# block 1

Fig. 1: block 1, register map, names as in the netlist
Scale: 2 px per um.
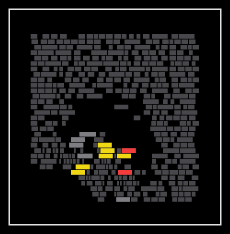
Fig. 2: block 1, wiring by layer
Scale: 4 px per um.
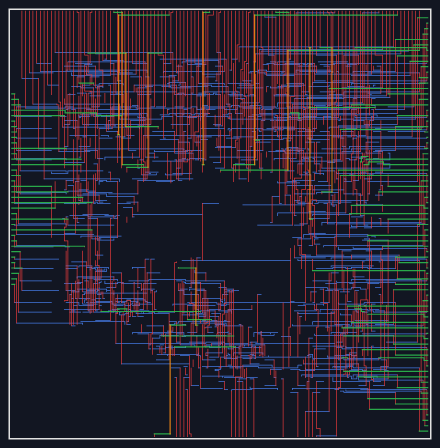
Fig. 3: block 1, clock routing
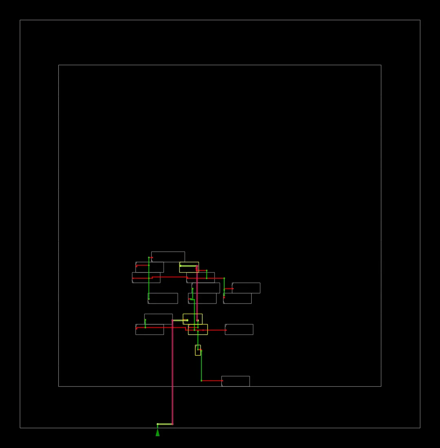
$ cat src/rtl/avalon_st_packet_arbiter.sv
// Packet-aware round-robin arbiter: NUM_IN Avalon-ST sources share one sink.
// A grant is held for a whole packet. A new packet starts only when the
// downstream fill level leaves room. Overlong packets are cut short with a
// forced eop, and their remaining beats are drained.
module avalon_st_packet_arbiter #(
  parameter int NUM_IN          = 4,
  parameter int CH_WIDTH        = 2,
  parameter int DATA_WIDTH      = 42,
  parameter int FILL_WIDTH      = 5,
  parameter int START_THRESHOLD = 12,
  parameter int MAX_BEATS       = 64
) (
  input  logic                         clk,
  input  logic                         reset,
  input  logic [NUM_IN-1:0]            in_valid,
  input  logic [NUM_IN*DATA_WIDTH-1:0] in_data,
  input  logic [NUM_IN-1:0]            in_sop,
  input  logic [NUM_IN-1:0]            in_eop,
  output logic [NUM_IN-1:0]            in_ready,
  output logic                         out_valid,
  output logic [DATA_WIDTH-1:0]        out_data,
  output logic                         out_sop,
  output logic                         out_eop,
  output logic [CH_WIDTH-1:0]          out_channel,
  input  logic                         out_ready,
  input  logic [FILL_WIDTH-1:0]        sink_fill_level,
  output logic                         busy,
  output logic                         trunc_err
);

  localparam int GW = (NUM_IN > 1) ? $clog2(NUM_IN) : 1;
  localparam int BW = (MAX_BEATS > 1) ? $clog2(MAX_BEATS) : 1;
  localparam logic [BW-1:0] LAST_BEAT = BW'((MAX_BEATS > 0) ? MAX_BEATS - 1 : 0);

  typedef enum logic [1:0] {IDLE, XFER, DRAIN} state_t;

  state_t                  state, state_nxt;
  logic [GW-1:0]           grant, rr_last, pick, idx;
  logic [BW-1:0]           beat_cnt;
  logic [NUM_IN-1:0]       req;
  logic                    any_req, fill_ok, trunc_hit;
  logic                    g_valid, g_sop, g_eop;
  logic [DATA_WIDTH-1:0]   g_data;

  // Round-robin pick: scan downward so the nearest index after rr_last wins
  always_comb begin
    req     = in_valid & in_sop;
    any_req = 1'b0;
    pick    = '0;
    idx     = '0;
    for (int k = NUM_IN; k >= 1; k--) begin
      idx = GW'((int'(rr_last) + k) % NUM_IN);
      if (req[idx]) begin
        any_req = 1'b1;
        pick    = idx;
      end
    end
  end

  // Granted-source mux (constant indices keep the selects width-clean)
  always_comb begin
    g_valid = 1'b0;
    g_sop   = 1'b0;
    g_eop   = 1'b0;
    g_data  = '0;
    for (int i = 0; i < NUM_IN; i++) begin
      if (grant == GW'(i)) begin
        g_valid = in_valid[i];
        g_sop   = in_sop[i];
        g_eop   = in_eop[i];
        g_data  = in_data[i*DATA_WIDTH +: DATA_WIDTH];
      end
    end
  end

  assign fill_ok   = int'(sink_fill_level) <= START_THRESHOLD;
  assign trunc_hit = (MAX_BEATS != 0) && (beat_cnt == LAST_BEAT) && !g_eop;

  // State register plus grant, round-robin pointer, beat counter and error pulse
  always_ff @(posedge clk) begin
    if (reset) begin
      state     <= IDLE;
      grant     <= '0;
      rr_last   <= GW'(NUM_IN - 1);
      beat_cnt  <= '0;
      trunc_err <= 1'b0;
    end else begin
      state     <= state_nxt;
      trunc_err <= 1'b0;
      case (state)
        IDLE: if (state_nxt == XFER) begin
          grant    <= pick;
          rr_last  <= pick;
          beat_cnt <= '0;
        end
        XFER: if (g_valid && out_ready) begin
          beat_cnt <= beat_cnt + 1'b1;
          if (trunc_hit) trunc_err <= 1'b1;
        end
        default: ;
      endcase
    end
  end

  // Next-state: fill gate only at packet start; leave on eop or truncation
  always_comb begin
    state_nxt = state;
    case (state)
      IDLE:  if (any_req && fill_ok) state_nxt = XFER;
      XFER:  if (g_valid && out_ready) begin
        if (g_eop)          state_nxt = IDLE;
        else if (trunc_hit) state_nxt = DRAIN;
      end
      DRAIN: if (g_valid && g_eop) state_nxt = IDLE;
      default: state_nxt = IDLE;
    endcase
  end

  // Outputs: pass-through in XFER, swallow beats in DRAIN, all quiet in IDLE
  always_comb begin
    in_ready    = '0;
    out_valid   = 1'b0;
    out_data    = '0;
    out_sop     = 1'b0;
    out_eop     = 1'b0;
    out_channel = CH_WIDTH'(grant);
    busy        = (state != IDLE);
    for (int i = 0; i < NUM_IN; i++) begin
      if (grant == GW'(i)) begin
        if (state == XFER)  in_ready[i] = out_ready;
        if (state == DRAIN) in_ready[i] = 1'b1;
      end
    end
    if (state == XFER) begin
      out_valid = g_valid;
      out_data  = g_data;
      out_sop   = g_sop;
      out_eop   = g_eop | trunc_hit;
    end
  end

endmodule

$ cat config.mk
export PLATFORM = sky130hd
export DESIGN_NAME = avalon_st_packet_arbiter
export DESIGN_NICKNAME = d
export VERILOG_FILES = /design/src/rtl/avalon_st_packet_arbiter.sv
export SDC_FILE = /design/constraint.sdc
export NUM_CORES = 1
export LEC_CHECK = 0
export ABC_AREA = 0
export CAP_MARGIN = 20
export CORE_AREA = 10 10 95 97
export CTS_CLUSTER_DIAMETER = 100
export DETAILED_ROUTE_END_ITERATION = 12
export DIE_AREA = 0 0 105 107
export PLACE_DENSITY = 0.95
export SYNTH_ARGS = -nofsm -noshare
export SYNTH_HDL_FRONTEND = slang
export SYNTH_SLANG_ARGS = --single-unit
$ cat constraint.sdc
create_clock -name clk -period 4.4 [get_ports clk]
set_input_delay 0.66 -clock clk [delete_from_list [all_inputs] [get_ports clk]]
set_output_delay 0.66 -clock clk [all_outputs]
set_load 0.1 [all_outputs]
==> flow_metrics.py <==
# Generated from Yosys and OpenROAD reports
metrics = {
    "run_status": {
        "status": "finished clean",
    },
    "timing": {
        "finalSetupViolations": 0,
        "maxSlewViolCount": 0,
        "worst_slew_pin_slew_ps": 1038,
    },
    "finish": {
        "flops": 13,
        "logic_gates": 161,
        "area_growth_pct": 118.1,
    },
    "clock_network": {
        "cts_tree": "done",
        "cts-root-buf": "clkbuf_8",
    },
    "global_route": {
        "grt_pass1_wl_um": 18590,
        "grt-ovfl-total": 0,
    },
    "floorplanning": {
        "die_h_um": 107,
    },
    "detailed_routing": {
        "antenna_left": 0,
        "highest_layer": "met4",
        "viasPerCell": 5.209,
        "wl_met2_um": 6752,
    },
    "critical_path": {
        "cp_num_cells": 4,
    },
    "placement": {
        "pre_cts_slack_ps": 994.7,
    },
    "power": {
        "switching_share_pct": 44.82,
    },
    "synth": {
        "ys_cells": 194,
    },
}
Notes on Fig. 1 above:
state -> red  # placed flops 2
beat_cnt -> yellow  # placed flops 6
Seq group: 140 uW
final core area utilization: 64.31%
flop share of the area: 5.780%
FF+latch area: 265.3 um^2

Notes on Fig. 2 above:
M4 -> orange  # wire length 341 um
M2 -> red  # wire length 6750 um
M1 -> blue  # wire length 4690 um
M3 -> green  # wire length 1150 um
via count: 2719
post-detailed-routing wire length: 12940 um
drt wl/cell: 24.79 um

Notes on Fig. 3 above:
worst skew pair latency: 240 ps
clock sinks: 13
total CTS buffers: 3


# block 2

Fig. 4: block 2, clock routing
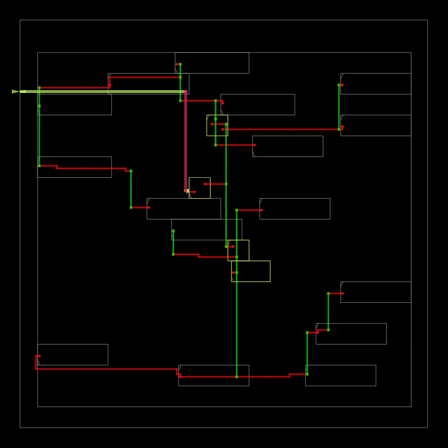
Fig. 5: block 2, I/O nets highlighted
Scale: 10 px per um.
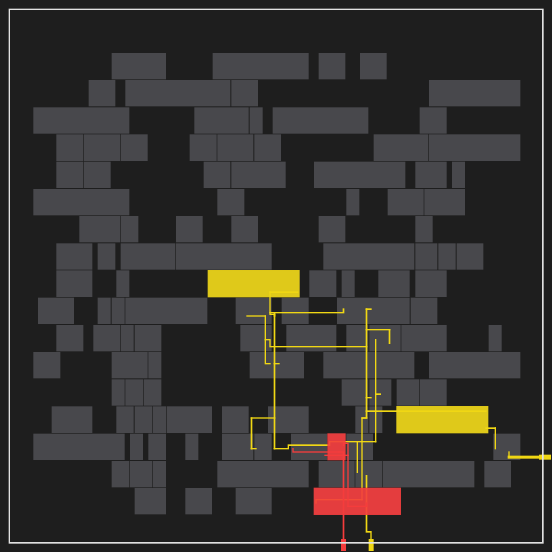
File: src/rtl/pci_pkg.sv
// Shared definitions for the PCI bus arbiter: FSM encoding, parameter
// defaults and the BUS_OWNER width helper.
package pci_pkg;

  localparam int N_REQ_DEF       = 4;
  localparam int GNT_TIMEOUT_DEF = 16;

  typedef enum logic [1:0] {
    IDLE       = 2'd0,
    GRANTED    = 2'd1,
    BUSY       = 2'd2,
    TURNAROUND = 2'd3
  } pci_state_e;

  // Width of an index into N requesters; never narrower than one bit.
  function automatic int owner_width(input int n);
    return (n > 1) ? $clog2(n) : 1;
  endfunction

endpackage

File: src/rtl/pci_rr_picker.sv
// Combinational round-robin search: starting at ptr and wrapping, the first
// asserted (active-high) request wins.
module pci_rr_picker
  import pci_pkg::*;
#(
  parameter  int N_REQ = N_REQ_DEF,
  localparam int OW    = owner_width(N_REQ)
) (
  input  logic [N_REQ-1:0] req,
  input  logic [OW-1:0]    ptr,
  output logic [OW-1:0]    winner,
  output logic             found
);

  // Walk the requesters in priority order from ptr, keep the first hit.
  always_comb begin : pick
    int idx;
    idx    = 0;
    winner = '0;
    found  = 1'b0;
    for (int i = 0; i < N_REQ; i++) begin
      idx = int'(ptr) + i;
      if (idx >= N_REQ) idx = idx - N_REQ;
      if (!found && req[idx]) begin
        found  = 1'b1;
        winner = OW'(idx);
      end
    end
  end

endmodule

File: src/rtl/pci_arbiter.sv
// PCI bus arbiter: round-robin grant to one of N_REQ masters, revoked when
// the master starts a transaction, drops its request or lets the grant time
// out. One idle turnaround clock always separates two owners.
//
// Handshake: a grant is offered by driving GNT_N[i]=0; the master accepts it
// by driving FRAME=0 while granted. Dropping REQ_N[i] or failing to accept
// within GNT_TIMEOUT clocks withdraws the offer. The bus is free again only
// once FRAME=1 and IRDY=1 are seen on the same edge.
module pci_arbiter
  import pci_pkg::*;
#(
  parameter  int N_REQ       = N_REQ_DEF,
  parameter  int GNT_TIMEOUT = GNT_TIMEOUT_DEF,
  localparam int OW          = owner_width(N_REQ),
  localparam int TW          = $clog2(GNT_TIMEOUT) + 1
) (
  input  logic             clk,
  input  logic             rst,
  input  logic [N_REQ-1:0] REQ_N,
  input  logic             FRAME,
  input  logic             IRDY,
  output logic [N_REQ-1:0] GNT_N,
  output logic [OW-1:0]    BUS_OWNER,
  output logic             OWNER_VALID,
  output pci_state_e       state_dbg,
  output logic [OW-1:0]    ptr_dbg
);

  pci_state_e       state_q, state_d;
  logic [OW-1:0]    ptr_q;
  logic [TW-1:0]    timer_q;
  logic [OW-1:0]    winner;
  logic             found;
  logic             bus_idle;
  logic             grant;
  logic             owner_released;
  logic             timed_out;
  logic [N_REQ-1:0] gnt_n_d;
  logic [OW-1:0]    owner_d;
  logic             valid_d;

  pci_rr_picker #(.N_REQ(N_REQ)) u_picker (
    .req    (~REQ_N),
    .ptr    (ptr_q),
    .winner (winner),
    .found  (found)
  );

  assign bus_idle       = FRAME & IRDY;
  assign grant          = (state_q == IDLE) && bus_idle && found;
  assign owner_released = REQ_N[BUS_OWNER];
  assign timed_out      = (timer_q == TW'(GNT_TIMEOUT - 1));

  assign state_dbg = state_q;
  assign ptr_dbg   = ptr_q;

  // State register.
  always_ff @(posedge clk or posedge rst) begin
    if (rst) state_q <= IDLE;
    else     state_q <= state_d;
  end

  // Next-state logic; FRAME accepted by the owner beats release and timeout.
  always_comb begin
    state_d = state_q;
    unique case (state_q)
      IDLE:       if (grant) state_d = GRANTED;
      GRANTED: begin
        if (!FRAME)                          state_d = BUSY;
        else if (owner_released || timed_out) state_d = TURNAROUND;
      end
      BUSY:       if (bus_idle) state_d = TURNAROUND;
      TURNAROUND: state_d = IDLE;
      default:    state_d = IDLE;
    endcase
  end

  // Next values of the registered outputs, derived from the next state.
  always_comb begin
    owner_d = grant ? winner : BUS_OWNER;
    valid_d = (state_d == GRANTED) || (state_d == BUSY);
    gnt_n_d = '1;
    if (state_d == GRANTED) gnt_n_d[owner_d] = 1'b0;
  end

  // Output registers, so no output glitches between edges.
  always_ff @(posedge clk or posedge rst) begin
    if (rst) begin
      GNT_N       <= '1;
      BUS_OWNER   <= '0;
      OWNER_VALID <= 1'b0;
    end else begin
      GNT_N       <= gnt_n_d;
      BUS_OWNER   <= owner_d;
      OWNER_VALID <= valid_d;
    end
  end

  // Round-robin pointer moves past the winner only when a grant issues.
  always_ff @(posedge clk or posedge rst) begin
    if (rst)
      ptr_q <= '0;
    else if (grant)
      ptr_q <= (winner == OW'(N_REQ - 1)) ? '0 : winner + OW'(1);
  end

  // Grant timer: cleared at grant, counts every clock spent in GRANTED.
  always_ff @(posedge clk or posedge rst) begin
    if (rst)
      timer_q <= '0;
    else if (grant)
      timer_q <= '0;
    else if (state_q == GRANTED && state_d == GRANTED)
      timer_q <= timer_q + TW'(1);
  end

endmodule
File: config.mk
export PLATFORM = sky130hd
export DESIGN_NAME = pci_arbiter
export DESIGN_NICKNAME = d
export VERILOG_FILES = /design/src/rtl/pci_pkg.sv /design/src/rtl/pci_rr_picker.sv /design/src/rtl/pci_arbiter.sv
export SDC_FILE = /design/constraint.sdc
export NUM_CORES = 1
export LEC_CHECK = 0
export ABC_AREA = 0
export ABC_CLOCK_PERIOD_IN_PS = 2340
export CAP_MARGIN = 40
export CORE_MARGIN = 2
export CORE_UTILIZATION = 40
export DETAILED_ROUTE_END_ITERATION = 10
export PLACE_DENSITY_LB_ADDON = 0.15
export SYNTH_ARGS = -nofsm -noshare
export SYNTH_HDL_FRONTEND = slang
export SYNTH_HIERARCHICAL = 1
export SYNTH_SLANG_ARGS = --single-unit
File: constraint.sdc
create_clock -name clk -period 2.34 [get_ports clk]
set_input_delay 0.351 -clock clk [delete_from_list [all_inputs] [get_ports clk]]
set_output_delay 0.351 -clock clk [all_outputs]
set_load 0.1 [all_outputs]
==> flow_metrics.py <==
# Generated from Yosys and OpenROAD reports
metrics = {
    "finish": {
        "largest_class": "combinational gates",
        "signal_buffers": 28,
        "largest_reg_flops": 5,
        "final_core_util_pct": 56.66,
        "comb_area_um2": 523.0,
        "drive_above_1_share_pct": 41.03,
        "seq_area_um2": 410.4,
        "regMostFlops": "timer_q",
    },
    "run_status": {
        "status": "finished clean",
    },
    "clock_network": {
        "clkSinkCount": 16,
        "cts_buffer_depth": 2,
        "cts-root-buf": "clkbuf_4",
        "cts_setup_buffers": 1,
    },
    "power": {
        "power_mw": 1.552,
        "pg_clk_uw": 190,
        "p_clk_share_pct": 12.2,
        "seq_power_uw": 467,
        "p_leak_nw": 0.6069,
    },
    "detailed_routing": {
        "post_drt_wl_per_cell_um": 13.53,
        "num_vias": 732,
        "drc": 0,
        "drt_iter0_markers": 4,
    },
    "synth": {
        "ys_area_um2": 968.4,
        "syn_area_um2": 968.4,
        "ys_types": 32,
        "fa_ha_area_share_pct": 5.168,
        "yosys.area.top_type": "dfrtp_1",
        "synthFlopType": "dfrtp_1",
        "simple_gate_area_share_pct": 19.12,
        "edf_count": 0,
    },
    "timing": {
        "worst_slew_pin_slew_ps": 638.9,
        "period_used_pct": 94.35,
        "timing.final.hold_violations": 0,
        "tns_ps": 0,
    },
    "run": {
        "warning_count": 26,
    },
    "placement": {
        "numPlacedInstances": 140,
        "place.gp.congestion": 0.7840,
    },
    "global_route": {
        "grt.met2_usage_pct": 27.16,
        "use_met3_pct": 3.390,
    },
    "critical_path": {
        "cp.arrival_ps": 2430,
        "r2r_setup_slack_ps": 130,
        "startpoint": "timer_q[0]",
        "crit_family": "simple AND/OR/NAND/NOR gates",
    },
    "floorplanning": {
        "core_um2": 2255,
    },
}
## Picture notes: Fig. 4
seq_cells: 16
worst skew pair latency: 290 ps

## Picture notes: Fig. 5
IRDY -> red  # direction input, end cells 2, buffers 1, wire 25.5 um
state_dbg -> yellow  # direction output, end cells 2, buffers 2, wire 130 um
input/output buffers: 18
io pins: 19


# block 3

Fig. 6: block 3, gate-type map
Scale: 2 px per um.
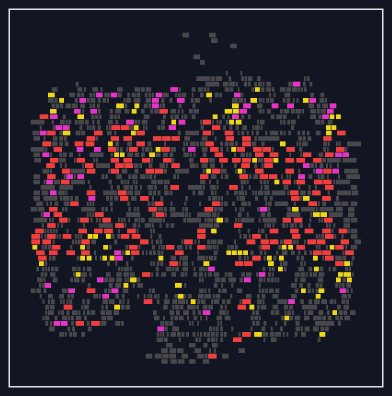
Fig. 7: block 3, register map, names as in the netlist
Scale: 1.5 px per um.
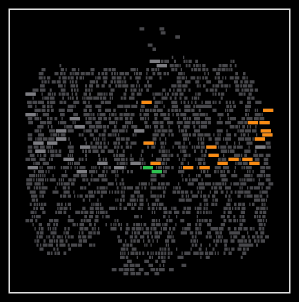
===== src/rtl/drive_pkg.sv =====
// Shared types and helpers for the differential-drive controller.
package drive_pkg;

  typedef enum logic [1:0] {
    IDLE      = 2'd0,
    RAMP_UP   = 2'd1,
    RUN       = 2'd2,
    RAMP_DOWN = 2'd3
  } drive_state_t;

  // Clamp a signed value into [0, 2^width-1]; callers slice the result down.
  function automatic logic [63:0] sat_unsigned(input logic signed [63:0] x,
                                               input int unsigned width);
    logic signed [63:0] max_v;
    max_v = (64'sd1 <<< width) - 64'sd1;
    if (x < 64'sd0) return '0;
    if (x > max_v) return max_v;
    return x;
  endfunction

  function automatic logic within_step(input logic [63:0] a,
                                       input logic [63:0] b,
                                       input logic [63:0] step);
    return ((a >= b) ? (a - b) : (b - a)) <= step;
  endfunction

endpackage


===== src/rtl/slew_limiter.sv =====
// Per-side duty register that moves toward its target by at most STEP per tick.
module slew_limiter #(
  parameter int WIDTH = 17,
  parameter int STEP  = 1024
) (
  input  logic             clk,
  input  logic             reset,
  input  logic             clk_en,
  input  logic             clear,
  input  logic [WIDTH-1:0] target,
  output logic [WIDTH-1:0] value
);

  localparam logic [WIDTH:0] STEP_X = (WIDTH+1)'(STEP);

  logic [WIDTH:0]   val_x, tgt_x, up_x, dn_x;
  logic [WIDTH-1:0] value_n;

  // One extra bit so neither the step up nor the step down can wrap.
  always_comb begin
    val_x   = {1'b0, value};
    tgt_x   = {1'b0, target};
    up_x    = val_x + STEP_X;
    dn_x    = val_x - STEP_X;
    value_n = value;
    if (tgt_x > val_x) begin
      value_n = (up_x >= tgt_x) ? target : up_x[WIDTH-1:0];
    end else begin
      value_n = (dn_x[WIDTH] || dn_x <= tgt_x) ? target : dn_x[WIDTH-1:0];
    end
  end

  always_ff @(posedge clk) begin
    if (reset || clear) begin
      value <= '0;
    end else if (clk_en) begin
      value <= value_n;
    end
  end

endmodule


===== src/rtl/diff_drive_ctrl.sv =====
// Differential-drive controller: offset clamp, saturated targets, slew-limited
// duties and the run/stop sequencing FSM.
//
// state     | meaning
// IDLE      | motors off, duties held at 0
// RAMP_UP   | soft start toward run targets
// RUN       | tracking run targets, PID enabled
// RAMP_DOWN | soft stop toward 0
module diff_drive_ctrl
  import drive_pkg::*;
#(
  parameter int PWM_RESOLUTION = 17,
  parameter int CTRL_WIDTH     = 18,
  parameter int BASE_DUTY      = 16384,
  parameter int MAX_OFFSET     = 8192,
  parameter int SLEW_STEP      = 1024
) (
  input  logic                         clk,
  input  logic                         reset,
  input  logic                         clk_en,
  input  logic                         toggle_req,
  input  logic                         estop,
  input  logic signed [CTRL_WIDTH-1:0] ctrl_in,
  output logic [PWM_RESOLUTION-1:0]    duty_l,
  output logic [PWM_RESOLUTION-1:0]    duty_r,
  output logic                         motor_en,
  output logic                         pid_en,
  output logic [1:0]                   state_o,
  output logic                         at_target
);

  localparam int EW = PWM_RESOLUTION + 2;
  localparam logic signed [CTRL_WIDTH-1:0] OFF_HI = CTRL_WIDTH'(MAX_OFFSET);
  localparam logic signed [CTRL_WIDTH-1:0] OFF_LO = -OFF_HI;
  localparam logic signed [EW-1:0]         BASE_X = EW'(BASE_DUTY);
  localparam logic [63:0]                  STEP_W = 64'(SLEW_STEP);

  drive_state_t state, state_n;

  logic signed [CTRL_WIDTH-1:0] off;
  logic signed [EW-1:0]         off_x, sum_l, sum_r;
  logic [PWM_RESOLUTION-1:0]    run_l, run_r, tgt_l, tgt_r;
  logic                         run_near, stop_near, at_next;

  always_comb begin
    off   = (ctrl_in > OFF_HI) ? OFF_HI : (ctrl_in < OFF_LO) ? OFF_LO : ctrl_in;
    off_x = EW'(off);
    sum_r = BASE_X + off_x;
    sum_l = BASE_X - off_x;
    run_r = PWM_RESOLUTION'(sat_unsigned(64'(sum_r), PWM_RESOLUTION));
    run_l = PWM_RESOLUTION'(sat_unsigned(64'(sum_l), PWM_RESOLUTION));
  end

  // Equivalent to "post-update duty equals target" on a tick.
  assign run_near  = within_step(64'(duty_l), 64'(run_l), STEP_W) &&
                     within_step(64'(duty_r), 64'(run_r), STEP_W);
  assign stop_near = (64'(duty_l) <= STEP_W) && (64'(duty_r) <= STEP_W);

  always_comb begin
    state_n = state;
    if (estop) begin
      state_n = IDLE;
    end else begin
      case (state)
        IDLE:      if (toggle_req) state_n = RAMP_UP;
        RAMP_UP:   if (toggle_req) state_n = RAMP_DOWN;
                   else if (clk_en && run_near) state_n = RUN;
        RUN:       if (toggle_req) state_n = RAMP_DOWN;
        RAMP_DOWN: if (toggle_req) state_n = RAMP_UP;
                   else if (clk_en && stop_near) state_n = IDLE;
        default:   state_n = IDLE;
      endcase
    end
  end

  // Targets follow the next state so a coincident tick already slews toward them.
  always_comb begin
    tgt_l = '0;
    tgt_r = '0;
    if (state_n == RAMP_UP || state_n == RUN) begin
      tgt_l = run_l;
      tgt_r = run_r;
    end
    if (estop) begin
      at_next = 1'b1;
    end else if (clk_en) begin
      at_next = within_step(64'(duty_l), 64'(tgt_l), STEP_W) &&
                within_step(64'(duty_r), 64'(tgt_r), STEP_W);
    end else begin
      at_next = (duty_l == tgt_l) && (duty_r == tgt_r);
    end
  end

  always_ff @(posedge clk) begin
    if (reset) begin
      state     <= IDLE;
      motor_en  <= 1'b0;
      pid_en    <= 1'b0;
      at_target <= 1'b1;
    end else begin
      state     <= state_n;
      motor_en  <= (state_n != IDLE);
      pid_en    <= (state_n == RUN);
      at_target <= at_next;
    end
  end

  assign state_o = state;

  slew_limiter #(.WIDTH(PWM_RESOLUTION), .STEP(SLEW_STEP)) u_slew_l (
    .clk    (clk),
    .reset  (reset),
    .clk_en (clk_en),
    .clear  (estop),
    .target (tgt_l),
    .value  (duty_l)
  );

  slew_limiter #(.WIDTH(PWM_RESOLUTION), .STEP(SLEW_STEP)) u_slew_r (
    .clk    (clk),
    .reset  (reset),
    .clk_en (clk_en),
    .clear  (estop),
    .target (tgt_r),
    .value  (duty_r)
  );

endmodule

===== config.mk =====
export PLATFORM = sky130hd
export DESIGN_NAME = diff_drive_ctrl
export DESIGN_NICKNAME = d
export VERILOG_FILES = /design/src/rtl/drive_pkg.sv /design/src/rtl/slew_limiter.sv /design/src/rtl/diff_drive_ctrl.sv
export SDC_FILE = /design/constraint.sdc
export NUM_CORES = 1
export LEC_CHECK = 0
export ABC_CLOCK_PERIOD_IN_PS = 17780
export CORE_AREA = 10 10 176 178
export CTS_BUF_LIST = sky130_fd_sc_hd__clkbuf_4
export DETAILED_ROUTE_END_ITERATION = 10
export DIE_AREA = 0 0 186 188
export PLACE_DENSITY = 0.62
export SETUP_SLACK_MARGIN = 0.05
export SLEW_MARGIN = 20
export SYNTH_ARGS = -nofsm -noshare
export SYNTH_HDL_FRONTEND = slang
export SYNTH_SLANG_ARGS = --single-unit

===== constraint.sdc =====
create_clock -name clk -period 17.78 [get_ports clk]
set_clock_uncertainty 0.2 [all_clocks]
set_input_delay 2.667 -clock clk [delete_from_list [all_inputs] [get_ports clk]]
set_output_delay 2.667 -clock clk [all_outputs]
set_load 0.02 [all_outputs]

==> flow_metrics.py <==
# Generated from Yosys and OpenROAD reports
metrics = {
    "critical_path": {
        "startpoint": "ctrl_in[6]",
        "cp_num_cells": 45,
        "reg2reg_to": "at_target",
        "worstPathRequired_ps": 17920,
    },
    "finish": {
        "area_growth_pct": 7.851,
        "layout.clock.cell_area_share_pct": 0.6862,
        "logic_gates": 1292,
        "signal_buffers": 68,
    },
    "detailed_routing": {
        "drt_iter0_markers": 1123,
        "wl_met1_um": 16700,
    },
    "power": {
        "power_uw": 841.0,
        "p_clk_share_pct": 8.6,
        "power_leader": "combinational logic",
    },
    "global_route": {
        "grt.total_usage_pct": 21.58,
    },
    "clock_network": {
        "htree_levels": 2,
        "cts_resized": 0,
    },
    "run_status": {
        "status": "finished clean",
    },
    "synth": {
        "syn_inst": 1561,
        "syn_area_um2": 10820,
    },
    "timing": {
        "whs_ps": 420.0,
    },
    "placement": {
        "numPlacedInstances": 1898,
    },
}
About Fig. 6:
mux cells -> magenta  # cells 61
non-inverting ao/oa cells -> yellow  # cells 91
fa/ha/maj cells -> red  # cells 178
most used logic cell in the final layout: ha_1
non-filler instance count after layout: 1906
Comb/total area: 78.31%

About Fig. 7:
state_o -> green  # placed flops 2
u_slew_l.value -> orange  # placed flops 17, where right middle
final core area utilization: 42.47%
flop share of the area: 6.690%
Seq group: 100 uW
FF+latch area: 780.7 um^2


# block 4

Fig. 8: block 4, gate-type map
Scale: 3 px per um.
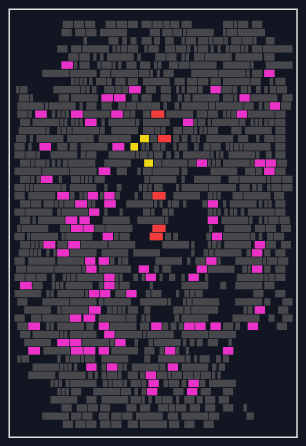
Fig. 9: block 4, I/O nets highlighted
Scale: 3 px per um.
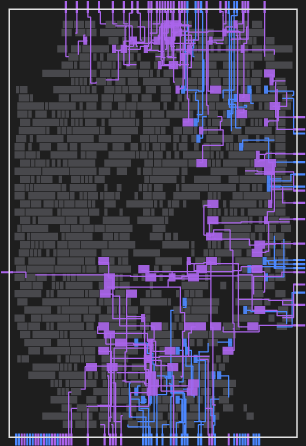
<file path="src/rtl/bp_common_pkg.sv">
// bp_common_pkg: Sv39 constants, PTE layout and page-table-walker state encoding shared by bp_ptw.
package bp_common_pkg;
  localparam int sv39_levels_gp = 3;
  localparam int page_offset_width_gp = 12;
  localparam int sv39_vpn_width_gp = 9;
  typedef struct packed {
    logic [9:0]  reserved;
    logic [43:0] ppn;
    logic [1:0]  rsw;
    logic        d;
    logic        a;
    logic        g;
    logic        u;
    logic        x;
    logic        w;
    logic        r;
    logic        v;
  } bp_sv39_pte_s;
  typedef enum logic [2:0] {
    e_idle, e_send, e_wait, e_fill, e_fault, e_drain
  } bp_ptw_state_e;
  function automatic int bp_pte_leaf_width(input int paddr_width);
    return paddr_width - page_offset_width_gp + 7;
  endfunction
endpackage

</file>
<file path="src/rtl/bp_ptw_pte_check.sv">
// bp_ptw_pte_check: decodes one Sv39 PTE into fault / descend decisions and the splintered TLB fill entry.
module bp_ptw_pte_check
  import bp_common_pkg::*;
#(
  parameter int ptag_width_p = 28
) (
  input  logic [63:0]             pte_i,
  input  logic [1:0]              level_i,
  input  logic                    store_i,
  input  logic [17:0]             vpn10_i,
  output logic                    fault_o,
  output logic                    descend_o,
  output logic [ptag_width_p+6:0] entry_o
);
  bp_sv39_pte_s pte;
  logic invalid, leaf, misaligned, high, unused;
  logic [ptag_width_p-1:0] ptag;
  assign pte = pte_i;
  assign unused = ^{pte.reserved, pte.rsw, pte.g};
  assign invalid = ~pte.v | (~pte.r & pte.w);
  assign leaf = pte.r | pte.x;
  assign misaligned = (level_i == 2'd2 & |pte.ppn[17:0]) | (level_i == 2'd1 & |pte.ppn[8:0]);
  assign high = |(pte.ppn >> ptag_width_p);
  // A/D are never updated in hardware, so a missing A or store-without-D must trap
  assign fault_o = invalid | (leaf ? misaligned | ~pte.a | (store_i & ~pte.d) | high : level_i == 2'd0);
  assign descend_o = ~invalid & ~leaf & level_i != 2'd0;
  assign ptag = level_i == 2'd0 ? pte.ppn[ptag_width_p-1:0]
              : level_i == 2'd1 ? {pte.ppn[ptag_width_p-1:9], vpn10_i[8:0]}
              : {pte.ppn[ptag_width_p-1:18], vpn10_i};
  assign entry_o = {ptag, level_i == 2'd2, pte.a, pte.d, pte.u, pte.x, pte.w, pte.r};
endmodule

</file>
<file path="src/rtl/bp_ptw.sv">
// bp_ptw: Sv39 hardware page-table walker turning a TLB miss into a TLB fill or a page fault.
module bp_ptw
  import bp_common_pkg::*;
#(
  parameter int vaddr_width_p = 39,
  parameter int paddr_width_p = 40,
  parameter int pte_width_p = 64,
  localparam int vtag_width_lp = vaddr_width_p - page_offset_width_gp,
  localparam int ptag_width_lp = paddr_width_p - page_offset_width_gp,
  localparam int entry_width_lp = bp_pte_leaf_width(paddr_width_p)
) (
  input  logic                      clk_i,
  input  logic                      reset_i,
  input  logic                      flush_i,
  input  logic [43:0]               satp_ppn_i,
  input  logic                      miss_v_i,
  output logic                      miss_ready_o,
  input  logic                      miss_instr_i,
  input  logic                      miss_load_i,
  input  logic                      miss_store_i,
  input  logic [vtag_width_lp-1:0]  miss_vtag_i,
  output logic                      mem_v_o,
  output logic [paddr_width_p-1:0]  mem_addr_o,
  input  logic                      mem_ready_and_i,
  input  logic                      mem_v_i,
  input  logic [pte_width_p-1:0]    mem_data_i,
  output logic                      w_v_o,
  output logic [vtag_width_lp-1:0]  w_vtag_o,
  output logic [entry_width_lp-1:0] w_entry_o,
  output logic                      instr_page_fault_o,
  output logic                      load_page_fault_o,
  output logic                      store_page_fault_o,
  output logic                      busy_o
);
  bp_ptw_state_e state_q, state_d;
  logic [1:0] level_q, level_d;
  logic [43:0] ppn_q, ppn_d;
  logic [vtag_width_lp-1:0] vtag_q, vtag_d, w_vtag_q, w_vtag_d;
  logic [2:0] type_q, type_d;
  logic [entry_width_lp-1:0] w_entry_q, w_entry_d, entry;
  logic [8:0] vpn;
  logic fault, descend, accept, resp;
  bp_ptw_pte_check #(.ptag_width_p(ptag_width_lp)) check (
    .pte_i(mem_data_i[63:0]), .level_i(level_q), .store_i(type_q[0]), .vpn10_i(vtag_q[17:0]),
    .fault_o(fault), .descend_o(descend), .entry_o(entry)
  );
  assign vpn = level_q == 2'd2 ? vtag_q[26:18] : level_q == 2'd1 ? vtag_q[17:9] : vtag_q[8:0];
  assign accept = state_q == e_idle & ~flush_i & miss_v_i;
  assign resp = state_q == e_wait & ~flush_i & mem_v_i;
  always_ff @(posedge clk_i or posedge reset_i)
    if (reset_i) state_q <= e_idle;
    else state_q <= state_d;
  always_comb begin
    state_d = state_q;
    case (state_q)
      e_idle:  state_d = accept ? e_send : e_idle;
      e_send:  state_d = mem_ready_and_i ? (flush_i ? e_drain : e_wait) : (flush_i ? e_idle : e_send);
      e_wait:  state_d = flush_i ? (mem_v_i ? e_idle : e_drain)
                       : ~mem_v_i ? e_wait : fault ? e_fault : descend ? e_send : e_fill;
      e_drain: state_d = mem_v_i ? e_idle : e_drain;
      default: state_d = e_idle;
    endcase
  end
  always_comb begin
    miss_ready_o = state_q == e_idle & ~flush_i;
    mem_v_o = state_q == e_send;
    mem_addr_o = mem_v_o ? paddr_width_p'({ppn_q, 12'b0}) + paddr_width_p'({vpn, 3'b0}) : '0;
    w_v_o = state_q == e_fill & ~flush_i;
    {instr_page_fault_o, load_page_fault_o, store_page_fault_o} = state_q == e_fault & ~flush_i ? type_q : 3'b0;
    busy_o = state_q != e_idle;
  end
  always_comb begin
    ppn_d = accept ? satp_ppn_i : resp & descend ? mem_data_i[53:10] : ppn_q;
    level_d = accept ? 2'd2 : resp & descend ? level_q - 2'd1 : level_q;
    vtag_d = accept ? miss_vtag_i : vtag_q;
    type_d = accept ? {miss_instr_i, miss_load_i, miss_store_i} : type_q;
    w_vtag_d = resp ? vtag_q : w_vtag_q;
    w_entry_d = resp ? entry : w_entry_q;
  end
  always_ff @(posedge clk_i or posedge reset_i)
    if (reset_i) begin
      level_q <= '0;
      ppn_q <= '0;
      vtag_q <= '0;
      type_q <= '0;
      w_vtag_q <= '0;
      w_entry_q <= '0;
    end else begin
      level_q <= level_d;
      ppn_q <= ppn_d;
      vtag_q <= vtag_d;
      type_q <= type_d;
      w_vtag_q <= w_vtag_d;
      w_entry_q <= w_entry_d;
    end
  assign w_vtag_o = w_vtag_q;
  assign w_entry_o = w_entry_q;
endmodule

</file>
<file path="config.mk">
export PLATFORM = sky130hd
export DESIGN_NAME = bp_ptw
export DESIGN_NICKNAME = d
export VERILOG_FILES = /design/src/rtl/bp_common_pkg.sv /design/src/rtl/bp_ptw_pte_check.sv /design/src/rtl/bp_ptw.sv
export SDC_FILE = /design/constraint.sdc
export NUM_CORES = 1
export LEC_CHECK = 0
export ABC_CLOCK_PERIOD_IN_PS = 11500
export CORE_ASPECT_RATIO = 1.5
export CORE_MARGIN = 1
export CORE_UTILIZATION = 45
export CTS_BUF_LIST = sky130_fd_sc_hd__clkbuf_16
export CTS_CLUSTER_DIAMETER = 30
export DETAILED_ROUTE_END_ITERATION = 7
export GPL_TIMING_DRIVEN = 0
export PLACE_DENSITY = 0.85
export SLEW_MARGIN = 10
export SYNTH_ARGS = -nofsm -noshare
export SYNTH_HDL_FRONTEND = slang
export SYNTH_SLANG_ARGS = --single-unit
</file>
<file path="constraint.sdc">
create_clock -name clk_i -period 11.5 [get_ports clk_i]
set_clock_uncertainty 0.05 [all_clocks]
set_input_delay 1.725 -clock clk_i [delete_from_list [all_inputs] [get_ports clk_i]]
set_output_delay 1.725 -clock clk_i [all_outputs]
set_load 0.005 [all_outputs]
</file>
==> flow_metrics.py <==
# Generated from Yosys and OpenROAD reports
metrics = {
    "run_status": {
        "status": "finished clean",
    },
    "critical_path": {
        "crit_family": "buffers and inverters",
        "rr_worst_depth": 7,
        "cp_slowest_cell": "clkdlybuf4s50_1",
        "worstPathRequired_ps": 9730,
        "worstPathMaxFanout": 8,
        "cp_num_cells": 4,
    },
    "timing": {
        "fmax_mhz": 191.7,
        "min_period_ps": 5216,
        "worst_slew_pin_slew_ps": 745.9,
        "period_used_pct": 45.36,
    },
    "placement": {
        "hpwlAfterDp_um": 14820,
    },
    "global_route": {
        "grt_pass1_wl_um": 29610,
        "grt.met2_usage_pct": 51.50,
        "grt-ovfl-total": 0,
    },
    "finish": {
        "logic_gates": 433,
        "largest_class": "sequential cells",
        "area_growth_pct": 51.06,
    },
    "synth": {
        "netlist.area_leader.share_pct": 53.08,
        "synth-xor-area-share_pct": 0.1486,
        "yosys.area.top_type": "dfrtp_1",
        "fa_ha_area_share_pct": 1.062,
    },
    "detailed_routing": {
        "post_drt_wl_per_cell_um": 19.22,
        "num_vias": 5470,
    },
    "worst_hold_path": {
        "hold_depth": 2,
    },
    "run": {
        "warning_count": 58,
    },
    "floorplanning": {
        "die_h_um": 142.2,
    },
}
About Fig. 8:
fa/ha/maj cells -> red  # cells 5, where middle
non-inverting ao/oa cells -> yellow  # cells 3
mux cells -> magenta  # cells 85
most used logic cell in the final layout: clkdlybuf4s50_1
non-filler instance count after layout: 1011

About Fig. 9:
satp_ppn_i -> blue  # direction input, end cells 28, buffers 28, wire 880 um
mem_data_i -> purple  # direction input, end cells 77, buffers 51, wire 2290 um
input/output buffers: 220
io pins: 253


# block 5

Fig. 10: block 5, register map, names as in the netlist
Scale: 4 px per um.
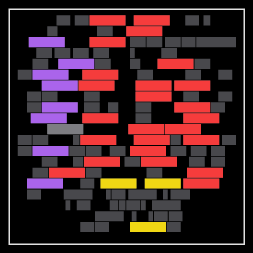
Fig. 11: block 5, gate-type map
Scale: 6 px per um.
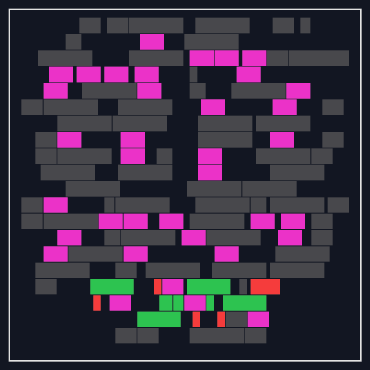
Fig. 12: block 5, I/O nets highlighted
Scale: 8 px per um.
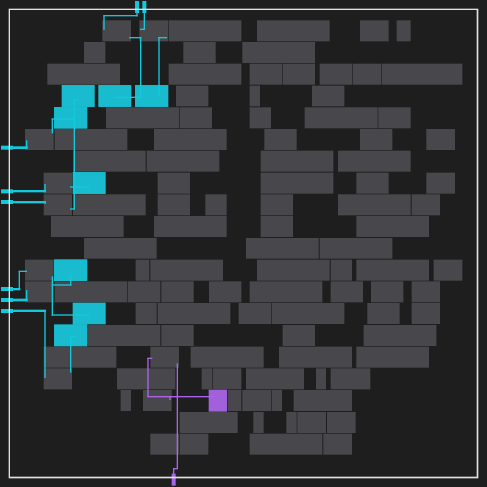
===== src/rtl/pipe_reg_if.sv =====
// Valid/ready bus for pipe_reg: the upstream (in_*) and downstream (out_*) handshakes.
// slave is the pipeline's view; master is the driver/monitor view.
interface pipe_reg_if #(parameter int WIDTH = 8);
  logic             in_valid;
  logic [WIDTH-1:0] in_data;
  logic             in_ready;
  logic             out_valid;
  logic [WIDTH-1:0] out_data;
  logic             out_ready;

  modport master (output in_valid, in_data, out_ready,
                  input  in_ready, out_valid, out_data);
  modport slave  (input  in_valid, in_data, out_ready,
                  output in_ready, out_valid, out_data);
endinterface


===== src/rtl/pipe_reg.sv =====
// DEPTH-stage valid/ready register pipeline with bubble collapse and synchronous flush.
// Define PIPE_REG_CNT_EN to add the registered occupancy output 'count'.
module pipe_reg_stage #(
  parameter int WIDTH = 8
) (
  input  logic             clk,
  input  logic             rst,
  input  logic             flush,
  input  logic             ld,
  input  logic             v_in,
  input  logic [WIDTH-1:0] d_in,
  output logic             v,
  output logic [WIDTH-1:0] d
);
  // Flush drops the valid bit but leaves the data register untouched.
  always_ff @(posedge clk or negedge rst) begin
    if (!rst) begin
      v <= 1'b0;
      d <= '0;
    end else begin
      if (flush)   v <= 1'b0;
      else if (ld) v <= v_in;
      if (ld && v_in && !flush) d <= d_in;
    end
  end
endmodule

module pipe_reg #(
  parameter int WIDTH = 8,
  parameter int DEPTH = 4
) (
  input  logic         clk,
  input  logic         rst,
  input  logic         flush,
  pipe_reg_if.slave    bus
`ifdef PIPE_REG_CNT_EN
  ,
  output logic [$clog2(DEPTH+1)-1:0] count
`endif
);
  logic [DEPTH-1:0]            vld_pipe;
  logic [DEPTH-1:0][WIDTH-1:0] dat_pipe;
  logic [DEPTH:0]              rdy;

  // A stage can load if it is empty or everything downstream of it moves.
  always_comb begin
    rdy        = '0;
    rdy[DEPTH] = bus.out_ready;
    for (int i = DEPTH - 1; i >= 0; i--)
      rdy[i] = ~vld_pipe[i] | rdy[i+1];
  end

  for (genvar g = 0; g < DEPTH; g++) begin : g_stage
    if (g == 0) begin : g_head
      pipe_reg_stage #(.WIDTH(WIDTH)) u_stage (
        .clk(clk), .rst(rst), .flush(flush), .ld(rdy[g]),
        .v_in(bus.in_valid), .d_in(bus.in_data),
        .v(vld_pipe[g]), .d(dat_pipe[g])
      );
    end else begin : g_body
      pipe_reg_stage #(.WIDTH(WIDTH)) u_stage (
        .clk(clk), .rst(rst), .flush(flush), .ld(rdy[g]),
        .v_in(vld_pipe[g-1]), .d_in(dat_pipe[g-1]),
        .v(vld_pipe[g]), .d(dat_pipe[g])
      );
    end
  end

  assign bus.in_ready  = rdy[0];
  assign bus.out_valid = vld_pipe[DEPTH-1];
  assign bus.out_data  = dat_pipe[DEPTH-1];

`ifdef PIPE_REG_CNT_EN
  localparam int CW = $clog2(DEPTH + 1);
  logic in_xfer, out_xfer;

  // Internal moves never change occupancy; only the two end transfers do.
  assign in_xfer  = bus.in_valid & rdy[0];
  assign out_xfer = vld_pipe[DEPTH-1] & bus.out_ready;

  always_ff @(posedge clk or negedge rst) begin
    if (!rst)       count <= '0;
    else if (flush) count <= '0;
    else            count <= count + CW'(in_xfer) - CW'(out_xfer);
  end
`endif
endmodule


===== src/flat_wrapper.sv =====
// flat-port wrapper written by rule: the top's interface ports become plain ports
module pipe_reg_flat 
#(
  parameter int WIDTH = 8,
  parameter int DEPTH = 4
)
  (clk, rst, flush, bus_in_valid, bus_in_data, bus_out_ready, bus_in_ready, bus_out_valid, bus_out_data);
  pipe_reg_if #(.WIDTH(WIDTH)) bus_i ();
  input  logic clk;
  input  logic rst;
  input  logic flush;
  input wire logic [$bits(bus_i.in_valid)-1:0] bus_in_valid;
  input wire logic [$bits(bus_i.in_data)-1:0] bus_in_data;
  input wire logic [$bits(bus_i.out_ready)-1:0] bus_out_ready;
  output wire logic [$bits(bus_i.in_ready)-1:0] bus_in_ready;
  output wire logic [$bits(bus_i.out_valid)-1:0] bus_out_valid;
  output wire logic [$bits(bus_i.out_data)-1:0] bus_out_data;
  assign bus_i.in_valid = bus_in_valid;
  assign bus_i.in_data = bus_in_data;
  assign bus_i.out_ready = bus_out_ready;
  assign bus_in_ready = bus_i.in_ready;
  assign bus_out_valid = bus_i.out_valid;
  assign bus_out_data = bus_i.out_data;
  pipe_reg #(.WIDTH(WIDTH), .DEPTH(DEPTH)) u_core (.clk(clk), .rst(rst), .flush(flush), .bus(bus_i));
endmodule

===== config.mk =====
export PLATFORM = sky130hd
export DESIGN_NAME = pipe_reg_flat
export DESIGN_NICKNAME = d
export VERILOG_FILES = /design/src/rtl/pipe_reg_if.sv /design/src/rtl/pipe_reg.sv /design/src/flat_wrapper.sv
export SDC_FILE = /design/constraint.sdc
export NUM_CORES = 1
export LEC_CHECK = 0
export ABC_AREA = 0
export CAP_MARGIN = 20
export CELL_PAD_IN_SITES_DETAIL_PLACEMENT = 0
export CELL_PAD_IN_SITES_GLOBAL_PLACEMENT = 1
export CORE_UTILIZATION = 45
export DETAILED_ROUTE_END_ITERATION = 10
export GPL_TIMING_DRIVEN = 0
export HOLD_SLACK_MARGIN = 0.05
export MAX_ROUTING_LAYER = met4
export PLACE_DENSITY = 0.77
export SLEW_MARGIN = 20
export SYNTH_ARGS = -nofsm -noshare
export SYNTH_HDL_FRONTEND = slang
export SYNTH_HIERARCHICAL = 1
export SYNTH_SLANG_ARGS = --single-unit

===== constraint.sdc =====
create_clock -name clk -period 3.4 [get_ports clk]
set_input_delay 0.85 -clock clk [delete_from_list [all_inputs] [get_ports clk]]
set_output_delay 0.85 -clock clk [all_outputs]
set_load 0.02 [all_outputs]

==> flow_metrics.py <==
# Generated from Yosys and OpenROAD reports
metrics = {
    "floorplanning": {
        "fp_util_pct": 47.19,
        "chipArea_um2": 3405,
        "num_tap_cells": 44,
    },
    "power": {
        "power_mw": 1.068,
        "peakVddDrop_mv": 0.2459,
        "p_switching_uw": 282.8,
        "pg_clk_uw": 198,
        "comb_power_share_pct": 24.8,
        "switching_share_pct": 26.49,
    },
    "finish": {
        "largest_reg_flops": 24,
        "layout.clock.cell_area_share_pct": 2.611,
        "drive_above_1_share_pct": 39.13,
        "largest_class": "sequential cells",
    },
    "synth": {
        "fp_nets": 98,
        "ys_cells": 85,
        "ys_seq_share_pct": 63.05,
        "fa_ha_area_share_pct": 0,
        "common_cells": "dfrtp_1 (36), mux2_2 (32), mux2i_1 (4), nand3b_4 (4), nor2_1 (4)",
        "simple_gate_area_share_pct": 8.669,
    },
    "clock_network": {
        "cts_buffer_depth": 2,
        "clk_pin_slew_ps": 90,
        "clkSinkCount": 36,
    },
    "timing": {
        "min_period_ps": 3134,
        "finClkSkew_ps": 3.797,
        "finalSetupViolations": 0,
    },
    "placement": {
        "place_area_um2": 1727,
        "hpwlAfterDp_um": 1570,
    },
    "global_route": {
        "grt.total_usage_pct": 14.69,
        "grt_max_degree": 22,
    },
    "run_status": {
        "status": "finished clean",
    },
    "detailed_routing": {
        "drt-total-wl_um": 1970,
    },
    "worst_hold_path": {
        "min_path_type": "in -> async",
    },
    "critical_path": {
        "setup.worst_path.class": "in -> out",
        "worstPathRequired_ps": 2550,
    },
    "run": {
        "maxCapViolations": 0,
    },
}
## Picture notes: Fig. 10
u_core/g_stage.g_body.u_stage/d -> red  # placed flops 24
u_core/g_stage.g_body.u_stage/v -> yellow  # placed flops 3
u_core/g_stage.g_head.u_stage/d -> purple  # placed flops 8
not colored = 1
final core area utilization: 58.55%
Seq group: 604 uW
flop share of the area: 50.81%
FF+latch area: 900.9 um^2

## Picture notes: Fig. 11
mux cells -> magenta  # cells 36
nor cells -> red  # cells 5, where bottom middle
nand cells -> green  # cells 7, where bottom middle
Comb/total area: 29.57%
most used logic cell in the final layout: dfrtp_1
non-filler instance count after layout: 159

## Picture notes: Fig. 12
bus_in_data -> cyan  # direction input, end cells 8, buffers 8, wire 98.5 um
bus_in_ready -> purple  # direction output, end cells 1, buffers 1, wire 28.1 um
input/output buffers: 22
io pins: 23


# block 6

File: config.mk
export PLATFORM = sky130hd
export DESIGN_NAME = pc_module_flat
export DESIGN_NICKNAME = d
export VERILOG_FILES = /design/src/rtl/pc_module_if.sv /design/src/rtl/pc_module.sv /design/src/flat_wrapper.sv
export SDC_FILE = /design/constraint.sdc
export NUM_CORES = 1
export LEC_CHECK = 0
export CORE_MARGIN = 5
export CORE_UTILIZATION = 34
export DETAILED_ROUTE_END_ITERATION = 16
export GPL_TIMING_DRIVEN = 0
export PLACE_DENSITY = 0.86
export SLEW_MARGIN = 20
export SYNTH_ARGS = -nofsm -noshare
export SYNTH_HDL_FRONTEND = slang
export SYNTH_SLANG_ARGS = --single-unit
File: constraint.sdc
create_clock -name clk -period 2.3 [get_ports clk]
set_clock_uncertainty 0.1 [all_clocks]
set_input_delay 0.23 -clock clk [delete_from_list [all_inputs] [get_ports clk]]
set_output_delay 0.23 -clock clk [all_outputs]
set_load 0.02 [all_outputs]
File: src/rtl/pc_module_if.sv
// Fetch-stage PC bus: next-PC/redirect/stall controls in, registered PC state out.
interface pc_if #(
  parameter int XLEN = 32
);
  logic [XLEN-1:0] PC_Next;
  logic            stall;
  logic            redirect_valid;
  logic [XLEN-1:0] redirect_pc;
  logic [XLEN-1:0] PC;
  logic [XLEN-1:0] PC_Plus4;
  logic            PC_Valid;
  logic            misalign_err;

  // master: next-PC logic / pipeline control; slave: the PC register itself
  modport master (
    output PC_Next, stall, redirect_valid, redirect_pc,
    input  PC, PC_Plus4, PC_Valid, misalign_err
  );

  modport slave (
    input  PC_Next, stall, redirect_valid, redirect_pc,
    output PC, PC_Plus4, PC_Valid, misalign_err
  );
endinterface

File: src/rtl/pc_module.sv
// Fetch-stage program counter; new address visible on PC one edge after it is presented.
// Priority rst > redirect > stall (hold) > PC_Next; no backpressure beyond the stall hold.
module pc_module #(
  parameter int              XLEN         = 32,
  parameter logic [XLEN-1:0] RESET_VECTOR = '0
) (
  input logic clk,
  input logic rst,
  pc_if.slave bus
);

  // Reset target is aligned the same way as every other load.
  localparam logic [XLEN-1:0] RESET_ALIGNED = {RESET_VECTOR[XLEN-1:2], 2'b00};

  logic [XLEN-1:0] r_pc;
  logic            r_pc_valid;
  logic            r_misalign;

  logic [XLEN-1:0] w_src;
  logic            w_load;

  always_comb begin
    w_src  = bus.PC_Next;
    w_load = 1'b1;
    if (bus.redirect_valid) begin
      w_src = bus.redirect_pc;
    end else if (bus.stall) begin
      w_src  = r_pc;
      w_load = 1'b0;
    end
  end

  // A hold edge never reports misalignment, even if the held PC came from a misaligned source.
  always_ff @(posedge clk) begin
    if (rst) begin
      r_pc       <= RESET_ALIGNED;
      r_pc_valid <= 1'b0;
      r_misalign <= 1'b0;
    end else begin
      r_pc       <= {w_src[XLEN-1:2], 2'b00};
      r_pc_valid <= 1'b1;
      r_misalign <= w_load && (w_src[1:0] != 2'b00);
    end
  end

  assign bus.PC           = r_pc;
  assign bus.PC_Plus4     = r_pc + XLEN'(4);
  assign bus.PC_Valid     = r_pc_valid;
  assign bus.misalign_err = r_misalign;

endmodule

File: src/flat_wrapper.sv
// flat-port wrapper written by rule: the top's interface ports become plain ports
module pc_module_flat 
#(
  parameter int              XLEN         = 32,
  parameter logic [XLEN-1:0] RESET_VECTOR = '0
)
  (clk, rst, bus_PC_Next, bus_stall, bus_redirect_valid, bus_redirect_pc, bus_PC, bus_PC_Plus4, bus_PC_Valid, bus_misalign_err);
  pc_if #(.XLEN(XLEN)) bus_i ();
  input logic clk;
  input logic rst;
  input wire logic [$bits(bus_i.PC_Next)-1:0] bus_PC_Next;
  input wire logic [$bits(bus_i.stall)-1:0] bus_stall;
  input wire logic [$bits(bus_i.redirect_valid)-1:0] bus_redirect_valid;
  input wire logic [$bits(bus_i.redirect_pc)-1:0] bus_redirect_pc;
  output wire logic [$bits(bus_i.PC)-1:0] bus_PC;
  output wire logic [$bits(bus_i.PC_Plus4)-1:0] bus_PC_Plus4;
  output wire logic [$bits(bus_i.PC_Valid)-1:0] bus_PC_Valid;
  output wire logic [$bits(bus_i.misalign_err)-1:0] bus_misalign_err;
  assign bus_i.PC_Next = bus_PC_Next;
  assign bus_i.stall = bus_stall;
  assign bus_i.redirect_valid = bus_redirect_valid;
  assign bus_i.redirect_pc = bus_redirect_pc;
  assign bus_PC = bus_i.PC;
  assign bus_PC_Plus4 = bus_i.PC_Plus4;
  assign bus_PC_Valid = bus_i.PC_Valid;
  assign bus_misalign_err = bus_i.misalign_err;
  pc_module #(.XLEN(XLEN), .RESET_VECTOR(RESET_VECTOR)) u_core (.clk(clk), .rst(rst), .bus(bus_i));
endmodule
Fig. 13: block 6, cell sizes after repair
Scale: 4 px per um.
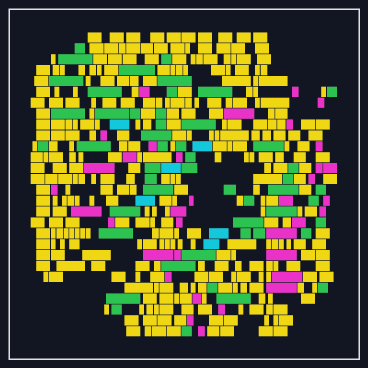
x1 and smaller -> yellow  # cells 320
x2 -> magenta  # cells 35
x6 and larger -> cyan  # cells 6
x3 and x4 -> green  # cells 50
Non-clk bufs: 161
cell area after layout: 3681 um^2
Area Growth Syn to Fin: 82.05%
Final WS setup: 11.22 ps

==> flow_metrics.py <==
# Generated from Yosys and OpenROAD reports
metrics = {
    "global_route": {
        "grt_pass1_wl_um": 11840,
        "antenna_found_initial": 0,
        "met1_usage_pct": 22.95,
        "use_met3_pct": 5.014,
    },
    "critical_path": {
        "reg2reg_to": "u_core.bus.PC[4]",
        "startpoint": "u_core.bus.PC[6]",
        "worstPathMaxFanout": 5,
        "worstPathCellList": "and3_2 -> and2_1 -> nand2_1 -> xnor2_1 -> clkdlybuf4s50_1",
        "cpPeakStageDelay_ps": 660,
    },
    "clock_network": {
        "cts_buffers": 5,
        "cts-root-buf": "clkbuf_8",
    },
    "timing": {
        "fmax_mhz": 436.9,
        "worst_slew_pin_slew_ps": 551.9,
    },
    "synth": {
        "syn_area_um2": 2022,
    },
    "power": {
        "power_frac_seq_pct": 41.5,
        "peakVddDrop_mv": 0.2176,
    },
    "finish": {
        "seq_area_um2": 703.2,
        "layout.clock.cell_area_share_pct": 1.869,
        "logic_gates": 208,
        "final_common_cell": "clkdlybuf4s50_1",
    },
    "run_status": {
        "status": "finished clean",
    },
}
Fig. 14: block 6, wiring by layer
Scale: 4 px per um.
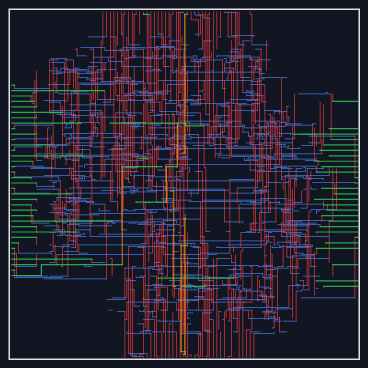
M1 -> blue  # wire length 2960 um
M4 -> orange  # wire length 163 um
M2 -> red  # wire length 4080 um
M3 -> green  # wire length 577 um
drt wl/cell: 16.01 um
via count: 2428


# block 7

Fig. 15: block 7, wiring by layer
Scale: 3 px per um.
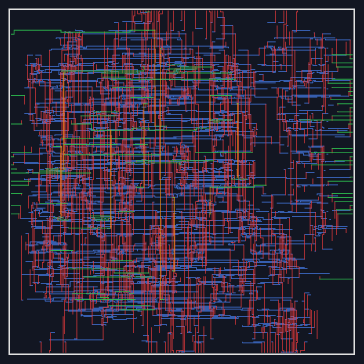
Fig. 16: block 7, I/O nets highlighted
Scale: 4 px per um.
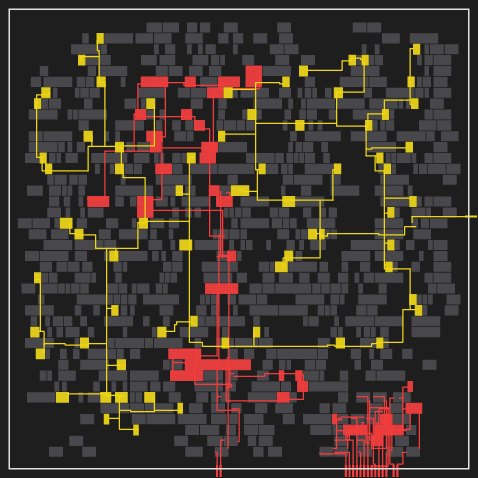
Fig. 17: block 7, gate-type map
Scale: 3 px per um.
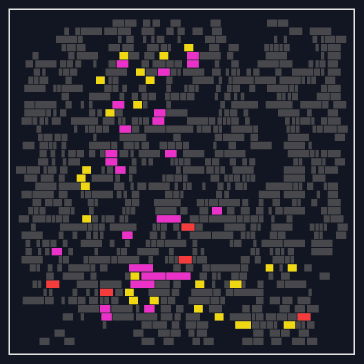
File: src/rtl/reflet_dma_if.sv
// Signal bundle for the DMA: config responder port, initiator bus port and interrupt.
// The master modport is the DMA side; slave is the system side facing it.
interface reflet_dma_if #(
  parameter int wordsize       = 16,
  parameter int base_addr_size = 16
);
  logic                      enable;
  logic [base_addr_size-1:0] addr;
  logic [wordsize-1:0]       data_in;
  logic [wordsize-1:0]       data_out;
  logic                      write_en;
  logic                      interrupt;
  logic                      bus_req;
  logic                      bus_gnt;
  logic [base_addr_size-1:0] bus_addr;
  logic [wordsize-1:0]       bus_dout;
  logic [wordsize-1:0]       bus_din;
  logic                      bus_we;

  modport master (
    input  enable, addr, data_in, write_en, bus_gnt, bus_din,
    output data_out, interrupt, bus_req, bus_addr, bus_dout, bus_we
  );

  modport slave (
    output enable, addr, data_in, write_en, bus_gnt, bus_din,
    input  data_out, interrupt, bus_req, bus_addr, bus_dout, bus_we
  );
endinterface

File: src/rtl/reflet_dma.sv
// DMA engine: copies COUNT words from SRC to DST as a second bus initiator,
// holding the bus for the whole transfer; done & int_en drives the interrupt.
//
// state | meaning
// IDLE  | waiting for start
// REQ   | bus_req raised, waiting for grant
// RADDR | source address on the bus
// RDATA | source address held, read data captured
// WRITE | buffered word written to destination, pointers advance
// DONE  | one-cycle completion, done flag set
module reflet_dma #(
  parameter int                        wordsize       = 16,
  parameter int                        base_addr_size = 16,
  parameter logic [base_addr_size-1:0] base_addr      = 16'hFF20
) (
  input  logic         clk,
  input  logic         reset,
  reflet_dma_if.master port
);

  typedef enum logic [2:0] {IDLE, REQ, RADDR, RDATA, WRITE, DONE} state_t;

  localparam logic [base_addr_size-1:0] one_addr = {{(base_addr_size-1){1'b0}}, 1'b1};
  localparam logic [wordsize-1:0]       one_word = {{(wordsize-1){1'b0}}, 1'b1};

  state_t                    state, state_nx;
  logic [base_addr_size-1:0] src, dst, offset;
  logic [wordsize-1:0]       count, buffer, rdata;
  logic                      src_inc, dst_inc, int_en, done;
  logic                      sel, wr, busy, cfg_ok, start, clr_done, step;

  assign offset   = port.addr - base_addr;
  assign sel      = port.enable && (offset[base_addr_size-1:2] == '0);
  assign wr       = sel && port.write_en;
  assign busy     = (state == REQ) || (state == RADDR) || (state == RDATA) || (state == WRITE);
  assign cfg_ok   = wr && !busy;
  assign start    = cfg_ok && (offset[1:0] == 2'd0) && port.data_in[0] && (state == IDLE);
  // Done-clear is honoured even while busy; everything else is locked out.
  assign clr_done = wr && (offset[1:0] == 2'd0) && port.data_in[4];
  assign step     = (state == WRITE) && port.bus_gnt;

  always_comb begin
    state_nx      = state;
    port.bus_req  = 1'b0;
    port.bus_addr = '0;
    port.bus_dout = '0;
    port.bus_we   = 1'b0;
    unique case (state)
      IDLE:  if (start) state_nx = (count == '0) ? DONE : REQ;
      REQ: begin
        port.bus_req = 1'b1;
        if (port.bus_gnt) state_nx = RADDR;
      end
      RADDR, RDATA: begin
        port.bus_req = 1'b1;
        if (port.bus_gnt) begin
          port.bus_addr = src;
          state_nx      = (state == RADDR) ? RDATA : WRITE;
        end
      end
      WRITE: begin
        port.bus_req = 1'b1;
        if (port.bus_gnt) begin
          port.bus_addr = dst;
          port.bus_dout = buffer;
          port.bus_we   = 1'b1;
          state_nx      = (count == one_word) ? DONE : RADDR;
        end
      end
      DONE:    state_nx = IDLE;
      default: state_nx = IDLE;
    endcase
  end

  always_ff @(posedge clk) begin
    if (reset) begin
      state   <= IDLE;
      src     <= '0;
      dst     <= '0;
      count   <= '0;
      buffer  <= '0;
      src_inc <= 1'b0;
      dst_inc <= 1'b0;
      int_en  <= 1'b0;
      done    <= 1'b0;
    end else begin
      state <= state_nx;
      if (cfg_ok) begin
        unique case (offset[1:0])
          2'd0: {int_en, dst_inc, src_inc} <= port.data_in[3:1];
          2'd1: src   <= port.data_in;
          2'd2: dst   <= port.data_in;
          2'd3: count <= port.data_in;
          default: ;
        endcase
      end
      if ((state == RDATA) && port.bus_gnt) buffer <= port.bus_din;
      if (step) begin
        count <= count - one_word;
        if (src_inc) src <= src + one_addr;
        if (dst_inc) dst <= dst + one_addr;
      end
      if (state_nx == DONE)  done <= 1'b1;
      else if (clr_done)     done <= 1'b0;
    end
  end

  always_comb begin
    rdata = '0;
    if (sel) begin
      unique case (offset[1:0])
        2'd0: rdata = {{(wordsize-5){1'b0}}, done, int_en, dst_inc, src_inc, busy};
        2'd1: rdata = src;
        2'd2: rdata = dst;
        2'd3: rdata = count;
        default: rdata = '0;
      endcase
    end
  end

  assign port.data_out  = rdata;
  assign port.interrupt = done & int_en;

endmodule

File: src/flat_wrapper.sv
// flat-port wrapper written by rule: the top's interface ports become plain ports
module reflet_dma_flat 
#(
  parameter int                        wordsize       = 16,
  parameter int                        base_addr_size = 16,
  parameter logic [base_addr_size-1:0] base_addr      = 16'hFF20
)
  (clk, reset, port_enable, port_addr, port_data_in, port_write_en, port_bus_gnt, port_bus_din, port_data_out, port_interrupt, port_bus_req, port_bus_addr, port_bus_dout, port_bus_we);
  reflet_dma_if #(.wordsize(wordsize), .base_addr_size(base_addr_size)) port_i ();
  input  logic clk;
  input  logic reset;
  input wire logic [$bits(port_i.enable)-1:0] port_enable;
  input wire logic [$bits(port_i.addr)-1:0] port_addr;
  input wire logic [$bits(port_i.data_in)-1:0] port_data_in;
  input wire logic [$bits(port_i.write_en)-1:0] port_write_en;
  input wire logic [$bits(port_i.bus_gnt)-1:0] port_bus_gnt;
  input wire logic [$bits(port_i.bus_din)-1:0] port_bus_din;
  output wire logic [$bits(port_i.data_out)-1:0] port_data_out;
  output wire logic [$bits(port_i.interrupt)-1:0] port_interrupt;
  output wire logic [$bits(port_i.bus_req)-1:0] port_bus_req;
  output wire logic [$bits(port_i.bus_addr)-1:0] port_bus_addr;
  output wire logic [$bits(port_i.bus_dout)-1:0] port_bus_dout;
  output wire logic [$bits(port_i.bus_we)-1:0] port_bus_we;
  assign port_i.enable = port_enable;
  assign port_i.addr = port_addr;
  assign port_i.data_in = port_data_in;
  assign port_i.write_en = port_write_en;
  assign port_i.bus_gnt = port_bus_gnt;
  assign port_i.bus_din = port_bus_din;
  assign port_data_out = port_i.data_out;
  assign port_interrupt = port_i.interrupt;
  assign port_bus_req = port_i.bus_req;
  assign port_bus_addr = port_i.bus_addr;
  assign port_bus_dout = port_i.bus_dout;
  assign port_bus_we = port_i.bus_we;
  reflet_dma #(.wordsize(wordsize), .base_addr_size(base_addr_size), .base_addr(base_addr)) u_core (.clk(clk), .reset(reset), .port(port_i));
endmodule
File: config.mk
export PLATFORM = sky130hd
export DESIGN_NAME = reflet_dma_flat
export DESIGN_NICKNAME = d
export VERILOG_FILES = /design/src/rtl/reflet_dma_if.sv /design/src/rtl/reflet_dma.sv /design/src/flat_wrapper.sv
export SDC_FILE = /design/constraint.sdc
export NUM_CORES = 1
export LEC_CHECK = 0
export CAP_MARGIN = 20
export CELL_PAD_IN_SITES_DETAIL_PLACEMENT = 0
export CELL_PAD_IN_SITES_GLOBAL_PLACEMENT = 1
export CORE_MARGIN = 1.5
export CORE_UTILIZATION = 37
export DETAILED_ROUTE_END_ITERATION = 6
export PLACE_DENSITY_LB_ADDON = 0.12
export SKIP_CTS_REPAIR_TIMING = 1
export SLEW_MARGIN = 20
export SYNTH_ARGS = -nofsm -noshare
export SYNTH_HDL_FRONTEND = slang
export SYNTH_SLANG_ARGS = --single-unit
File: constraint.sdc
create_clock -name clk -period 3.1 [get_ports clk]
set_input_delay 0.62 -clock clk [delete_from_list [all_inputs] [get_ports clk]]
set_output_delay 0.62 -clock clk [all_outputs]
set_load 0.02 [all_outputs]
==> flow_metrics.py <==
# Generated from Yosys and OpenROAD reports
metrics = {
    "power": {
        "switching_share_pct": 23.73,
        "comb_power_share_pct": 7.6,
        "p_per_area_nw_per_um2": 309.4,
    },
    "clock_network": {
        "cts_tree": "done",
    },
    "synth": {
        "common_cells": "nand2_1 (92), dfxtp_1 (71), a21oi_1 (52), nor2_1 (43), nand3_1 (37)",
        "ys_cells": 598,
        "ys_types": 62,
    },
    "finish": {
        "antennaDiodeCount": 0,
        "final_core_util_pct": 53.84,
        "comb_area_um2": 3014,
    },
    "timing": {
        "worst_slack_ps": 85.56,
        "period_used_pct": 97.24,
    },
    "detailed_routing": {
        "drt_iter0_markers": 373,
    },
    "critical_path": {
        "end_kind": "output pin",
        "worstPathCellList": "clkdlybuf4s50_1 -> nand4bb_1 -> clkinv_1 -> buf_12 -> a22o_1 -> clkdlybuf4s50_1",
    },
    "worst_hold_path": {
        "hold_depth": 2,
    },
    "run_status": {
        "status": "finished clean",
    },
    "global_route": {
        "grt_pass1_wl_um": 25020,
    },
    "placement": {
        "pre_cts_slack_ps": -539.8,
    },
}
About Fig. 15:
M2 -> red  # wire length 7530 um
M1 -> blue  # wire length 7140 um
M4 -> orange  # wire length 301 um
M3 -> green  # wire length 913 um
drt wl/cell: 17.94 um
gr usage total: 24.21%
post-detailed-routing wire length: 15890 um

About Fig. 16:
port_addr -> red  # direction input, end cells 43, buffers 25, wire 823 um
reset -> yellow  # direction input, end cells 69, buffers 2, wire 780 um
io pins: 104
input/output buffers: 103

About Fig. 17:
mux cells -> magenta  # cells 23
non-inverting ao/oa cells -> yellow  # cells 24
fa/ha/maj cells -> red  # cells 5
non-filler instance count after layout: 886
Comb/total area: 46.42%
most used logic cell in the final layout: nand2_1


# block 8

Fig. 18: block 8, I/O nets highlighted
Scale: 4 px per um.
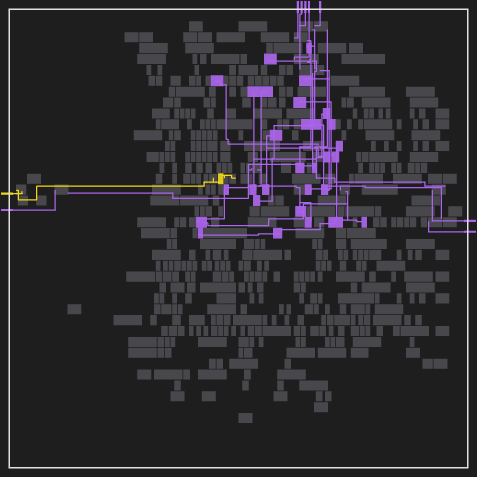
Fig. 19: block 8, gate-type map
Scale: 3 px per um.
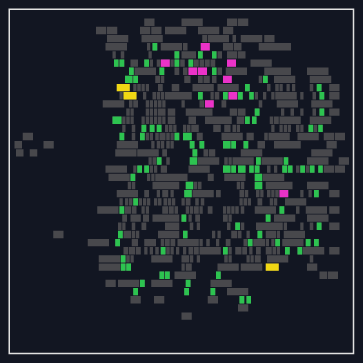
`config.mk`:
```
export PLATFORM = sky130hd
export DESIGN_NAME = instr_loader
export DESIGN_NICKNAME = d
export VERILOG_FILES = /design/src/rtl/instr_loader_pkg.sv /design/src/rtl/instr_loader.sv
export SDC_FILE = /design/constraint.sdc
export NUM_CORES = 1
export LEC_CHECK = 0
export ABC_AREA = 1
export CAP_MARGIN = 20
export CORE_UTILIZATION = 25
export DETAILED_ROUTE_END_ITERATION = 16
export REMOVE_ABC_BUFFERS = 1
export SLEW_MARGIN = 20
export SYNTH_ARGS = -nofsm -noshare
export SYNTH_HDL_FRONTEND = slang
export SYNTH_SLANG_ARGS = --single-unit
```
`constraint.sdc`:
```
create_clock -name clk -period 2.41 [get_ports clk]
set_input_delay 0.482 -clock clk [delete_from_list [all_inputs] [get_ports clk]]
set_output_delay 0.482 -clock clk [all_outputs]
set_load 0.05 [all_outputs]
```
`src/rtl/instr_loader_pkg.sv`:
```
// Shared widths, FSM states and error codes for the byte-stream program loader.
package instr_loader_pkg;

    localparam int unsigned IMEM_AW = 10;
    localparam int unsigned IW      = 9;
    // Frame word count is one bit wider than the address so a full 1024-word image is representable.
    localparam int unsigned CW      = IMEM_AW + 1;

    typedef enum logic [2:0] {
        S_IDLE,
        S_CNT_LO,
        S_CNT_HI,
        S_W_LO,
        S_W_HI,
        S_CHECK,
        S_DONE,
        S_ERR
    } ldr_state_t;

    typedef enum logic [1:0] {
        LE_NONE,
        LE_LEN,
        LE_FMT,
        LE_CSUM
    } ldr_err_t;

endpackage

```
`src/rtl/instr_loader.sv`:
```
// Program loader: unpacks a framed host byte stream into 9-bit instruction writes,
// holding the CPU while loading and checking length, word format and XOR checksum.
module instr_loader
    import instr_loader_pkg::*;
#(
    parameter int unsigned SIZE = 1024
) (
    input  logic               clk,
    input  logic               rst_n,
    input  logic               start,
    input  logic [7:0]         rx_data,
    input  logic               rx_valid,
    output logic               rx_ready,
    output logic               wr_en,
    output logic [IMEM_AW-1:0] wr_addr,
    output logic [IW-1:0]      wr_data,
    output logic               cpu_hold,
    output logic               busy,
    output logic               done,
    output logic               error,
    output logic [1:0]         err_code
);

    localparam logic [CW-1:0] SIZE_W = CW'(SIZE);

    ldr_state_t         state_q, state_d;
    logic [CW-1:0]      cnt_q, cnt_d;
    logic [CW-1:0]      idx_q, idx_d;
    logic [7:0]         csum_q, csum_d;
    logic [7:0]         lo_q, lo_d;
    logic               done_q, done_d;
    logic               error_q, error_d;
    ldr_err_t           err_code_q, err_code_d;
    logic               wr_en_q, wr_en_d;
    logic [IMEM_AW-1:0] wr_addr_q, wr_addr_d;
    logic [IW-1:0]      wr_data_q, wr_data_d;

    logic               accept;
    logic [CW-1:0]      cnt_new;
    logic [CW-1:0]      idx_inc;

    assign accept  = rx_valid && rx_ready;
    assign cnt_new = {rx_data[2:0], cnt_q[7:0]};
    assign idx_inc = idx_q + CW'(1);

    always_ff @(posedge clk) begin
        if (!rst_n) begin
            state_q    <= S_IDLE;
            cnt_q      <= '0;
            idx_q      <= '0;
            csum_q     <= '0;
            lo_q       <= '0;
            done_q     <= 1'b0;
            error_q    <= 1'b0;
            err_code_q <= LE_NONE;
            wr_en_q    <= 1'b0;
            wr_addr_q  <= '0;
            wr_data_q  <= '0;
        end else begin
            state_q    <= state_d;
            cnt_q      <= cnt_d;
            idx_q      <= idx_d;
            csum_q     <= csum_d;
            lo_q       <= lo_d;
            done_q     <= done_d;
            error_q    <= error_d;
            err_code_q <= err_code_d;
            wr_en_q    <= wr_en_d;
            wr_addr_q  <= wr_addr_d;
            wr_data_q  <= wr_data_d;
        end
    end

    always_comb begin
        state_d    = state_q;
        cnt_d      = cnt_q;
        idx_d      = idx_q;
        csum_d     = csum_q;
        lo_d       = lo_q;
        done_d     = done_q;
        error_d    = error_q;
        err_code_d = err_code_q;
        wr_en_d    = 1'b0;
        wr_addr_d  = wr_addr_q;
        wr_data_d  = wr_data_q;

        case (state_q)
            S_IDLE, S_DONE, S_ERR: begin
                if (start) begin
                    state_d    = S_CNT_LO;
                    done_d     = 1'b0;
                    error_d    = 1'b0;
                    err_code_d = LE_NONE;
                    csum_d     = '0;
                    idx_d      = '0;
                end
            end
            S_CNT_LO: begin
                if (accept) begin
                    cnt_d   = {3'b000, rx_data};
                    csum_d  = csum_q ^ rx_data;
                    state_d = S_CNT_HI;
                end
            end
            S_CNT_HI: begin
                if (accept) begin
                    cnt_d  = cnt_new;
                    csum_d = csum_q ^ rx_data;
                    if (cnt_new > SIZE_W) begin
                        state_d    = S_ERR;
                        error_d    = 1'b1;
                        err_code_d = LE_LEN;
                    end else if (cnt_new == '0) begin
                        state_d = S_CHECK;
                    end else begin
                        state_d = S_W_LO;
                    end
                end
            end
            S_W_LO: begin
                if (accept) begin
                    lo_d    = rx_data;
                    csum_d  = csum_q ^ rx_data;
                    state_d = S_W_HI;
                end
            end
            S_W_HI: begin
                if (accept) begin
                    csum_d = csum_q ^ rx_data;
                    if (rx_data[7:1] != 7'd0) begin
                        state_d    = S_ERR;
                        error_d    = 1'b1;
                        err_code_d = LE_FMT;
                    end else begin
                        wr_en_d   = 1'b1;
                        wr_addr_d = idx_q[IMEM_AW-1:0];
                        wr_data_d = {rx_data[0], lo_q};
                        idx_d     = idx_inc;
                        state_d   = (idx_inc == cnt_q) ? S_CHECK : S_W_LO;
                    end
                end
            end
            S_CHECK: begin
                if (accept) begin
                    if (rx_data == csum_q) begin
                        state_d = S_DONE;
                        done_d  = 1'b1;
                    end else begin
                        state_d    = S_ERR;
                        error_d    = 1'b1;
                        err_code_d = LE_CSUM;
                    end
                end
            end
            default: state_d = S_IDLE;
        endcase
    end

    always_comb begin
        rx_ready = 1'b0;
        cpu_hold = 1'b0;
        case (state_q)
            S_CNT_LO, S_CNT_HI, S_W_LO, S_W_HI, S_CHECK: begin
                rx_ready = 1'b1;
                cpu_hold = 1'b1;
            end
            default: begin
                rx_ready = 1'b0;
                cpu_hold = 1'b0;
            end
        endcase
    end

    assign busy     = cpu_hold;
    assign done     = done_q;
    assign error    = error_q;
    assign err_code = err_code_q;
    assign wr_en    = wr_en_q;
    assign wr_addr  = wr_addr_q;
    assign wr_data  = wr_data_q;

endmodule

```
==> flow_metrics.py <==
# Generated from Yosys and OpenROAD reports
metrics = {
    "power": {
        "p_switching_uw": 826.2,
        "power_frac_seq_pct": 37.6,
        "intPower_mw": 2.244,
        "p_leak_nw": 1.678,
        "peakVddDrop_mv": 0.3087,
    },
    "detailed_routing": {
        "antenna_left": 0,
        "drt-total-wl_um": 7885,
        "highest_layer": "met4",
        "met3_length_um": 267,
        "viasPerCell": 4.468,
    },
    "run_status": {
        "status": "finished clean",
    },
    "finish": {
        "nNetsFinal": 515,
        "layout_top_cells": "nand2_1 (92), dfxtp_1 (65), nor2_1 (53)",
        "final_core_util_pct": 33.79,
        "layout.clock.cell_area_share_pct": 8.039,
        "seq_area_um2": 1301,
        "layout.nonclk_buf_share_pct": 12.30,
        "comb_area_um2": 1578,
    },
    "timing": {
        "timing.final.hold_violations": 0,
        "finClkSkew_ps": 5.384,
        "maxSlewViolCount": 0,
        "tns_ps": 0,
        "fmax_mhz": 483.9,
    },
    "synth": {
        "avgSynthCellArea_um2": 6.955,
        "syn_inst": 453,
        "yosysWarnings": 0,
        "yosys.area.top_type": "dfxtp_1",
        "yosysMostFrequentCell": "nand2_1",
        "netlist.area_leader.share_pct": 41.30,
    },
    "critical_path": {
        "reg2reg_to": "state_q[2]",
        "crit_family": "buffers and inverters",
        "cp_slowest_cell": "dfxtp_1",
        "worstPathMaxFanout": 6,
        "cpPeakStageDelay_ps": 420,
    },
    "clock_network": {
        "cts_tree": "done",
        "cts_setup_buffers": 0,
        "cts_resized": 0,
        "htree_levels": 3,
        "hold_buffers": 0,
    },
    "floorplanning": {
        "num_tap_cells": 168,
        "num_rows": 40,
    },
    "placement": {
        "pre_cts_slack_ps": -129.3,
        "place.gp.congestion": 0.8680,
    },
    "global_route": {
        "busiest_layer": "met2",
    },
}
About Fig. 18:
rx_data -> purple  # direction input, end cells 33, buffers 16, wire 825 um
rx_ready -> yellow  # direction output, end cells 1, buffers 1, wire 67.0 um
io pins: 39
input/output buffers: 38

About Fig. 19:
aoi and oai cells -> green  # cells 96
xor and xnor cells -> magenta  # cells 9, where top middle
fa/ha/maj cells -> yellow  # cells 3
Comb/total area: 38.40%
non-filler instance count after layout: 673
most used logic cell in the final layout: nand2_1


# block 9

Fig. 20: block 9, gate-type map
Scale: 6 px per um.
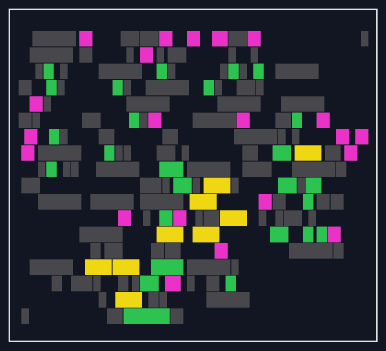
Fig. 21: block 9, I/O nets highlighted
Scale: 8 px per um.
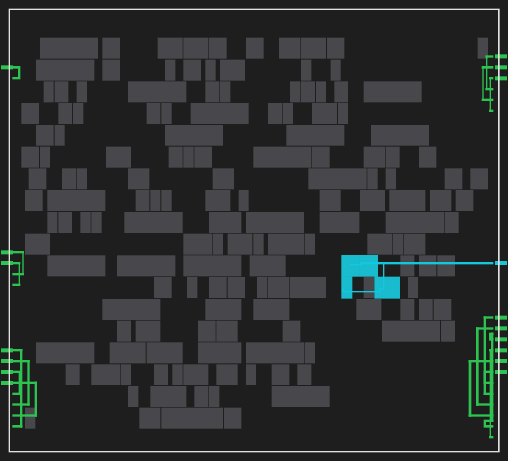
### src/rtl/cache_fill_fsm.sv
// cache_fill_fsm: cache-line fill controller between a cache and pipelined memory.
// On a miss it issues one read per word of the line (optionally critical-word-first,
// wrapping inside the line), writes each returned word into the data array, then
// pulses a single tag-array write to close the fill.
//
// Ports:
//   clk, rst           clock; synchronous active-high reset
//   miss_detected      miss request, sampled only while idle
//   miss_address       byte address of the missing access, captured with the miss
//   fsm_busy           high while a fill is in progress (REQ, WAIT, DONE)
//   memory_read        one read request per high cycle
//   memory_address     byte address of the word being requested
//   memory_data_valid  one returned word this cycle (in request order)
//   memory_data        returned word
//   write_data_array   write cache_word_data into the data array this cycle
//   cache_word_addr    byte address of the word written; block base on tag write
//   cache_word_data    returned word, passed straight through
//   write_tag_array    one-cycle pulse marking fill completion
module cache_fill_fsm #(
  parameter int ADDR_WIDTH  = 16,
  parameter int DATA_WIDTH  = 16,
  parameter int BLOCK_WORDS = 8,
  parameter int CRIT_FIRST  = 0
) (
  input  logic                  clk,
  input  logic                  rst,
  input  logic                  miss_detected,
  input  logic [ADDR_WIDTH-1:0] miss_address,
  output logic                  fsm_busy,
  output logic                  memory_read,
  output logic [ADDR_WIDTH-1:0] memory_address,
  input  logic                  memory_data_valid,
  input  logic [DATA_WIDTH-1:0] memory_data,
  output logic                  write_data_array,
  output logic [ADDR_WIDTH-1:0] cache_word_addr,
  output logic [DATA_WIDTH-1:0] cache_word_data,
  output logic                  write_tag_array
);

  localparam int BYTES    = DATA_WIDTH / 8;
  localparam int BSHIFT   = $clog2(BYTES);
  localparam int IW       = $clog2(BLOCK_WORDS);
  localparam int OFF_BITS = IW + BSHIFT;
  localparam int CW       = IW + 1;

  localparam logic [CW-1:0] BW_CNT   = CW'(BLOCK_WORDS);
  localparam logic [CW-1:0] LAST_CNT = CW'(BLOCK_WORDS - 1);

  localparam logic [ADDR_WIDTH-1:0] BASE_MASK =
    {{(ADDR_WIDTH - OFF_BITS){1'b1}}, {OFF_BITS{1'b0}}};

  typedef enum logic [1:0] {
    IDLE,
    REQ,
    WAIT,
    DONE
  } state_t;

  state_t state;
  state_t state_nx;

  logic [CW-1:0]         issue_cnt;
  logic [CW-1:0]         issue_nx;
  logic [CW-1:0]         recv_cnt;
  logic [CW-1:0]         recv_nx;
  logic [ADDR_WIDTH-1:0] base_q;
  logic [ADDR_WIDTH-1:0] base_nx;
  logic [IW-1:0]         start_q;
  logic [IW-1:0]         start_nx;

  logic recv_ok;
  logic last_recv;
  logic last_issue;

  // The word index is kept IW bits wide, so the wrap is a natural
  // modulo-BLOCK_WORDS and is OR-ed into the cleared offset field:
  // it can never carry into the tag bits.
  function automatic logic [ADDR_WIDTH-1:0] word_addr(
    input logic [ADDR_WIDTH-1:0] base,
    input logic [IW-1:0]         start,
    input logic [CW-1:0]         cnt
  );
    logic [IW-1:0]         idx;
    logic [ADDR_WIDTH-1:0] off;
    idx = start + cnt[IW-1:0];
    off = '0;
    off[OFF_BITS-1:BSHIFT] = idx;
    return base | off;
  endfunction

  assign fsm_busy        = (state != IDLE);
  assign cache_word_data = memory_data;

  // Returns are accepted only while a fill is collecting words and
  // the line is not yet full; anything else is a stray strobe.
  assign recv_ok = ((state == REQ) || (state == WAIT)) &&
                   memory_data_valid &&
                   (recv_cnt != BW_CNT);

  assign last_recv  = recv_ok && (recv_cnt == LAST_CNT);
  assign last_issue = (issue_cnt == LAST_CNT);

  always_ff @(posedge clk) begin
    if (rst) begin
      state     <= IDLE;
      issue_cnt <= '0;
      recv_cnt  <= '0;
      base_q    <= '0;
      start_q   <= '0;
    end else begin
      state     <= state_nx;
      issue_cnt <= issue_nx;
      recv_cnt  <= recv_nx;
      base_q    <= base_nx;
      start_q   <= start_nx;
    end
  end

  always_comb begin
    state_nx         = state;
    issue_nx         = issue_cnt;
    recv_nx          = recv_cnt;
    base_nx          = base_q;
    start_nx         = start_q;
    memory_read      = 1'b0;
    memory_address   = '0;
    write_data_array = 1'b0;
    cache_word_addr  = '0;
    write_tag_array  = 1'b0;

    // Receive path runs alongside issue so short latencies overlap.
    if (recv_ok) begin
      write_data_array = 1'b1;
      cache_word_addr  = word_addr(base_q, start_q, recv_cnt);
      recv_nx          = recv_cnt + 1'b1;
    end

    unique case (state)
      IDLE: begin
        if (miss_detected) begin
          base_nx  = miss_address & BASE_MASK;
          start_nx = (CRIT_FIRST != 0) ?
                     IW'(miss_address >> BSHIFT) : '0;
          issue_nx = '0;
          recv_nx  = '0;
          state_nx = REQ;
        end
      end
      REQ: begin
        memory_read    = 1'b1;
        memory_address = word_addr(base_q, start_q, issue_cnt);
        issue_nx       = issue_cnt + 1'b1;
        if (last_issue) begin
          // Zero-latency memory can finish the line in the same cycle.
          state_nx = last_recv ? DONE : WAIT;
        end
      end
      WAIT: begin
        if (last_recv) begin
          state_nx = DONE;
        end
      end
      DONE: begin
        write_tag_array = 1'b1;
        cache_word_addr = base_q;
        state_nx        = IDLE;
      end
      default: begin
        state_nx = IDLE;
      end
    endcase
  end

endmodule
### config.mk
export PLATFORM = sky130hd
export DESIGN_NAME = cache_fill_fsm
export DESIGN_NICKNAME = d
export VERILOG_FILES = /design/src/rtl/cache_fill_fsm.sv
export SDC_FILE = /design/constraint.sdc
export NUM_CORES = 1
export LEC_CHECK = 0
export ABC_AREA = 0
export ABC_CLOCK_PERIOD_IN_PS = 4000
export CORE_ASPECT_RATIO = 0.9
export CORE_UTILIZATION = 46
export CTS_CLUSTER_DIAMETER = 30
export DETAILED_ROUTE_END_ITERATION = 8
export DONT_BUFFER_PORTS = 1
export SYNTH_ARGS = -nofsm -noshare
export SYNTH_HDL_FRONTEND = slang
export SYNTH_SLANG_ARGS = --single-unit
### constraint.sdc
create_clock -name clk -period 4 [get_ports clk]
set_input_delay 0.8 -clock clk [delete_from_list [all_inputs] [get_ports clk]]
set_output_delay 0.8 -clock clk [all_outputs]
set_load 0.01 [all_outputs]
==> flow_metrics.py <==
# Generated from Yosys and OpenROAD reports
metrics = {
    "clock_network": {
        "clk_pin_slew_ps": 120,
        "cts-root-buf": "clkbuf_4",
        "cts_buffers": 3,
    },
    "finish": {
        "largest_reg_flops": 12,
        "regMostFlops": "base_q",
        "seq_area_um2": 440.4,
        "signal_buffers": 0,
        "reg.largest.list": "base_q (12), issue_cnt (4), recv_cnt (4)",
        "flops": 22,
    },
    "detailed_routing": {
        "drc": 0,
        "post_drt_wl_per_cell_um": 13.96,
        "met3_length_um": 186,
    },
    "placement": {
        "place.gp.congestion": 0.7659,
        "pre_cts_slack_ps": 998.6,
    },
    "synth": {
        "ys_seq_share_pct": 30.56,
        "simple_gate_area_share_pct": 31.42,
        "syn_area_um2": 1441,
        "mux_share_pct": 1.389,
        "ys_top_cells_by_area": "dfxtp_1 (31%), buf_4 (10%), ha_1 (7.8%)",
    },
    "floorplanning": {
        "fp_util_pct": 50.39,
        "die_w_um": 61.01,
        "die_h_um": 55.11,
    },
    "global_route": {
        "grt.total_usage_pct": 17.27,
        "antenna_found_initial": 0,
        "grt_max_degree": 24,
        "grt_pass1_vias": 904,
    },
    "timing": {
        "timing.final.hold_violations": 0,
        "finClkSkew_ps": 1.937,
        "finalSetupViolations": 0,
    },
    "power": {
        "p_leak_nw": 0.5095,
        "switching_share_pct": 42.38,
        "pg_clk_uw": 119,
    },
    "run_status": {
        "status": "finished clean",
    },
    "critical_path": {
        "crit_family": "simple AND/OR/NAND/NOR gates",
        "critPathCapture": "cache_word_addr[15]",
        "startpoint": "state[0]",
        "timing.rr.start": "state[0]",
    },
    "run": {
        "warning_count": 35,
    },
}
## Picture notes: Fig. 20
aoi and oai cells -> green  # cells 26, where all over the die
fa/ha/maj cells -> yellow  # cells 9
and/or cells -> magenta  # cells 21
Comb/total area: 58.96%
non-filler instance count after layout: 196
most used logic cell in the final layout: nand2_1

## Picture notes: Fig. 21
miss_detected -> cyan  # direction input, end cells 4, buffers 0, wire 26.9 um
cache_word_data -> green  # direction output, end cells 0, buffers 0, wire 128 um
input/output buffers: 0
io pins: 88


# block 10

==> src/rtl/marker_serializer_pkg.sv <==
// marker_serializer_pkg: sync-marker constants shared with the receive-side detector, plus the FSM state encodings.
package marker_serializer_pkg;
    localparam int MARKER_W = 4;
    localparam logic [MARKER_W-1:0] MARKER = 4'b0111;
    typedef enum logic {
        ST_IDLE = 1'b0,
        ST_SEND = 1'b1
    } state_t;
endpackage

==> src/rtl/piso_shreg.sv <==
// piso_shreg: parallel-load, shift-left register with zero fill that exposes its MSB.
module piso_shreg #(
    parameter int WIDTH = 12
) (
    input  logic             clk,
    input  logic             rst_n,
    input  logic             load,
    input  logic             shift,
    input  logic [WIDTH-1:0] d,
    output logic             msb
);
    logic [WIDTH-1:0] q;
    always_ff @(posedge clk or negedge rst_n) begin
        if (!rst_n) q <= '0;
        else if (load) q <= d;
        else if (shift) q <= {q[WIDTH-2:0], 1'b0};
    end
    assign msb = q[WIDTH-1];
endmodule

==> src/rtl/marker_serializer.sv <==
// marker_serializer: frames each accepted word as MARKER then DATA, MSB first, on one serial line.
module marker_serializer
    import marker_serializer_pkg::*;
#(
    parameter int DATA_W = 8
) (
    input  logic              clk,
    input  logic              rst_n,
    input  logic [DATA_W-1:0] in_data,
    input  logic              in_valid,
    output logic              in_ready,
    input  logic              abort,
    output logic              tx_bit,
    output logic              tx_active,
    output logic              frame_done
);
    localparam int FW = MARKER_W + DATA_W;
    localparam int CW = $clog2(FW);
    state_t state, state_nxt;
    logic [CW-1:0] cnt;
    logic busy, accept, last, msb;

    // abort outranks a same-cycle handshake and also masks the final-bit pulse
    always_comb begin
        busy = state == ST_SEND;
        in_ready = state == ST_IDLE;
        accept = in_valid && in_ready && !abort;
        last = busy && cnt == '0;
        tx_active = busy;
        tx_bit = busy && msb;
        frame_done = last && !abort;
        state_nxt = busy ? ((abort || last) ? ST_IDLE : ST_SEND) : (accept ? ST_SEND : ST_IDLE);
    end

    always_ff @(posedge clk or negedge rst_n) begin
        if (!rst_n) begin
            state <= ST_IDLE;
            cnt <= '0;
        end else begin
            state <= state_nxt;
            cnt <= accept ? CW'(FW - 1) : (busy && abort) ? '0 : (busy && cnt != '0) ? cnt - CW'(1) : cnt;
        end
    end

    // an abort reuses the load path with zero data to clear the frame in flight
    piso_shreg #(.WIDTH(FW)) u_shreg (
        .clk  (clk),
        .rst_n(rst_n),
        .load (accept || (busy && abort)),
        .shift(busy),
        .d    (accept ? {MARKER, in_data} : {FW{1'b0}}),
        .msb  (msb)
    );
endmodule
==> config.mk <==
export PLATFORM = sky130hd
export DESIGN_NAME = marker_serializer
export DESIGN_NICKNAME = d
export VERILOG_FILES = /design/src/rtl/marker_serializer_pkg.sv /design/src/rtl/piso_shreg.sv /design/src/rtl/marker_serializer.sv
export SDC_FILE = /design/constraint.sdc
export NUM_CORES = 1
export LEC_CHECK = 0
export CAP_MARGIN = 20
export CORE_MARGIN = 2
export CORE_UTILIZATION = 50
export DETAILED_ROUTE_END_ITERATION = 12
export HOLD_SLACK_MARGIN = 0.03
export PLACE_DENSITY_LB_ADDON = 0.2
export SETUP_SLACK_MARGIN = 0.15
export SYNTH_ARGS = -nofsm -noshare
export SYNTH_HDL_FRONTEND = slang
export SYNTH_SLANG_ARGS = --single-unit
==> constraint.sdc <==
create_clock -name clk -period 1.75 [get_ports clk]
set_input_delay 0.175 -clock clk [delete_from_list [all_inputs] [get_ports clk]]
set_output_delay 0.175 -clock clk [all_outputs]
set_load 0.1 [all_outputs]
Fig. 22: block 10, register map, names as in the netlist
Scale: 6 px per um.
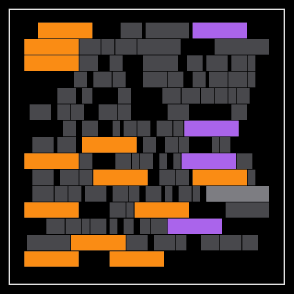
cnt -> purple  # placed flops 4
u_shreg.q -> orange  # placed flops 12
FF+latch area: 429.2 um^2
flop share of the area: 36.33%
final core area utilization: 70.71%
Seq group: 506 uW

==> flow_metrics.py <==
# Generated from Yosys and OpenROAD reports
metrics = {
    "global_route": {
        "grt_max_degree": 24,
        "grt-ovfl-total": 0,
    },
    "finish": {
        "largest_class": "sequential cells",
        "largest_reg_flops": 12,
    },
    "synth": {
        "ys_seq_share_pct": 49.20,
        "simple_gate_area_share_pct": 18.52,
        "compound_area_share_pct": 24.02,
        "synthFlopType": "dfrtp_1",
        "yosys.area.top_type": "dfrtp_1",
    },
    "timing": {
        "finalSetupViolations": 1,
        "period_used_pct": 107.3,
        "worst_slack_ps": -128.5,
        "worst_slew_pin_slew_ps": 517.3,
        "timing.final.hold_violations": 0,
    },
    "floorplanning": {
        "chipArea_um2": 2078,
        "io_pins": 16,
    },
    "critical_path": {
        "end_kind": "output pin",
        "critical_path_buf_inv_count": 2,
        "setup.worst_path.class": "reg -> out",
        "reg2reg_to": "cnt[0]",
        "r2r_setup_slack_ps": 220,
        "timing.rr.start": "cnt[0]",
        "rr_worst_depth": 6,
        "worstPathMaxFanout": 2,
    },
    "power": {
        "p_switching_uw": 368.6,
        "comb_power_share_pct": 34.9,
    },
    "detailed_routing": {
        "drt_iter0_markers": 13,
    },
    "placement": {
        "numPortBuffers": 15,
    },
    "clock_network": {
        "cts_setup_buffers": 3,
    },
    "run_status": {
        "violations": "negative setup slack",
        "status": "finished with violations",
    },
}

# block 11

Fig. 23: block 11, I/O nets highlighted
Scale: 1 px per um.
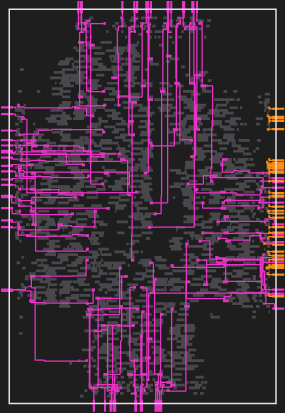
$ cat config.mk
export PLATFORM = sky130hd
export DESIGN_NAME = fetch_pc_unit_flat
export DESIGN_NICKNAME = d
export VERILOG_FILES = /design/src/rtl/fetch_pc_unit_pkg.sv /design/src/rtl/fetch_pc_unit_if.sv /design/src/rtl/fetch_pc_unit_pred_queue.sv /design/src/rtl/fetch_pc_unit.sv /design/src/flat_wrapper.sv
export VERILOG_INCLUDE_DIRS = /design/src /design/src/rtl
export SDC_FILE = /design/constraint.sdc
export NUM_CORES = 1
export LEC_CHECK = 0
export ABC_AREA = 0
export CORE_ASPECT_RATIO = 1.5
export CORE_MARGIN = 5
export CORE_UTILIZATION = 25
export CTS_CLUSTER_SIZE = 10
export DETAILED_ROUTE_END_ITERATION = 10
export PLACE_DENSITY = 0.45
export SYNTH_ARGS = -nofsm -noshare
export SYNTH_HDL_FRONTEND = slang
export SYNTH_SLANG_ARGS = --single-unit
export TNS_END_PERCENT = 20
$ cat constraint.sdc
create_clock -name clk -period 7 [get_ports clk]
set_clock_uncertainty 0.15 [all_clocks]
set_input_delay 0.7 -clock clk [delete_from_list [all_inputs] [get_ports clk]]
set_output_delay 0.7 -clock clk [all_outputs]
set_load 0.005 [all_outputs]
$ cat src/rtl/diagv2_const.vh
// rtl/diagv2_const.vh - shared bus widths and prediction-queue entry layout
`ifndef DIAGV2_CONST_VH
`define DIAGV2_CONST_VH

`define DataBusBits   64
`define PredQEntryBits (2*`DataBusBits)
`define PredQPcMsb    127
`define PredQPcLsb    64
`define PredQPredMsb  63
`define PredQPredLsb  0

`endif

$ cat src/rtl/fetch_pc_unit_pkg.sv
// rtl/fetch_pc_unit_pkg.sv - types and helpers shared by the fetch PC sequencer
`include "diagv2_const.vh"

package fetch_pc_unit_pkg;

    localparam int DATA_W  = `DataBusBits;
    localparam int ENTRY_W = `PredQEntryBits;

    typedef struct packed {
        logic [DATA_W-1:0] pc;
        logic [DATA_W-1:0] pred;
    } pq_entry_t;

    // Full-width compare covers both wrong direction and wrong target.
    function automatic logic mispredicted(input logic [DATA_W-1:0] pred,
                                          input logic [DATA_W-1:0] actual);
        return pred != actual;
    endfunction

endpackage

$ cat src/rtl/fetch_pc_unit_if.sv
// rtl/fetch_pc_unit_if.sv - fetch, resolve and predictor-update signal bundle
`include "diagv2_const.vh"

interface fetch_pc_unit_if;
    import fetch_pc_unit_pkg::*;

    logic              stall;
    logic [DATA_W-1:0] PCPrediction;
    logic [DATA_W-1:0] PC;
    logic              fetch_valid;
    logic              resolve_valid;
    logic              resolve_is_ctrl;
    logic              resolve_taken;
    logic [DATA_W-1:0] resolve_next_pc;
    logic              flush;
    logic              we;
    logic [DATA_W-1:0] PCUpdate;
    logic [DATA_W-1:0] targetUpdate;
    logic              takenUpdate;

    modport slave (
        input  stall, PCPrediction, resolve_valid, resolve_is_ctrl,
               resolve_taken, resolve_next_pc,
        output PC, fetch_valid, flush, we, PCUpdate, targetUpdate, takenUpdate
    );

    modport master (
        output stall, PCPrediction, resolve_valid, resolve_is_ctrl,
               resolve_taken, resolve_next_pc,
        input  PC, fetch_valid, flush, we, PCUpdate, targetUpdate, takenUpdate
    );

endinterface

$ cat src/rtl/fetch_pc_unit_pred_queue.sv
// rtl/fetch_pc_unit_pred_queue.sv - circular FIFO of in-flight {pc, pred} entries
`include "diagv2_const.vh"

module pred_queue
    import fetch_pc_unit_pkg::*;
#(
    parameter int Q_DEPTH = 4,
    parameter int Q_PTR_W = 2
) (
    input  logic               clk,
    input  logic               reset,
    input  logic               push,
    input  logic [ENTRY_W-1:0] push_data,
    input  logic               pop,
    input  logic               clear,
    output logic [ENTRY_W-1:0] head_data,
    output logic [Q_PTR_W:0]   count,
    output logic               full,
    output logic               empty
);

    localparam logic [Q_PTR_W:0] FULL_CNT = Q_DEPTH[Q_PTR_W:0];

    logic [ENTRY_W-1:0] mem [Q_DEPTH];
    logic [Q_PTR_W-1:0] head;
    logic [Q_PTR_W-1:0] tail;
    logic               do_push;
    logic               do_pop;

    assign full      = (count == FULL_CNT);
    assign empty     = (count == '0);
    assign do_push   = push & ~full & ~clear;
    assign do_pop    = pop & ~empty & ~clear;
    assign head_data = mem[head];

    always_ff @(posedge clk or negedge reset) begin
        if (!reset) begin
            head  <= '0;
            tail  <= '0;
            count <= '0;
        end else if (clear) begin
            head  <= '0;
            tail  <= '0;
            count <= '0;
        end else begin
            if (do_push) tail <= tail + 1'b1;
            if (do_pop)  head <= head + 1'b1;
            unique case ({do_push, do_pop})
                2'b10:   count <= count + 1'b1;
                2'b01:   count <= count - 1'b1;
                default: ;
            endcase
        end
    end

    // Payload storage needs no reset; validity is tracked by the pointers.
    always_ff @(posedge clk) begin
        if (do_push) mem[tail] <= push_data;
    end

endmodule

$ cat src/rtl/fetch_pc_unit.sv
// rtl/fetch_pc_unit.sv - fetch PC sequencer around the branch predictor (option: FETCH_PERF_CNT_EN)
`include "diagv2_const.vh"

module fetch_pc_unit
    import fetch_pc_unit_pkg::*;
#(
    parameter logic [DATA_W-1:0] RESET_PC = '0,
    parameter int                Q_DEPTH  = 4,
    parameter int                Q_PTR_W  = 2
) (
    input  logic            clk,
    input  logic            reset,
    fetch_pc_unit_if.slave  bus,
    output logic            q_full,
    output logic            resolve_err,
    output logic [31:0]     ctrl_count,
    output logic [31:0]     mispred_count
);

    logic [DATA_W-1:0]  pc_q;
    logic [ENTRY_W-1:0] head_data;
    logic [DATA_W-1:0]  head_pc;
    logic [DATA_W-1:0]  head_pred;
    logic [Q_PTR_W:0]   q_count;
    logic               q_empty;
    logic               fire;
    logic               flush_c;
    logic               fetch_c;
    logic               err_q;

    assign head_pc   = head_data[`PredQPcMsb:`PredQPcLsb];
    assign head_pred = head_data[`PredQPredMsb:`PredQPredLsb];

    assign fire    = bus.resolve_valid & (q_count != '0);
    assign flush_c = fire & mispredicted(head_pred, bus.resolve_next_pc);
    // Registered full gates fetch, so a pop on a full cycle frees a slot next cycle.
    assign fetch_c = ~bus.stall & ~q_full & ~flush_c;

    assign bus.PC           = pc_q;
    assign bus.fetch_valid  = fetch_c;
    assign bus.flush        = flush_c;
    assign bus.we           = fire & bus.resolve_is_ctrl;
    assign bus.PCUpdate     = fire ? head_pc : '0;
    assign bus.targetUpdate = fire ? bus.resolve_next_pc : '0;
    assign bus.takenUpdate  = fire & bus.resolve_taken;
    assign resolve_err      = err_q;

    pred_queue #(
        .Q_DEPTH (Q_DEPTH),
        .Q_PTR_W (Q_PTR_W)
    ) u_pred_queue (
        .clk       (clk),
        .reset     (reset),
        .push      (fetch_c),
        .push_data ({pc_q, bus.PCPrediction}),
        .pop       (fire),
        .clear     (flush_c),
        .head_data (head_data),
        .count     (q_count),
        .full      (q_full),
        .empty     (q_empty)
    );

    always_ff @(posedge clk or negedge reset) begin
        if (!reset) begin
            pc_q  <= RESET_PC;
            err_q <= 1'b0;
        end else begin
            if (flush_c)      pc_q <= bus.resolve_next_pc;
            else if (fetch_c) pc_q <= bus.PCPrediction;
            if (bus.resolve_valid & q_empty) err_q <= 1'b1;
        end
    end

`ifdef FETCH_PERF_CNT_EN
    logic [31:0] ctrl_cnt_q;
    logic [31:0] mispred_cnt_q;

    always_ff @(posedge clk or negedge reset) begin
        if (!reset) begin
            ctrl_cnt_q    <= '0;
            mispred_cnt_q <= '0;
        end else begin
            if (bus.we)  ctrl_cnt_q    <= ctrl_cnt_q + 32'd1;
            if (flush_c) mispred_cnt_q <= mispred_cnt_q + 32'd1;
        end
    end

    assign ctrl_count    = ctrl_cnt_q;
    assign mispred_count = mispred_cnt_q;
`else
    assign ctrl_count    = '0;
    assign mispred_count = '0;
`endif

endmodule

$ cat src/flat_wrapper.sv
// flat-port wrapper written by rule: the top's interface ports become plain ports
module fetch_pc_unit_flat import fetch_pc_unit_pkg::*;
#(
    parameter logic [DATA_W-1:0] RESET_PC = '0,
    parameter int                Q_DEPTH  = 4,
    parameter int                Q_PTR_W  = 2
)
  (clk, reset, q_full, resolve_err, ctrl_count, mispred_count, bus_stall, bus_PCPrediction, bus_resolve_valid, bus_resolve_is_ctrl, bus_resolve_taken, bus_resolve_next_pc, bus_PC, bus_fetch_valid, bus_flush, bus_we, bus_PCUpdate, bus_targetUpdate, bus_takenUpdate);
  fetch_pc_unit_if bus_i ();
  input  logic clk;
  input  logic reset;
  output logic q_full;
  output logic resolve_err;
  output logic [31:0] ctrl_count;
  output logic [31:0] mispred_count;
  input wire logic [$bits(bus_i.stall)-1:0] bus_stall;
  input wire logic [$bits(bus_i.PCPrediction)-1:0] bus_PCPrediction;
  input wire logic [$bits(bus_i.resolve_valid)-1:0] bus_resolve_valid;
  input wire logic [$bits(bus_i.resolve_is_ctrl)-1:0] bus_resolve_is_ctrl;
  input wire logic [$bits(bus_i.resolve_taken)-1:0] bus_resolve_taken;
  input wire logic [$bits(bus_i.resolve_next_pc)-1:0] bus_resolve_next_pc;
  output wire logic [$bits(bus_i.PC)-1:0] bus_PC;
  output wire logic [$bits(bus_i.fetch_valid)-1:0] bus_fetch_valid;
  output wire logic [$bits(bus_i.flush)-1:0] bus_flush;
  output wire logic [$bits(bus_i.we)-1:0] bus_we;
  output wire logic [$bits(bus_i.PCUpdate)-1:0] bus_PCUpdate;
  output wire logic [$bits(bus_i.targetUpdate)-1:0] bus_targetUpdate;
  output wire logic [$bits(bus_i.takenUpdate)-1:0] bus_takenUpdate;
  assign bus_i.stall = bus_stall;
  assign bus_i.PCPrediction = bus_PCPrediction;
  assign bus_i.resolve_valid = bus_resolve_valid;
  assign bus_i.resolve_is_ctrl = bus_resolve_is_ctrl;
  assign bus_i.resolve_taken = bus_resolve_taken;
  assign bus_i.resolve_next_pc = bus_resolve_next_pc;
  assign bus_PC = bus_i.PC;
  assign bus_fetch_valid = bus_i.fetch_valid;
  assign bus_flush = bus_i.flush;
  assign bus_we = bus_i.we;
  assign bus_PCUpdate = bus_i.PCUpdate;
  assign bus_targetUpdate = bus_i.targetUpdate;
  assign bus_takenUpdate = bus_i.takenUpdate;
  fetch_pc_unit #(.RESET_PC(RESET_PC), .Q_DEPTH(Q_DEPTH), .Q_PTR_W(Q_PTR_W)) u_core (.clk(clk), .reset(reset), .bus(bus_i), .q_full(q_full), .resolve_err(resolve_err), .ctrl_count(ctrl_count), .mispred_count(mispred_count));
endmodule
==> flow_metrics.py <==
# Generated from Yosys and OpenROAD reports
metrics = {
    "run_status": {
        "status": "finished clean",
    },
    "floorplanning": {
        "num_tap_cells": 1278,
    },
    "clock_network": {
        "cts_setup_buffers": 0,
    },
    "finish": {
        "fillers": 9405,
        "layout_top_cells": "edfxtp_1 (512), clkdlybuf4s50_1 (330), and2_1 (131)",
        "logic_gates": 571,
        "antennaDiodeCount": 5,
        "flops": 584,
    },
    "critical_path": {
        "cpPeakStageDelay_ps": 940,
    },
    "global_route": {
        "met1_usage_pct": 16.04,
        "grt.total_usage_pct": 13.45,
        "grt-ovfl-total": 0,
    },
    "synth": {
        "avgSynthCellArea_um2": 20.07,
        "ys_seq_share_pct": 70.31,
    },
    "detailed_routing": {
        "antenna_left": 0,
        "drc": 0,
    },
}
About Fig. 23:
mispred_count -> orange  # direction output, end cells 32, buffers 0, wire 193 um
bus_resolve_next_pc -> magenta  # direction input, end cells 192, buffers 64, wire 8620 um
input/output buffers: 331
io pins: 396


# block 12

Fig. 24: block 12, register map, names as in the netlist
Scale: 1 px per um.
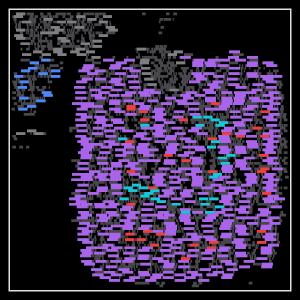
Fig. 25: block 12, wiring by layer
Scale: 1.5 px per um.
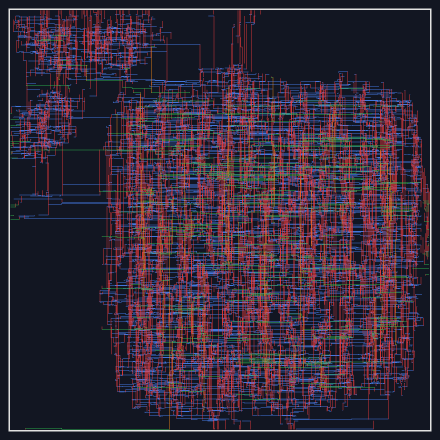
**src/rtl/ptmch_pkg.sv**
```systemverilog
// ----------------------------------------------------------------------------
// ptmch_pkg
// Shared definitions for the SPI instruction-match trigger path:
//   - SPI opcodes the upstream trigger stage matches on
//   - bit positions of each trigger type on the 3-bit trigger pulse bus
//   - event record layout as it leaves the event logger
// ----------------------------------------------------------------------------
package ptmch_pkg;

    // SPI NAND opcodes recognised by the trigger stage
    localparam logic [7:0] OPC_PROG_EXEC = 8'h10;
    localparam logic [7:0] OPC_GET_FEAT  = 8'h0F;
    localparam logic [7:0] OPC_READ_SR   = 8'h05;
    localparam logic [7:0] OPC_BLK_ERASE = 8'hD8;

    // Trigger pulse bus bit indices
    localparam int TRG_PE = 0;  // program-execute
    localparam int TRG_RS = 1;  // read-status
    localparam int TRG_BE = 2;  // 128KB block-erase

    // Event record at the default timestamp width
    localparam int EVT_TS_W = 32;

    typedef struct packed {
        logic [2:0]          code;
        logic [EVT_TS_W-1:0] ts;
    } evt_t;

endpackage

```
**src/rtl/ptmch_evt_fifo.sv**
```systemverilog
// ----------------------------------------------------------------------------
// ptmch_evt_fifo
// Single-clock synchronous FIFO with a registered head. A push into an empty
// FIFO is visible on rdata the cycle after the write (no fall-through). The
// head register only changes on a pop or on the first push into an empty
// FIFO, so rdata holds steady while the consumer stalls.
// Ports:
//   clk, rst      clock, asynchronous active-high reset
//   push, wdata   write request and data (dropped when full without a pop)
//   pop           read request (ignored when empty)
//   rdata         current head entry
//   full, empty   occupancy flags
//   level         entry count, 0..P_DEPTH
// ----------------------------------------------------------------------------
module ptmch_evt_fifo #(
    parameter int P_DEPTH = 16,
    parameter int P_W     = 35
) (
    input  logic                       clk,
    input  logic                       rst,
    input  logic                       push,
    input  logic [P_W-1:0]             wdata,
    input  logic                       pop,
    output logic [P_W-1:0]             rdata,
    output logic                       full,
    output logic                       empty,
    output logic [$clog2(P_DEPTH):0]   level
);

    localparam int AW = $clog2(P_DEPTH);
    localparam logic [AW:0] PTR_ONE = {{AW{1'b0}}, 1'b1};

    logic [P_W-1:0] mem [P_DEPTH];
    logic [AW:0]    wr_ptr;
    logic [AW:0]    rd_ptr;
    logic [AW:0]    rd_ptr_nxt;
    logic           push_ok;
    logic           pop_ok;

    // Extra MSB on the pointers distinguishes full from empty
    assign level  = wr_ptr - rd_ptr;
    assign empty  = (wr_ptr == rd_ptr);
    assign full   = (wr_ptr[AW] != rd_ptr[AW]) && (wr_ptr[AW-1:0] == rd_ptr[AW-1:0]);
    assign pop_ok = pop && !empty;
    // A pop in the same cycle frees the slot a full FIFO needs for the push
    assign push_ok    = push && (!full || pop_ok);
    assign rd_ptr_nxt = pop_ok ? (rd_ptr + PTR_ONE) : rd_ptr;

    always_ff @(posedge clk) begin
        if (push_ok) begin
            mem[wr_ptr[AW-1:0]] <= wdata;
        end
    end

    always_ff @(posedge clk or posedge rst) begin
        if (rst) begin
            wr_ptr <= '0;
            rd_ptr <= '0;
            rdata  <= '0;
        end else begin
            if (push_ok) begin
                wr_ptr <= wr_ptr + PTR_ONE;
            end
            rd_ptr <= rd_ptr_nxt;
            // Next head is either the entry being written right now (FIFO
            // drains to it this cycle) or an entry already in storage.
            if (push_ok && (rd_ptr_nxt == wr_ptr)) begin
                rdata <= wdata;
            end else if (rd_ptr_nxt != wr_ptr) begin
                rdata <= mem[rd_ptr_nxt[AW-1:0]];
            end
        end
    end

endmodule

```
**src/rtl/ptmch_evt_log.sv**
```systemverilog
// ----------------------------------------------------------------------------
// ptmch_evt_log
// Timestamps every onset on the trigger pulse bus, queues {code, timestamp}
// records in a FIFO drained over valid/ready, and keeps per-type saturating
// onset counters plus a sticky overflow flag.
// Ports:
//   CLK200M            sole clock
//   RESET              asynchronous active-high reset
//   TRG_PLS[2:0]       trigger pulses (bit0 PE, bit1 RS, bit2 BE)
//   CLR_CNT            synchronous clear of counters and OVF
//   EVT_VALID/READY    event stream handshake
//   EVT_DATA           {code[2:0], timestamp}
//   FIFO_LVL           entries currently queued
//   OVF                sticky: an event was dropped on a full FIFO
//   CNT_PE/RS/BE       saturating onset counters per trigger type
// ----------------------------------------------------------------------------
module ptmch_evt_log
    import ptmch_pkg::*;
#(
    parameter int P_DEPTH = 16,
    parameter int P_TS_W  = 32,
    parameter int P_CNT_W = 16
) (
    input  logic                       CLK200M,
    input  logic                       RESET,
    input  logic [2:0]                 TRG_PLS,
    input  logic                       CLR_CNT,
    output logic                       EVT_VALID,
    input  logic                       EVT_READY,
    output logic [P_TS_W+2:0]          EVT_DATA,
    output logic [$clog2(P_DEPTH):0]   FIFO_LVL,
    output logic                       OVF,
    output logic [P_CNT_W-1:0]         CNT_PE,
    output logic [P_CNT_W-1:0]         CNT_RS,
    output logic [P_CNT_W-1:0]         CNT_BE
);

    localparam logic [P_TS_W-1:0]  TS_ONE  = {{(P_TS_W-1){1'b0}}, 1'b1};
    localparam logic [P_CNT_W-1:0] CNT_ONE = {{(P_CNT_W-1){1'b0}}, 1'b1};

    logic [2:0]        trg_q;
    logic [2:0]        trg_q_d;
    logic [2:0]        rise_q;
    logic [P_TS_W-1:0] ts_cnt;
    logic              evt_push;
    logic              evt_pop;
    logic              evt_drop;
    logic              fifo_full;
    logic              fifo_empty;

    function automatic logic [P_CNT_W-1:0] sat_inc(input logic [P_CNT_W-1:0] v);
        return (&v) ? v : (v + CNT_ONE);
    endfunction

    // Clear wins over the old value but not over an onset in the same cycle
    function automatic logic [P_CNT_W-1:0] cnt_next(input logic [P_CNT_W-1:0] v,
                                                    input logic inc,
                                                    input logic clr);
        if (clr) begin
            return inc ? CNT_ONE : '0;
        end
        return inc ? sat_inc(v) : v;
    endfunction

    // Stage 1: input register and edge-detect history
    always_ff @(posedge CLK200M or posedge RESET) begin
        if (RESET) begin
            trg_q   <= '0;
            trg_q_d <= '0;
            ts_cnt  <= '0;
        end else begin
            trg_q   <= TRG_PLS;
            trg_q_d <= trg_q;
            ts_cnt  <= ts_cnt + TS_ONE;
        end
    end

    // Stage 2: registered onset vector
    always_ff @(posedge CLK200M or posedge RESET) begin
        if (RESET) begin
            rise_q <= '0;
        end else begin
            rise_q <= trg_q & ~trg_q_d;
        end
    end

    // Stage 3: FIFO write, counters and overflow flag
    assign evt_push  = |rise_q;
    assign EVT_VALID = ~fifo_empty;
    assign evt_pop   = EVT_VALID & EVT_READY;
    assign evt_drop  = evt_push & fifo_full & ~evt_pop;

    ptmch_evt_fifo #(
        .P_DEPTH (P_DEPTH),
        .P_W     (P_TS_W + 3)
    ) u_fifo (
        .clk   (CLK200M),
        .rst   (RESET),
        .push  (evt_push),
        .wdata ({rise_q, ts_cnt}),
        .pop   (evt_pop),
        .rdata (EVT_DATA),
        .full  (fifo_full),
        .empty (fifo_empty),
        .level (FIFO_LVL)
    );

    always_ff @(posedge CLK200M or posedge RESET) begin
        if (RESET) begin
            CNT_PE <= '0;
            CNT_RS <= '0;
            CNT_BE <= '0;
            OVF    <= 1'b0;
        end else begin
            CNT_PE <= cnt_next(CNT_PE, rise_q[TRG_PE], CLR_CNT);
            CNT_RS <= cnt_next(CNT_RS, rise_q[TRG_RS], CLR_CNT);
            CNT_BE <= cnt_next(CNT_BE, rise_q[TRG_BE], CLR_CNT);
            // A drop in the clear cycle still leaves the flag set
            OVF    <= evt_drop | (OVF & ~CLR_CNT);
        end
    end

endmodule

```
**config.mk**
```make
export PLATFORM = sky130hd
export DESIGN_NAME = ptmch_evt_log
export DESIGN_NICKNAME = d
export VERILOG_FILES = /design/src/rtl/ptmch_pkg.sv /design/src/rtl/ptmch_evt_fifo.sv /design/src/rtl/ptmch_evt_log.sv
export SDC_FILE = /design/constraint.sdc
export NUM_CORES = 1
export LEC_CHECK = 0
export ABC_AREA = 1
export CORE_UTILIZATION = 41
export CTS_CLUSTER_SIZE = 16
export DETAILED_ROUTE_END_ITERATION = 8
export GPL_TIMING_DRIVEN = 1
export HOLD_SLACK_MARGIN = 0.15
export MAX_ROUTING_LAYER = met4
export PLACE_DENSITY = 0.68
export SLEW_MARGIN = 25
export SYNTH_ARGS = -nofsm -noshare
export SYNTH_HDL_FRONTEND = slang
export SYNTH_SLANG_ARGS = --single-unit
```
**constraint.sdc**
```tcl
create_clock -name CLK200M -period 11.6 [get_ports CLK200M]
set_input_delay 1.16 -clock CLK200M [delete_from_list [all_inputs] [get_ports CLK200M]]
set_output_delay 1.16 -clock CLK200M [all_outputs]
set_load 0.01 [all_outputs]
```
==> flow_metrics.py <==
# Generated from Yosys and OpenROAD reports
metrics = {
    "finish": {
        "n_all_inverters": 438,
        "fillers": 6836,
        "layout.clock.cell_area_share_pct": 7.109,
        "drive_above_1_share_pct": 6.206,
    },
    "critical_path": {
        "critical_path_buf_inv_count": 2,
        "worstPathCellList": "clkdlybuf4s50_1 -> nand2_4 -> nand2_8 -> nand2_8 -> nand2_1 -> nand3_1 -> nor2_4 -> buf_4 -> nand2_4 -> nand3_1 -> nand2_1",
        "timing.rr.start": "u_fifo.wr_ptr[0]",
        "rr_worst_depth": 15,
        "setup.worst_path.class": "in -> reg",
        "cp.arrival_ps": 5270,
    },
    "power": {
        "p_clk_share_pct": 27.6,
        "intPower_mw": 5.454,
        "pg_clk_mw": 2.45,
        "seq_power_mw": 3.17,
        "power_mw": 8.892,
    },
    "run_status": {
        "status": "finished clean",
    },
    "placement": {
        "numPlacedInstances": 4015,
        "pre_cts_slack_ps": 6183,
        "numPortBuffers": 96,
        "hpwlAfterDp_um": 40900,
    },
    "synth": {
        "yosysWarnings": 0,
        "synth-xor-area-share_pct": 1.245,
        "netlist.area_leader.share_pct": 53.10,
        "async_flop_share_pct": 19.42,
        "synth-seq-cells": 695,
    },
    "detailed_routing": {
        "wl_met1_um": 33710,
        "highest_layer": "met4",
    },
    "floorplanning": {
        "io_pins": 97,
        "fp_util_pct": 41.56,
        "core_um2": 76200,
    },
    "global_route": {
        "met1_usage_pct": 27.65,
        "grt-ovfl-total": 0,
    },
    "timing": {
        "worst_slew_pin_slew_ps": 1071,
        "finalSetupViolations": 0,
    },
    "run": {
        "warning_count": 33,
    },
    "clock_network": {
        "cts_buffer_depth": 3,
        "hold_buffers": 0,
    },
}
Notes on Fig. 24 above:
u_fifo.mem -> purple  # placed flops 560, where all over the die
u_fifo.rdata -> red  # placed flops 35
CNT_RS -> blue  # placed flops 16, where top left
ts_cnt -> cyan  # placed flops 32
final core area utilization: 47.30%
FF+latch area: 20190 um^2

Notes on Fig. 25 above:
M2 -> red  # wire length 39.0 mm
M1 -> blue  # wire length 33.7 mm
M4 -> orange  # wire length 2190 um
M3 -> green  # wire length 5880 um
post-detailed-routing wire length: 80770 um
drt wl/cell: 19.43 um
via count: 21913
gr usage total: 21.26%


# block 13

Fig. 26: block 13, wiring by layer
Scale: 6 px per um.
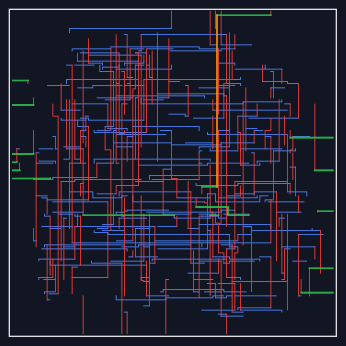
Fig. 27: block 13, I/O nets highlighted
Scale: 8 px per um.
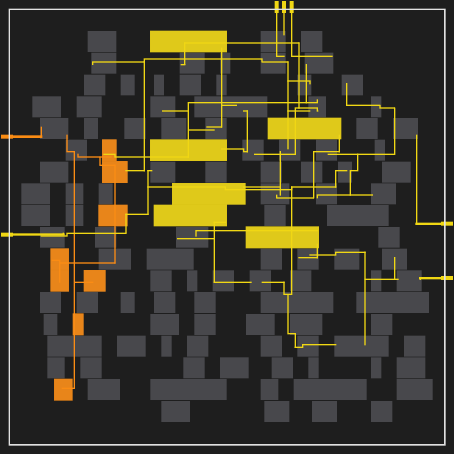
--- src/rtl/multdiv_iter_counter.sv ---
// Step counter for the iterative multiplier/divider: counts enabled steps 0..TERMINAL.
// Latency: count/busy/done registered, update on the edge sampling en; at_tc is combinational.
// Backpressure: none; en simply stalls the count, stop aborts to IDLE holding the count.
//
// Ports:
//   clk      - rising-edge clock
//   clr_n    - asynchronous active-low reset (IDLE, count=0)
//   start    - clear count and enter RUN (loses only to stop)
//   stop     - abort to IDLE, count holds
//   en       - step enable while in RUN
//   load     - preload load_val (IDLE/RUN only); values >= TERMINAL jump to DONE
//   load_val - preload value
//   count    - current step count
//   busy     - high while in RUN
//   done     - one-cycle completion pulse
//   at_tc    - in RUN with count == TERMINAL-1 (next enabled step completes)
module multdiv_iter_counter #(
    parameter int WIDTH    = 6,
    parameter int TERMINAL = 32,
    parameter int WRAP     = 0
) (
    input  logic             clk,
    input  logic             clr_n,
    input  logic             start,
    input  logic             stop,
    input  logic             en,
    input  logic             load,
    input  logic [WIDTH-1:0] load_val,
    output logic [WIDTH-1:0] count,
    output logic             busy,
    output logic             done,
    output logic             at_tc
);

    localparam logic [WIDTH-1:0] TC    = WIDTH'(TERMINAL);
    localparam logic [WIDTH-1:0] TC_M1 = WIDTH'(TERMINAL - 1);

    // TERMINAL must be reachable and representable in WIDTH bits.
    generate
        if (TERMINAL < 1 || TERMINAL > (2 ** WIDTH) - 1) begin : g_bad_terminal
            $error("multdiv_iter_counter: TERMINAL out of range for WIDTH");
        end
    endgenerate

    typedef enum logic [1:0] {
        S_IDLE = 2'd0,
        S_RUN  = 2'd1,
        S_DONE = 2'd2
    } state_t;

    state_t state;

    always_ff @(posedge clk or negedge clr_n) begin
        if (!clr_n) begin
            state <= S_IDLE;
            count <= '0;
            busy  <= 1'b0;
            done  <= 1'b0;
        end else if (stop) begin
            state <= S_IDLE;
            busy  <= 1'b0;
            done  <= 1'b0;
        end else if (start) begin
            state <= S_RUN;
            count <= '0;
            busy  <= 1'b1;
            done  <= 1'b0;
        end else if (load && state != S_DONE) begin
            done <= 1'b0;
            if (load_val < TC) begin
                state <= S_RUN;
                count <= load_val;
                busy  <= 1'b1;
            end else begin
                // Preload past the end: finish silently, no done pulse.
                state <= S_DONE;
                count <= TC;
                busy  <= 1'b0;
            end
        end else begin
            done <= 1'b0;
            case (state)
                S_RUN: begin
                    if (en) begin
                        if (count == TC_M1) begin
                            done <= 1'b1;
                            if (WRAP != 0) begin
                                count <= '0;
                            end else begin
                                count <= TC;
                                state <= S_DONE;
                                busy  <= 1'b0;
                            end
                        end else begin
                            count <= count + 1'b1;
                        end
                    end
                end
                S_IDLE: begin
                    busy <= 1'b0;
                end
                S_DONE: begin
                    busy <= 1'b0;
                end
                default: begin
                    state <= S_IDLE;
                    busy  <= 1'b0;
                end
            endcase
        end
    end

    assign at_tc = (state == S_RUN) && (count == TC_M1);

endmodule

--- config.mk ---
export PLATFORM = sky130hd
export DESIGN_NAME = multdiv_iter_counter
export DESIGN_NICKNAME = d
export VERILOG_FILES = /design/src/rtl/multdiv_iter_counter.sv
export SDC_FILE = /design/constraint.sdc
export NUM_CORES = 1
export LEC_CHECK = 0
export CAP_MARGIN = 10
export CELL_PAD_IN_SITES_DETAIL_PLACEMENT = 2
export CELL_PAD_IN_SITES_GLOBAL_PLACEMENT = 2
export CORE_MARGIN = 1
export CORE_UTILIZATION = 23
export DETAILED_ROUTE_END_ITERATION = 8
export MAX_ROUTING_LAYER = met4
export PLACE_DENSITY_LB_ADDON = 0.1
export SETUP_SLACK_MARGIN = 0.15
export SYNTH_ARGS = -nofsm -noshare
export SYNTH_HDL_FRONTEND = slang
export SYNTH_SLANG_ARGS = --single-unit
--- constraint.sdc ---
create_clock -name clk -period 1.6 [get_ports clk]
set_input_delay 0.24 -clock clk [delete_from_list [all_inputs] [get_ports clk]]
set_output_delay 0.24 -clock clk [all_outputs]
set_load 0.02 [all_outputs]
==> flow_metrics.py <==
# Generated from Yosys and OpenROAD reports
metrics = {
    "finish": {
        "seq_area_um2": 254.0,
        "comb_area_um2": 439.2,
    },
    "run_status": {
        "status": "finished with violations",
        "violations": "negative setup slack",
    },
    "timing": {
        "finalSetupViolations": 4,
        "worst_slack_ps": -242.6,
    },
    "detailed_routing": {
        "wl_met1_um": 1197,
    },
    "global_route": {
        "grt_pass1_vias": 777,
        "busiest_layer": "met2",
    },
    "synth": {
        "common_cells": "dfrtp_1 (10), nand2_1 (6), a22o_1 (4), nand2b_1 (4)",
        "ys_top_cells_by_area": "dfrtp_1 (40%), a22o_1 (5.6%), nand2b_1 (4.0%)",
        "ys_seq_share_pct": 39.84,
    },
    "critical_path": {
        "cp.arrival_ps": 1600,
    },
    "clock_network": {
        "cts_tree": "done",
    },
    "floorplanning": {
        "chipArea_um2": 2944,
    },
}
About Fig. 26:
M2 -> red  # wire length 1220 um
M3 -> green  # wire length 77.5 um
M4 -> orange  # wire length 28.6 um
M1 -> blue  # wire length 1200 um
post-detailed-routing wire length: 2524 um
drt wl/cell: 16.94 um

About Fig. 27:
load -> orange  # direction input, end cells 8, buffers 2, wire 71.1 um
count -> yellow  # direction output, end cells 6, buffers 12, wire 416 um
io pins: 21
input/output buffers: 20



==> screenshots <==
Clock routing.
panel A
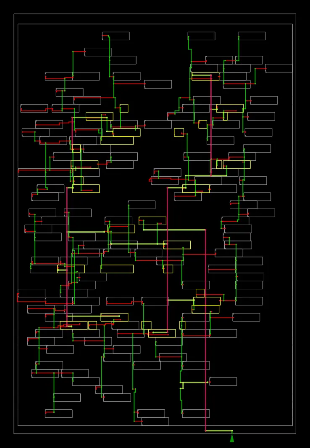
panel B
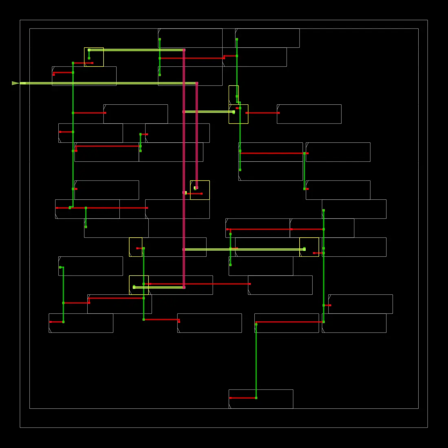
panel C
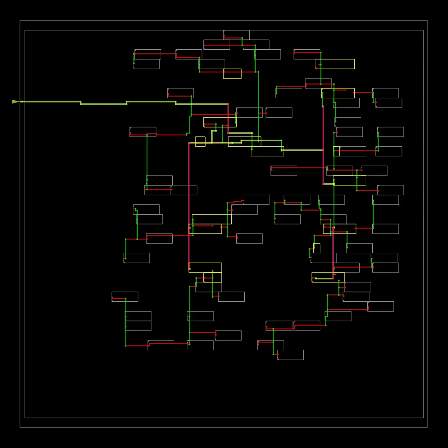
panel D
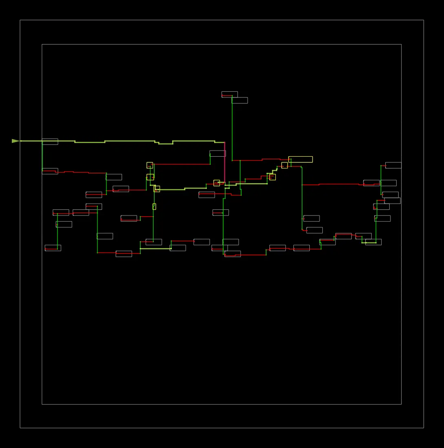
panel E
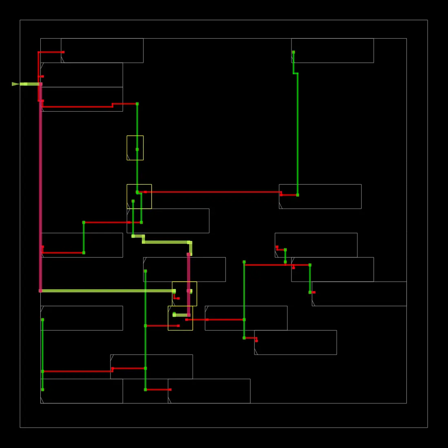
panel F
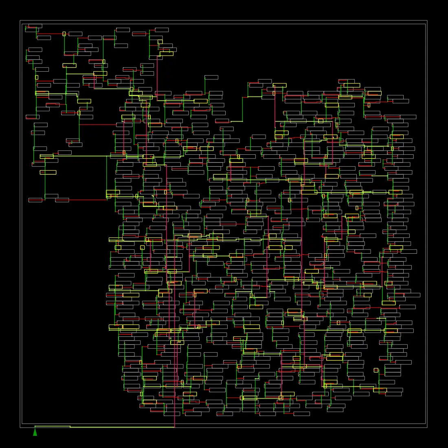
- block 4 = panel A
- block 5 = panel B
- block 12 = panel F
- block 8 = panel C
- block 3 = panel D
- block 10 = panel E
Of these, fewest sequential cells: panel E
Of these, most clock buffers: panel F


==> layout pictures side by side <==
Gate-type map.
Plate I
Scale: 1.5 px per um.
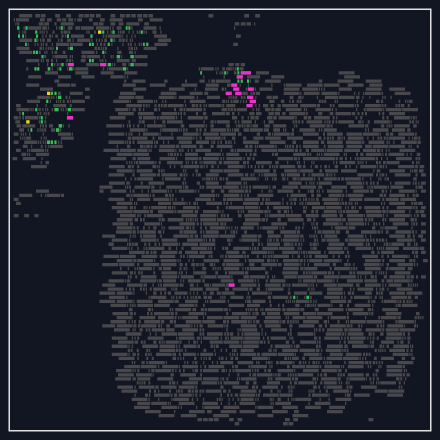
Plate II
Scale: 8 px per um.
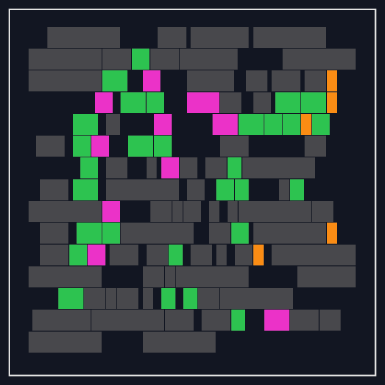
Plate III
Scale: 6 px per um.
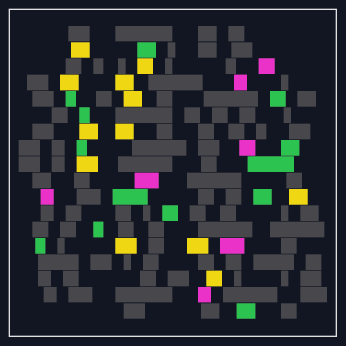
Plate IV
Scale: 4 px per um.
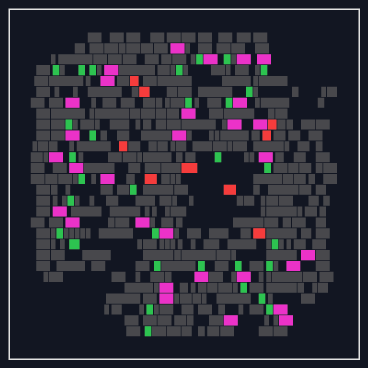
Plate V
Scale: 8 px per um.
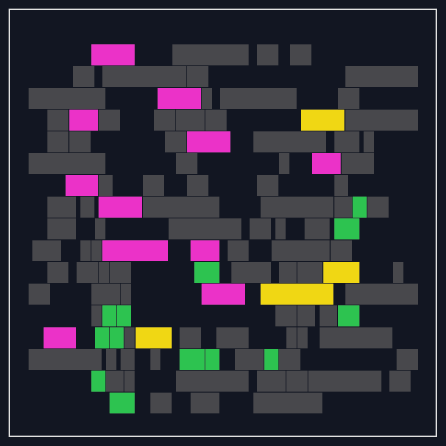
Plate VI
Scale: 4 px per um.
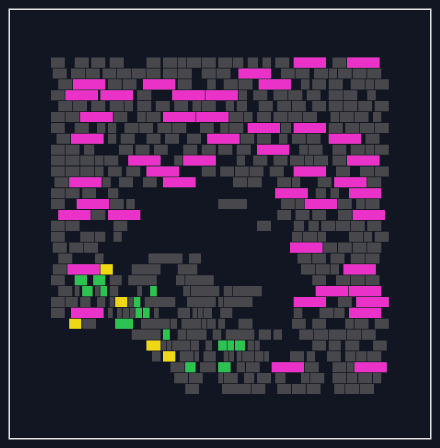
Of these, largest die: Plate I
Of these, smallest die: Plate II
block 13: Plate III
block 6: Plate IV
block 12: Plate I
block 1: Plate VI
block 10: Plate II
block 2: Plate V

Power is estimated from default activity; no workload was simulated.
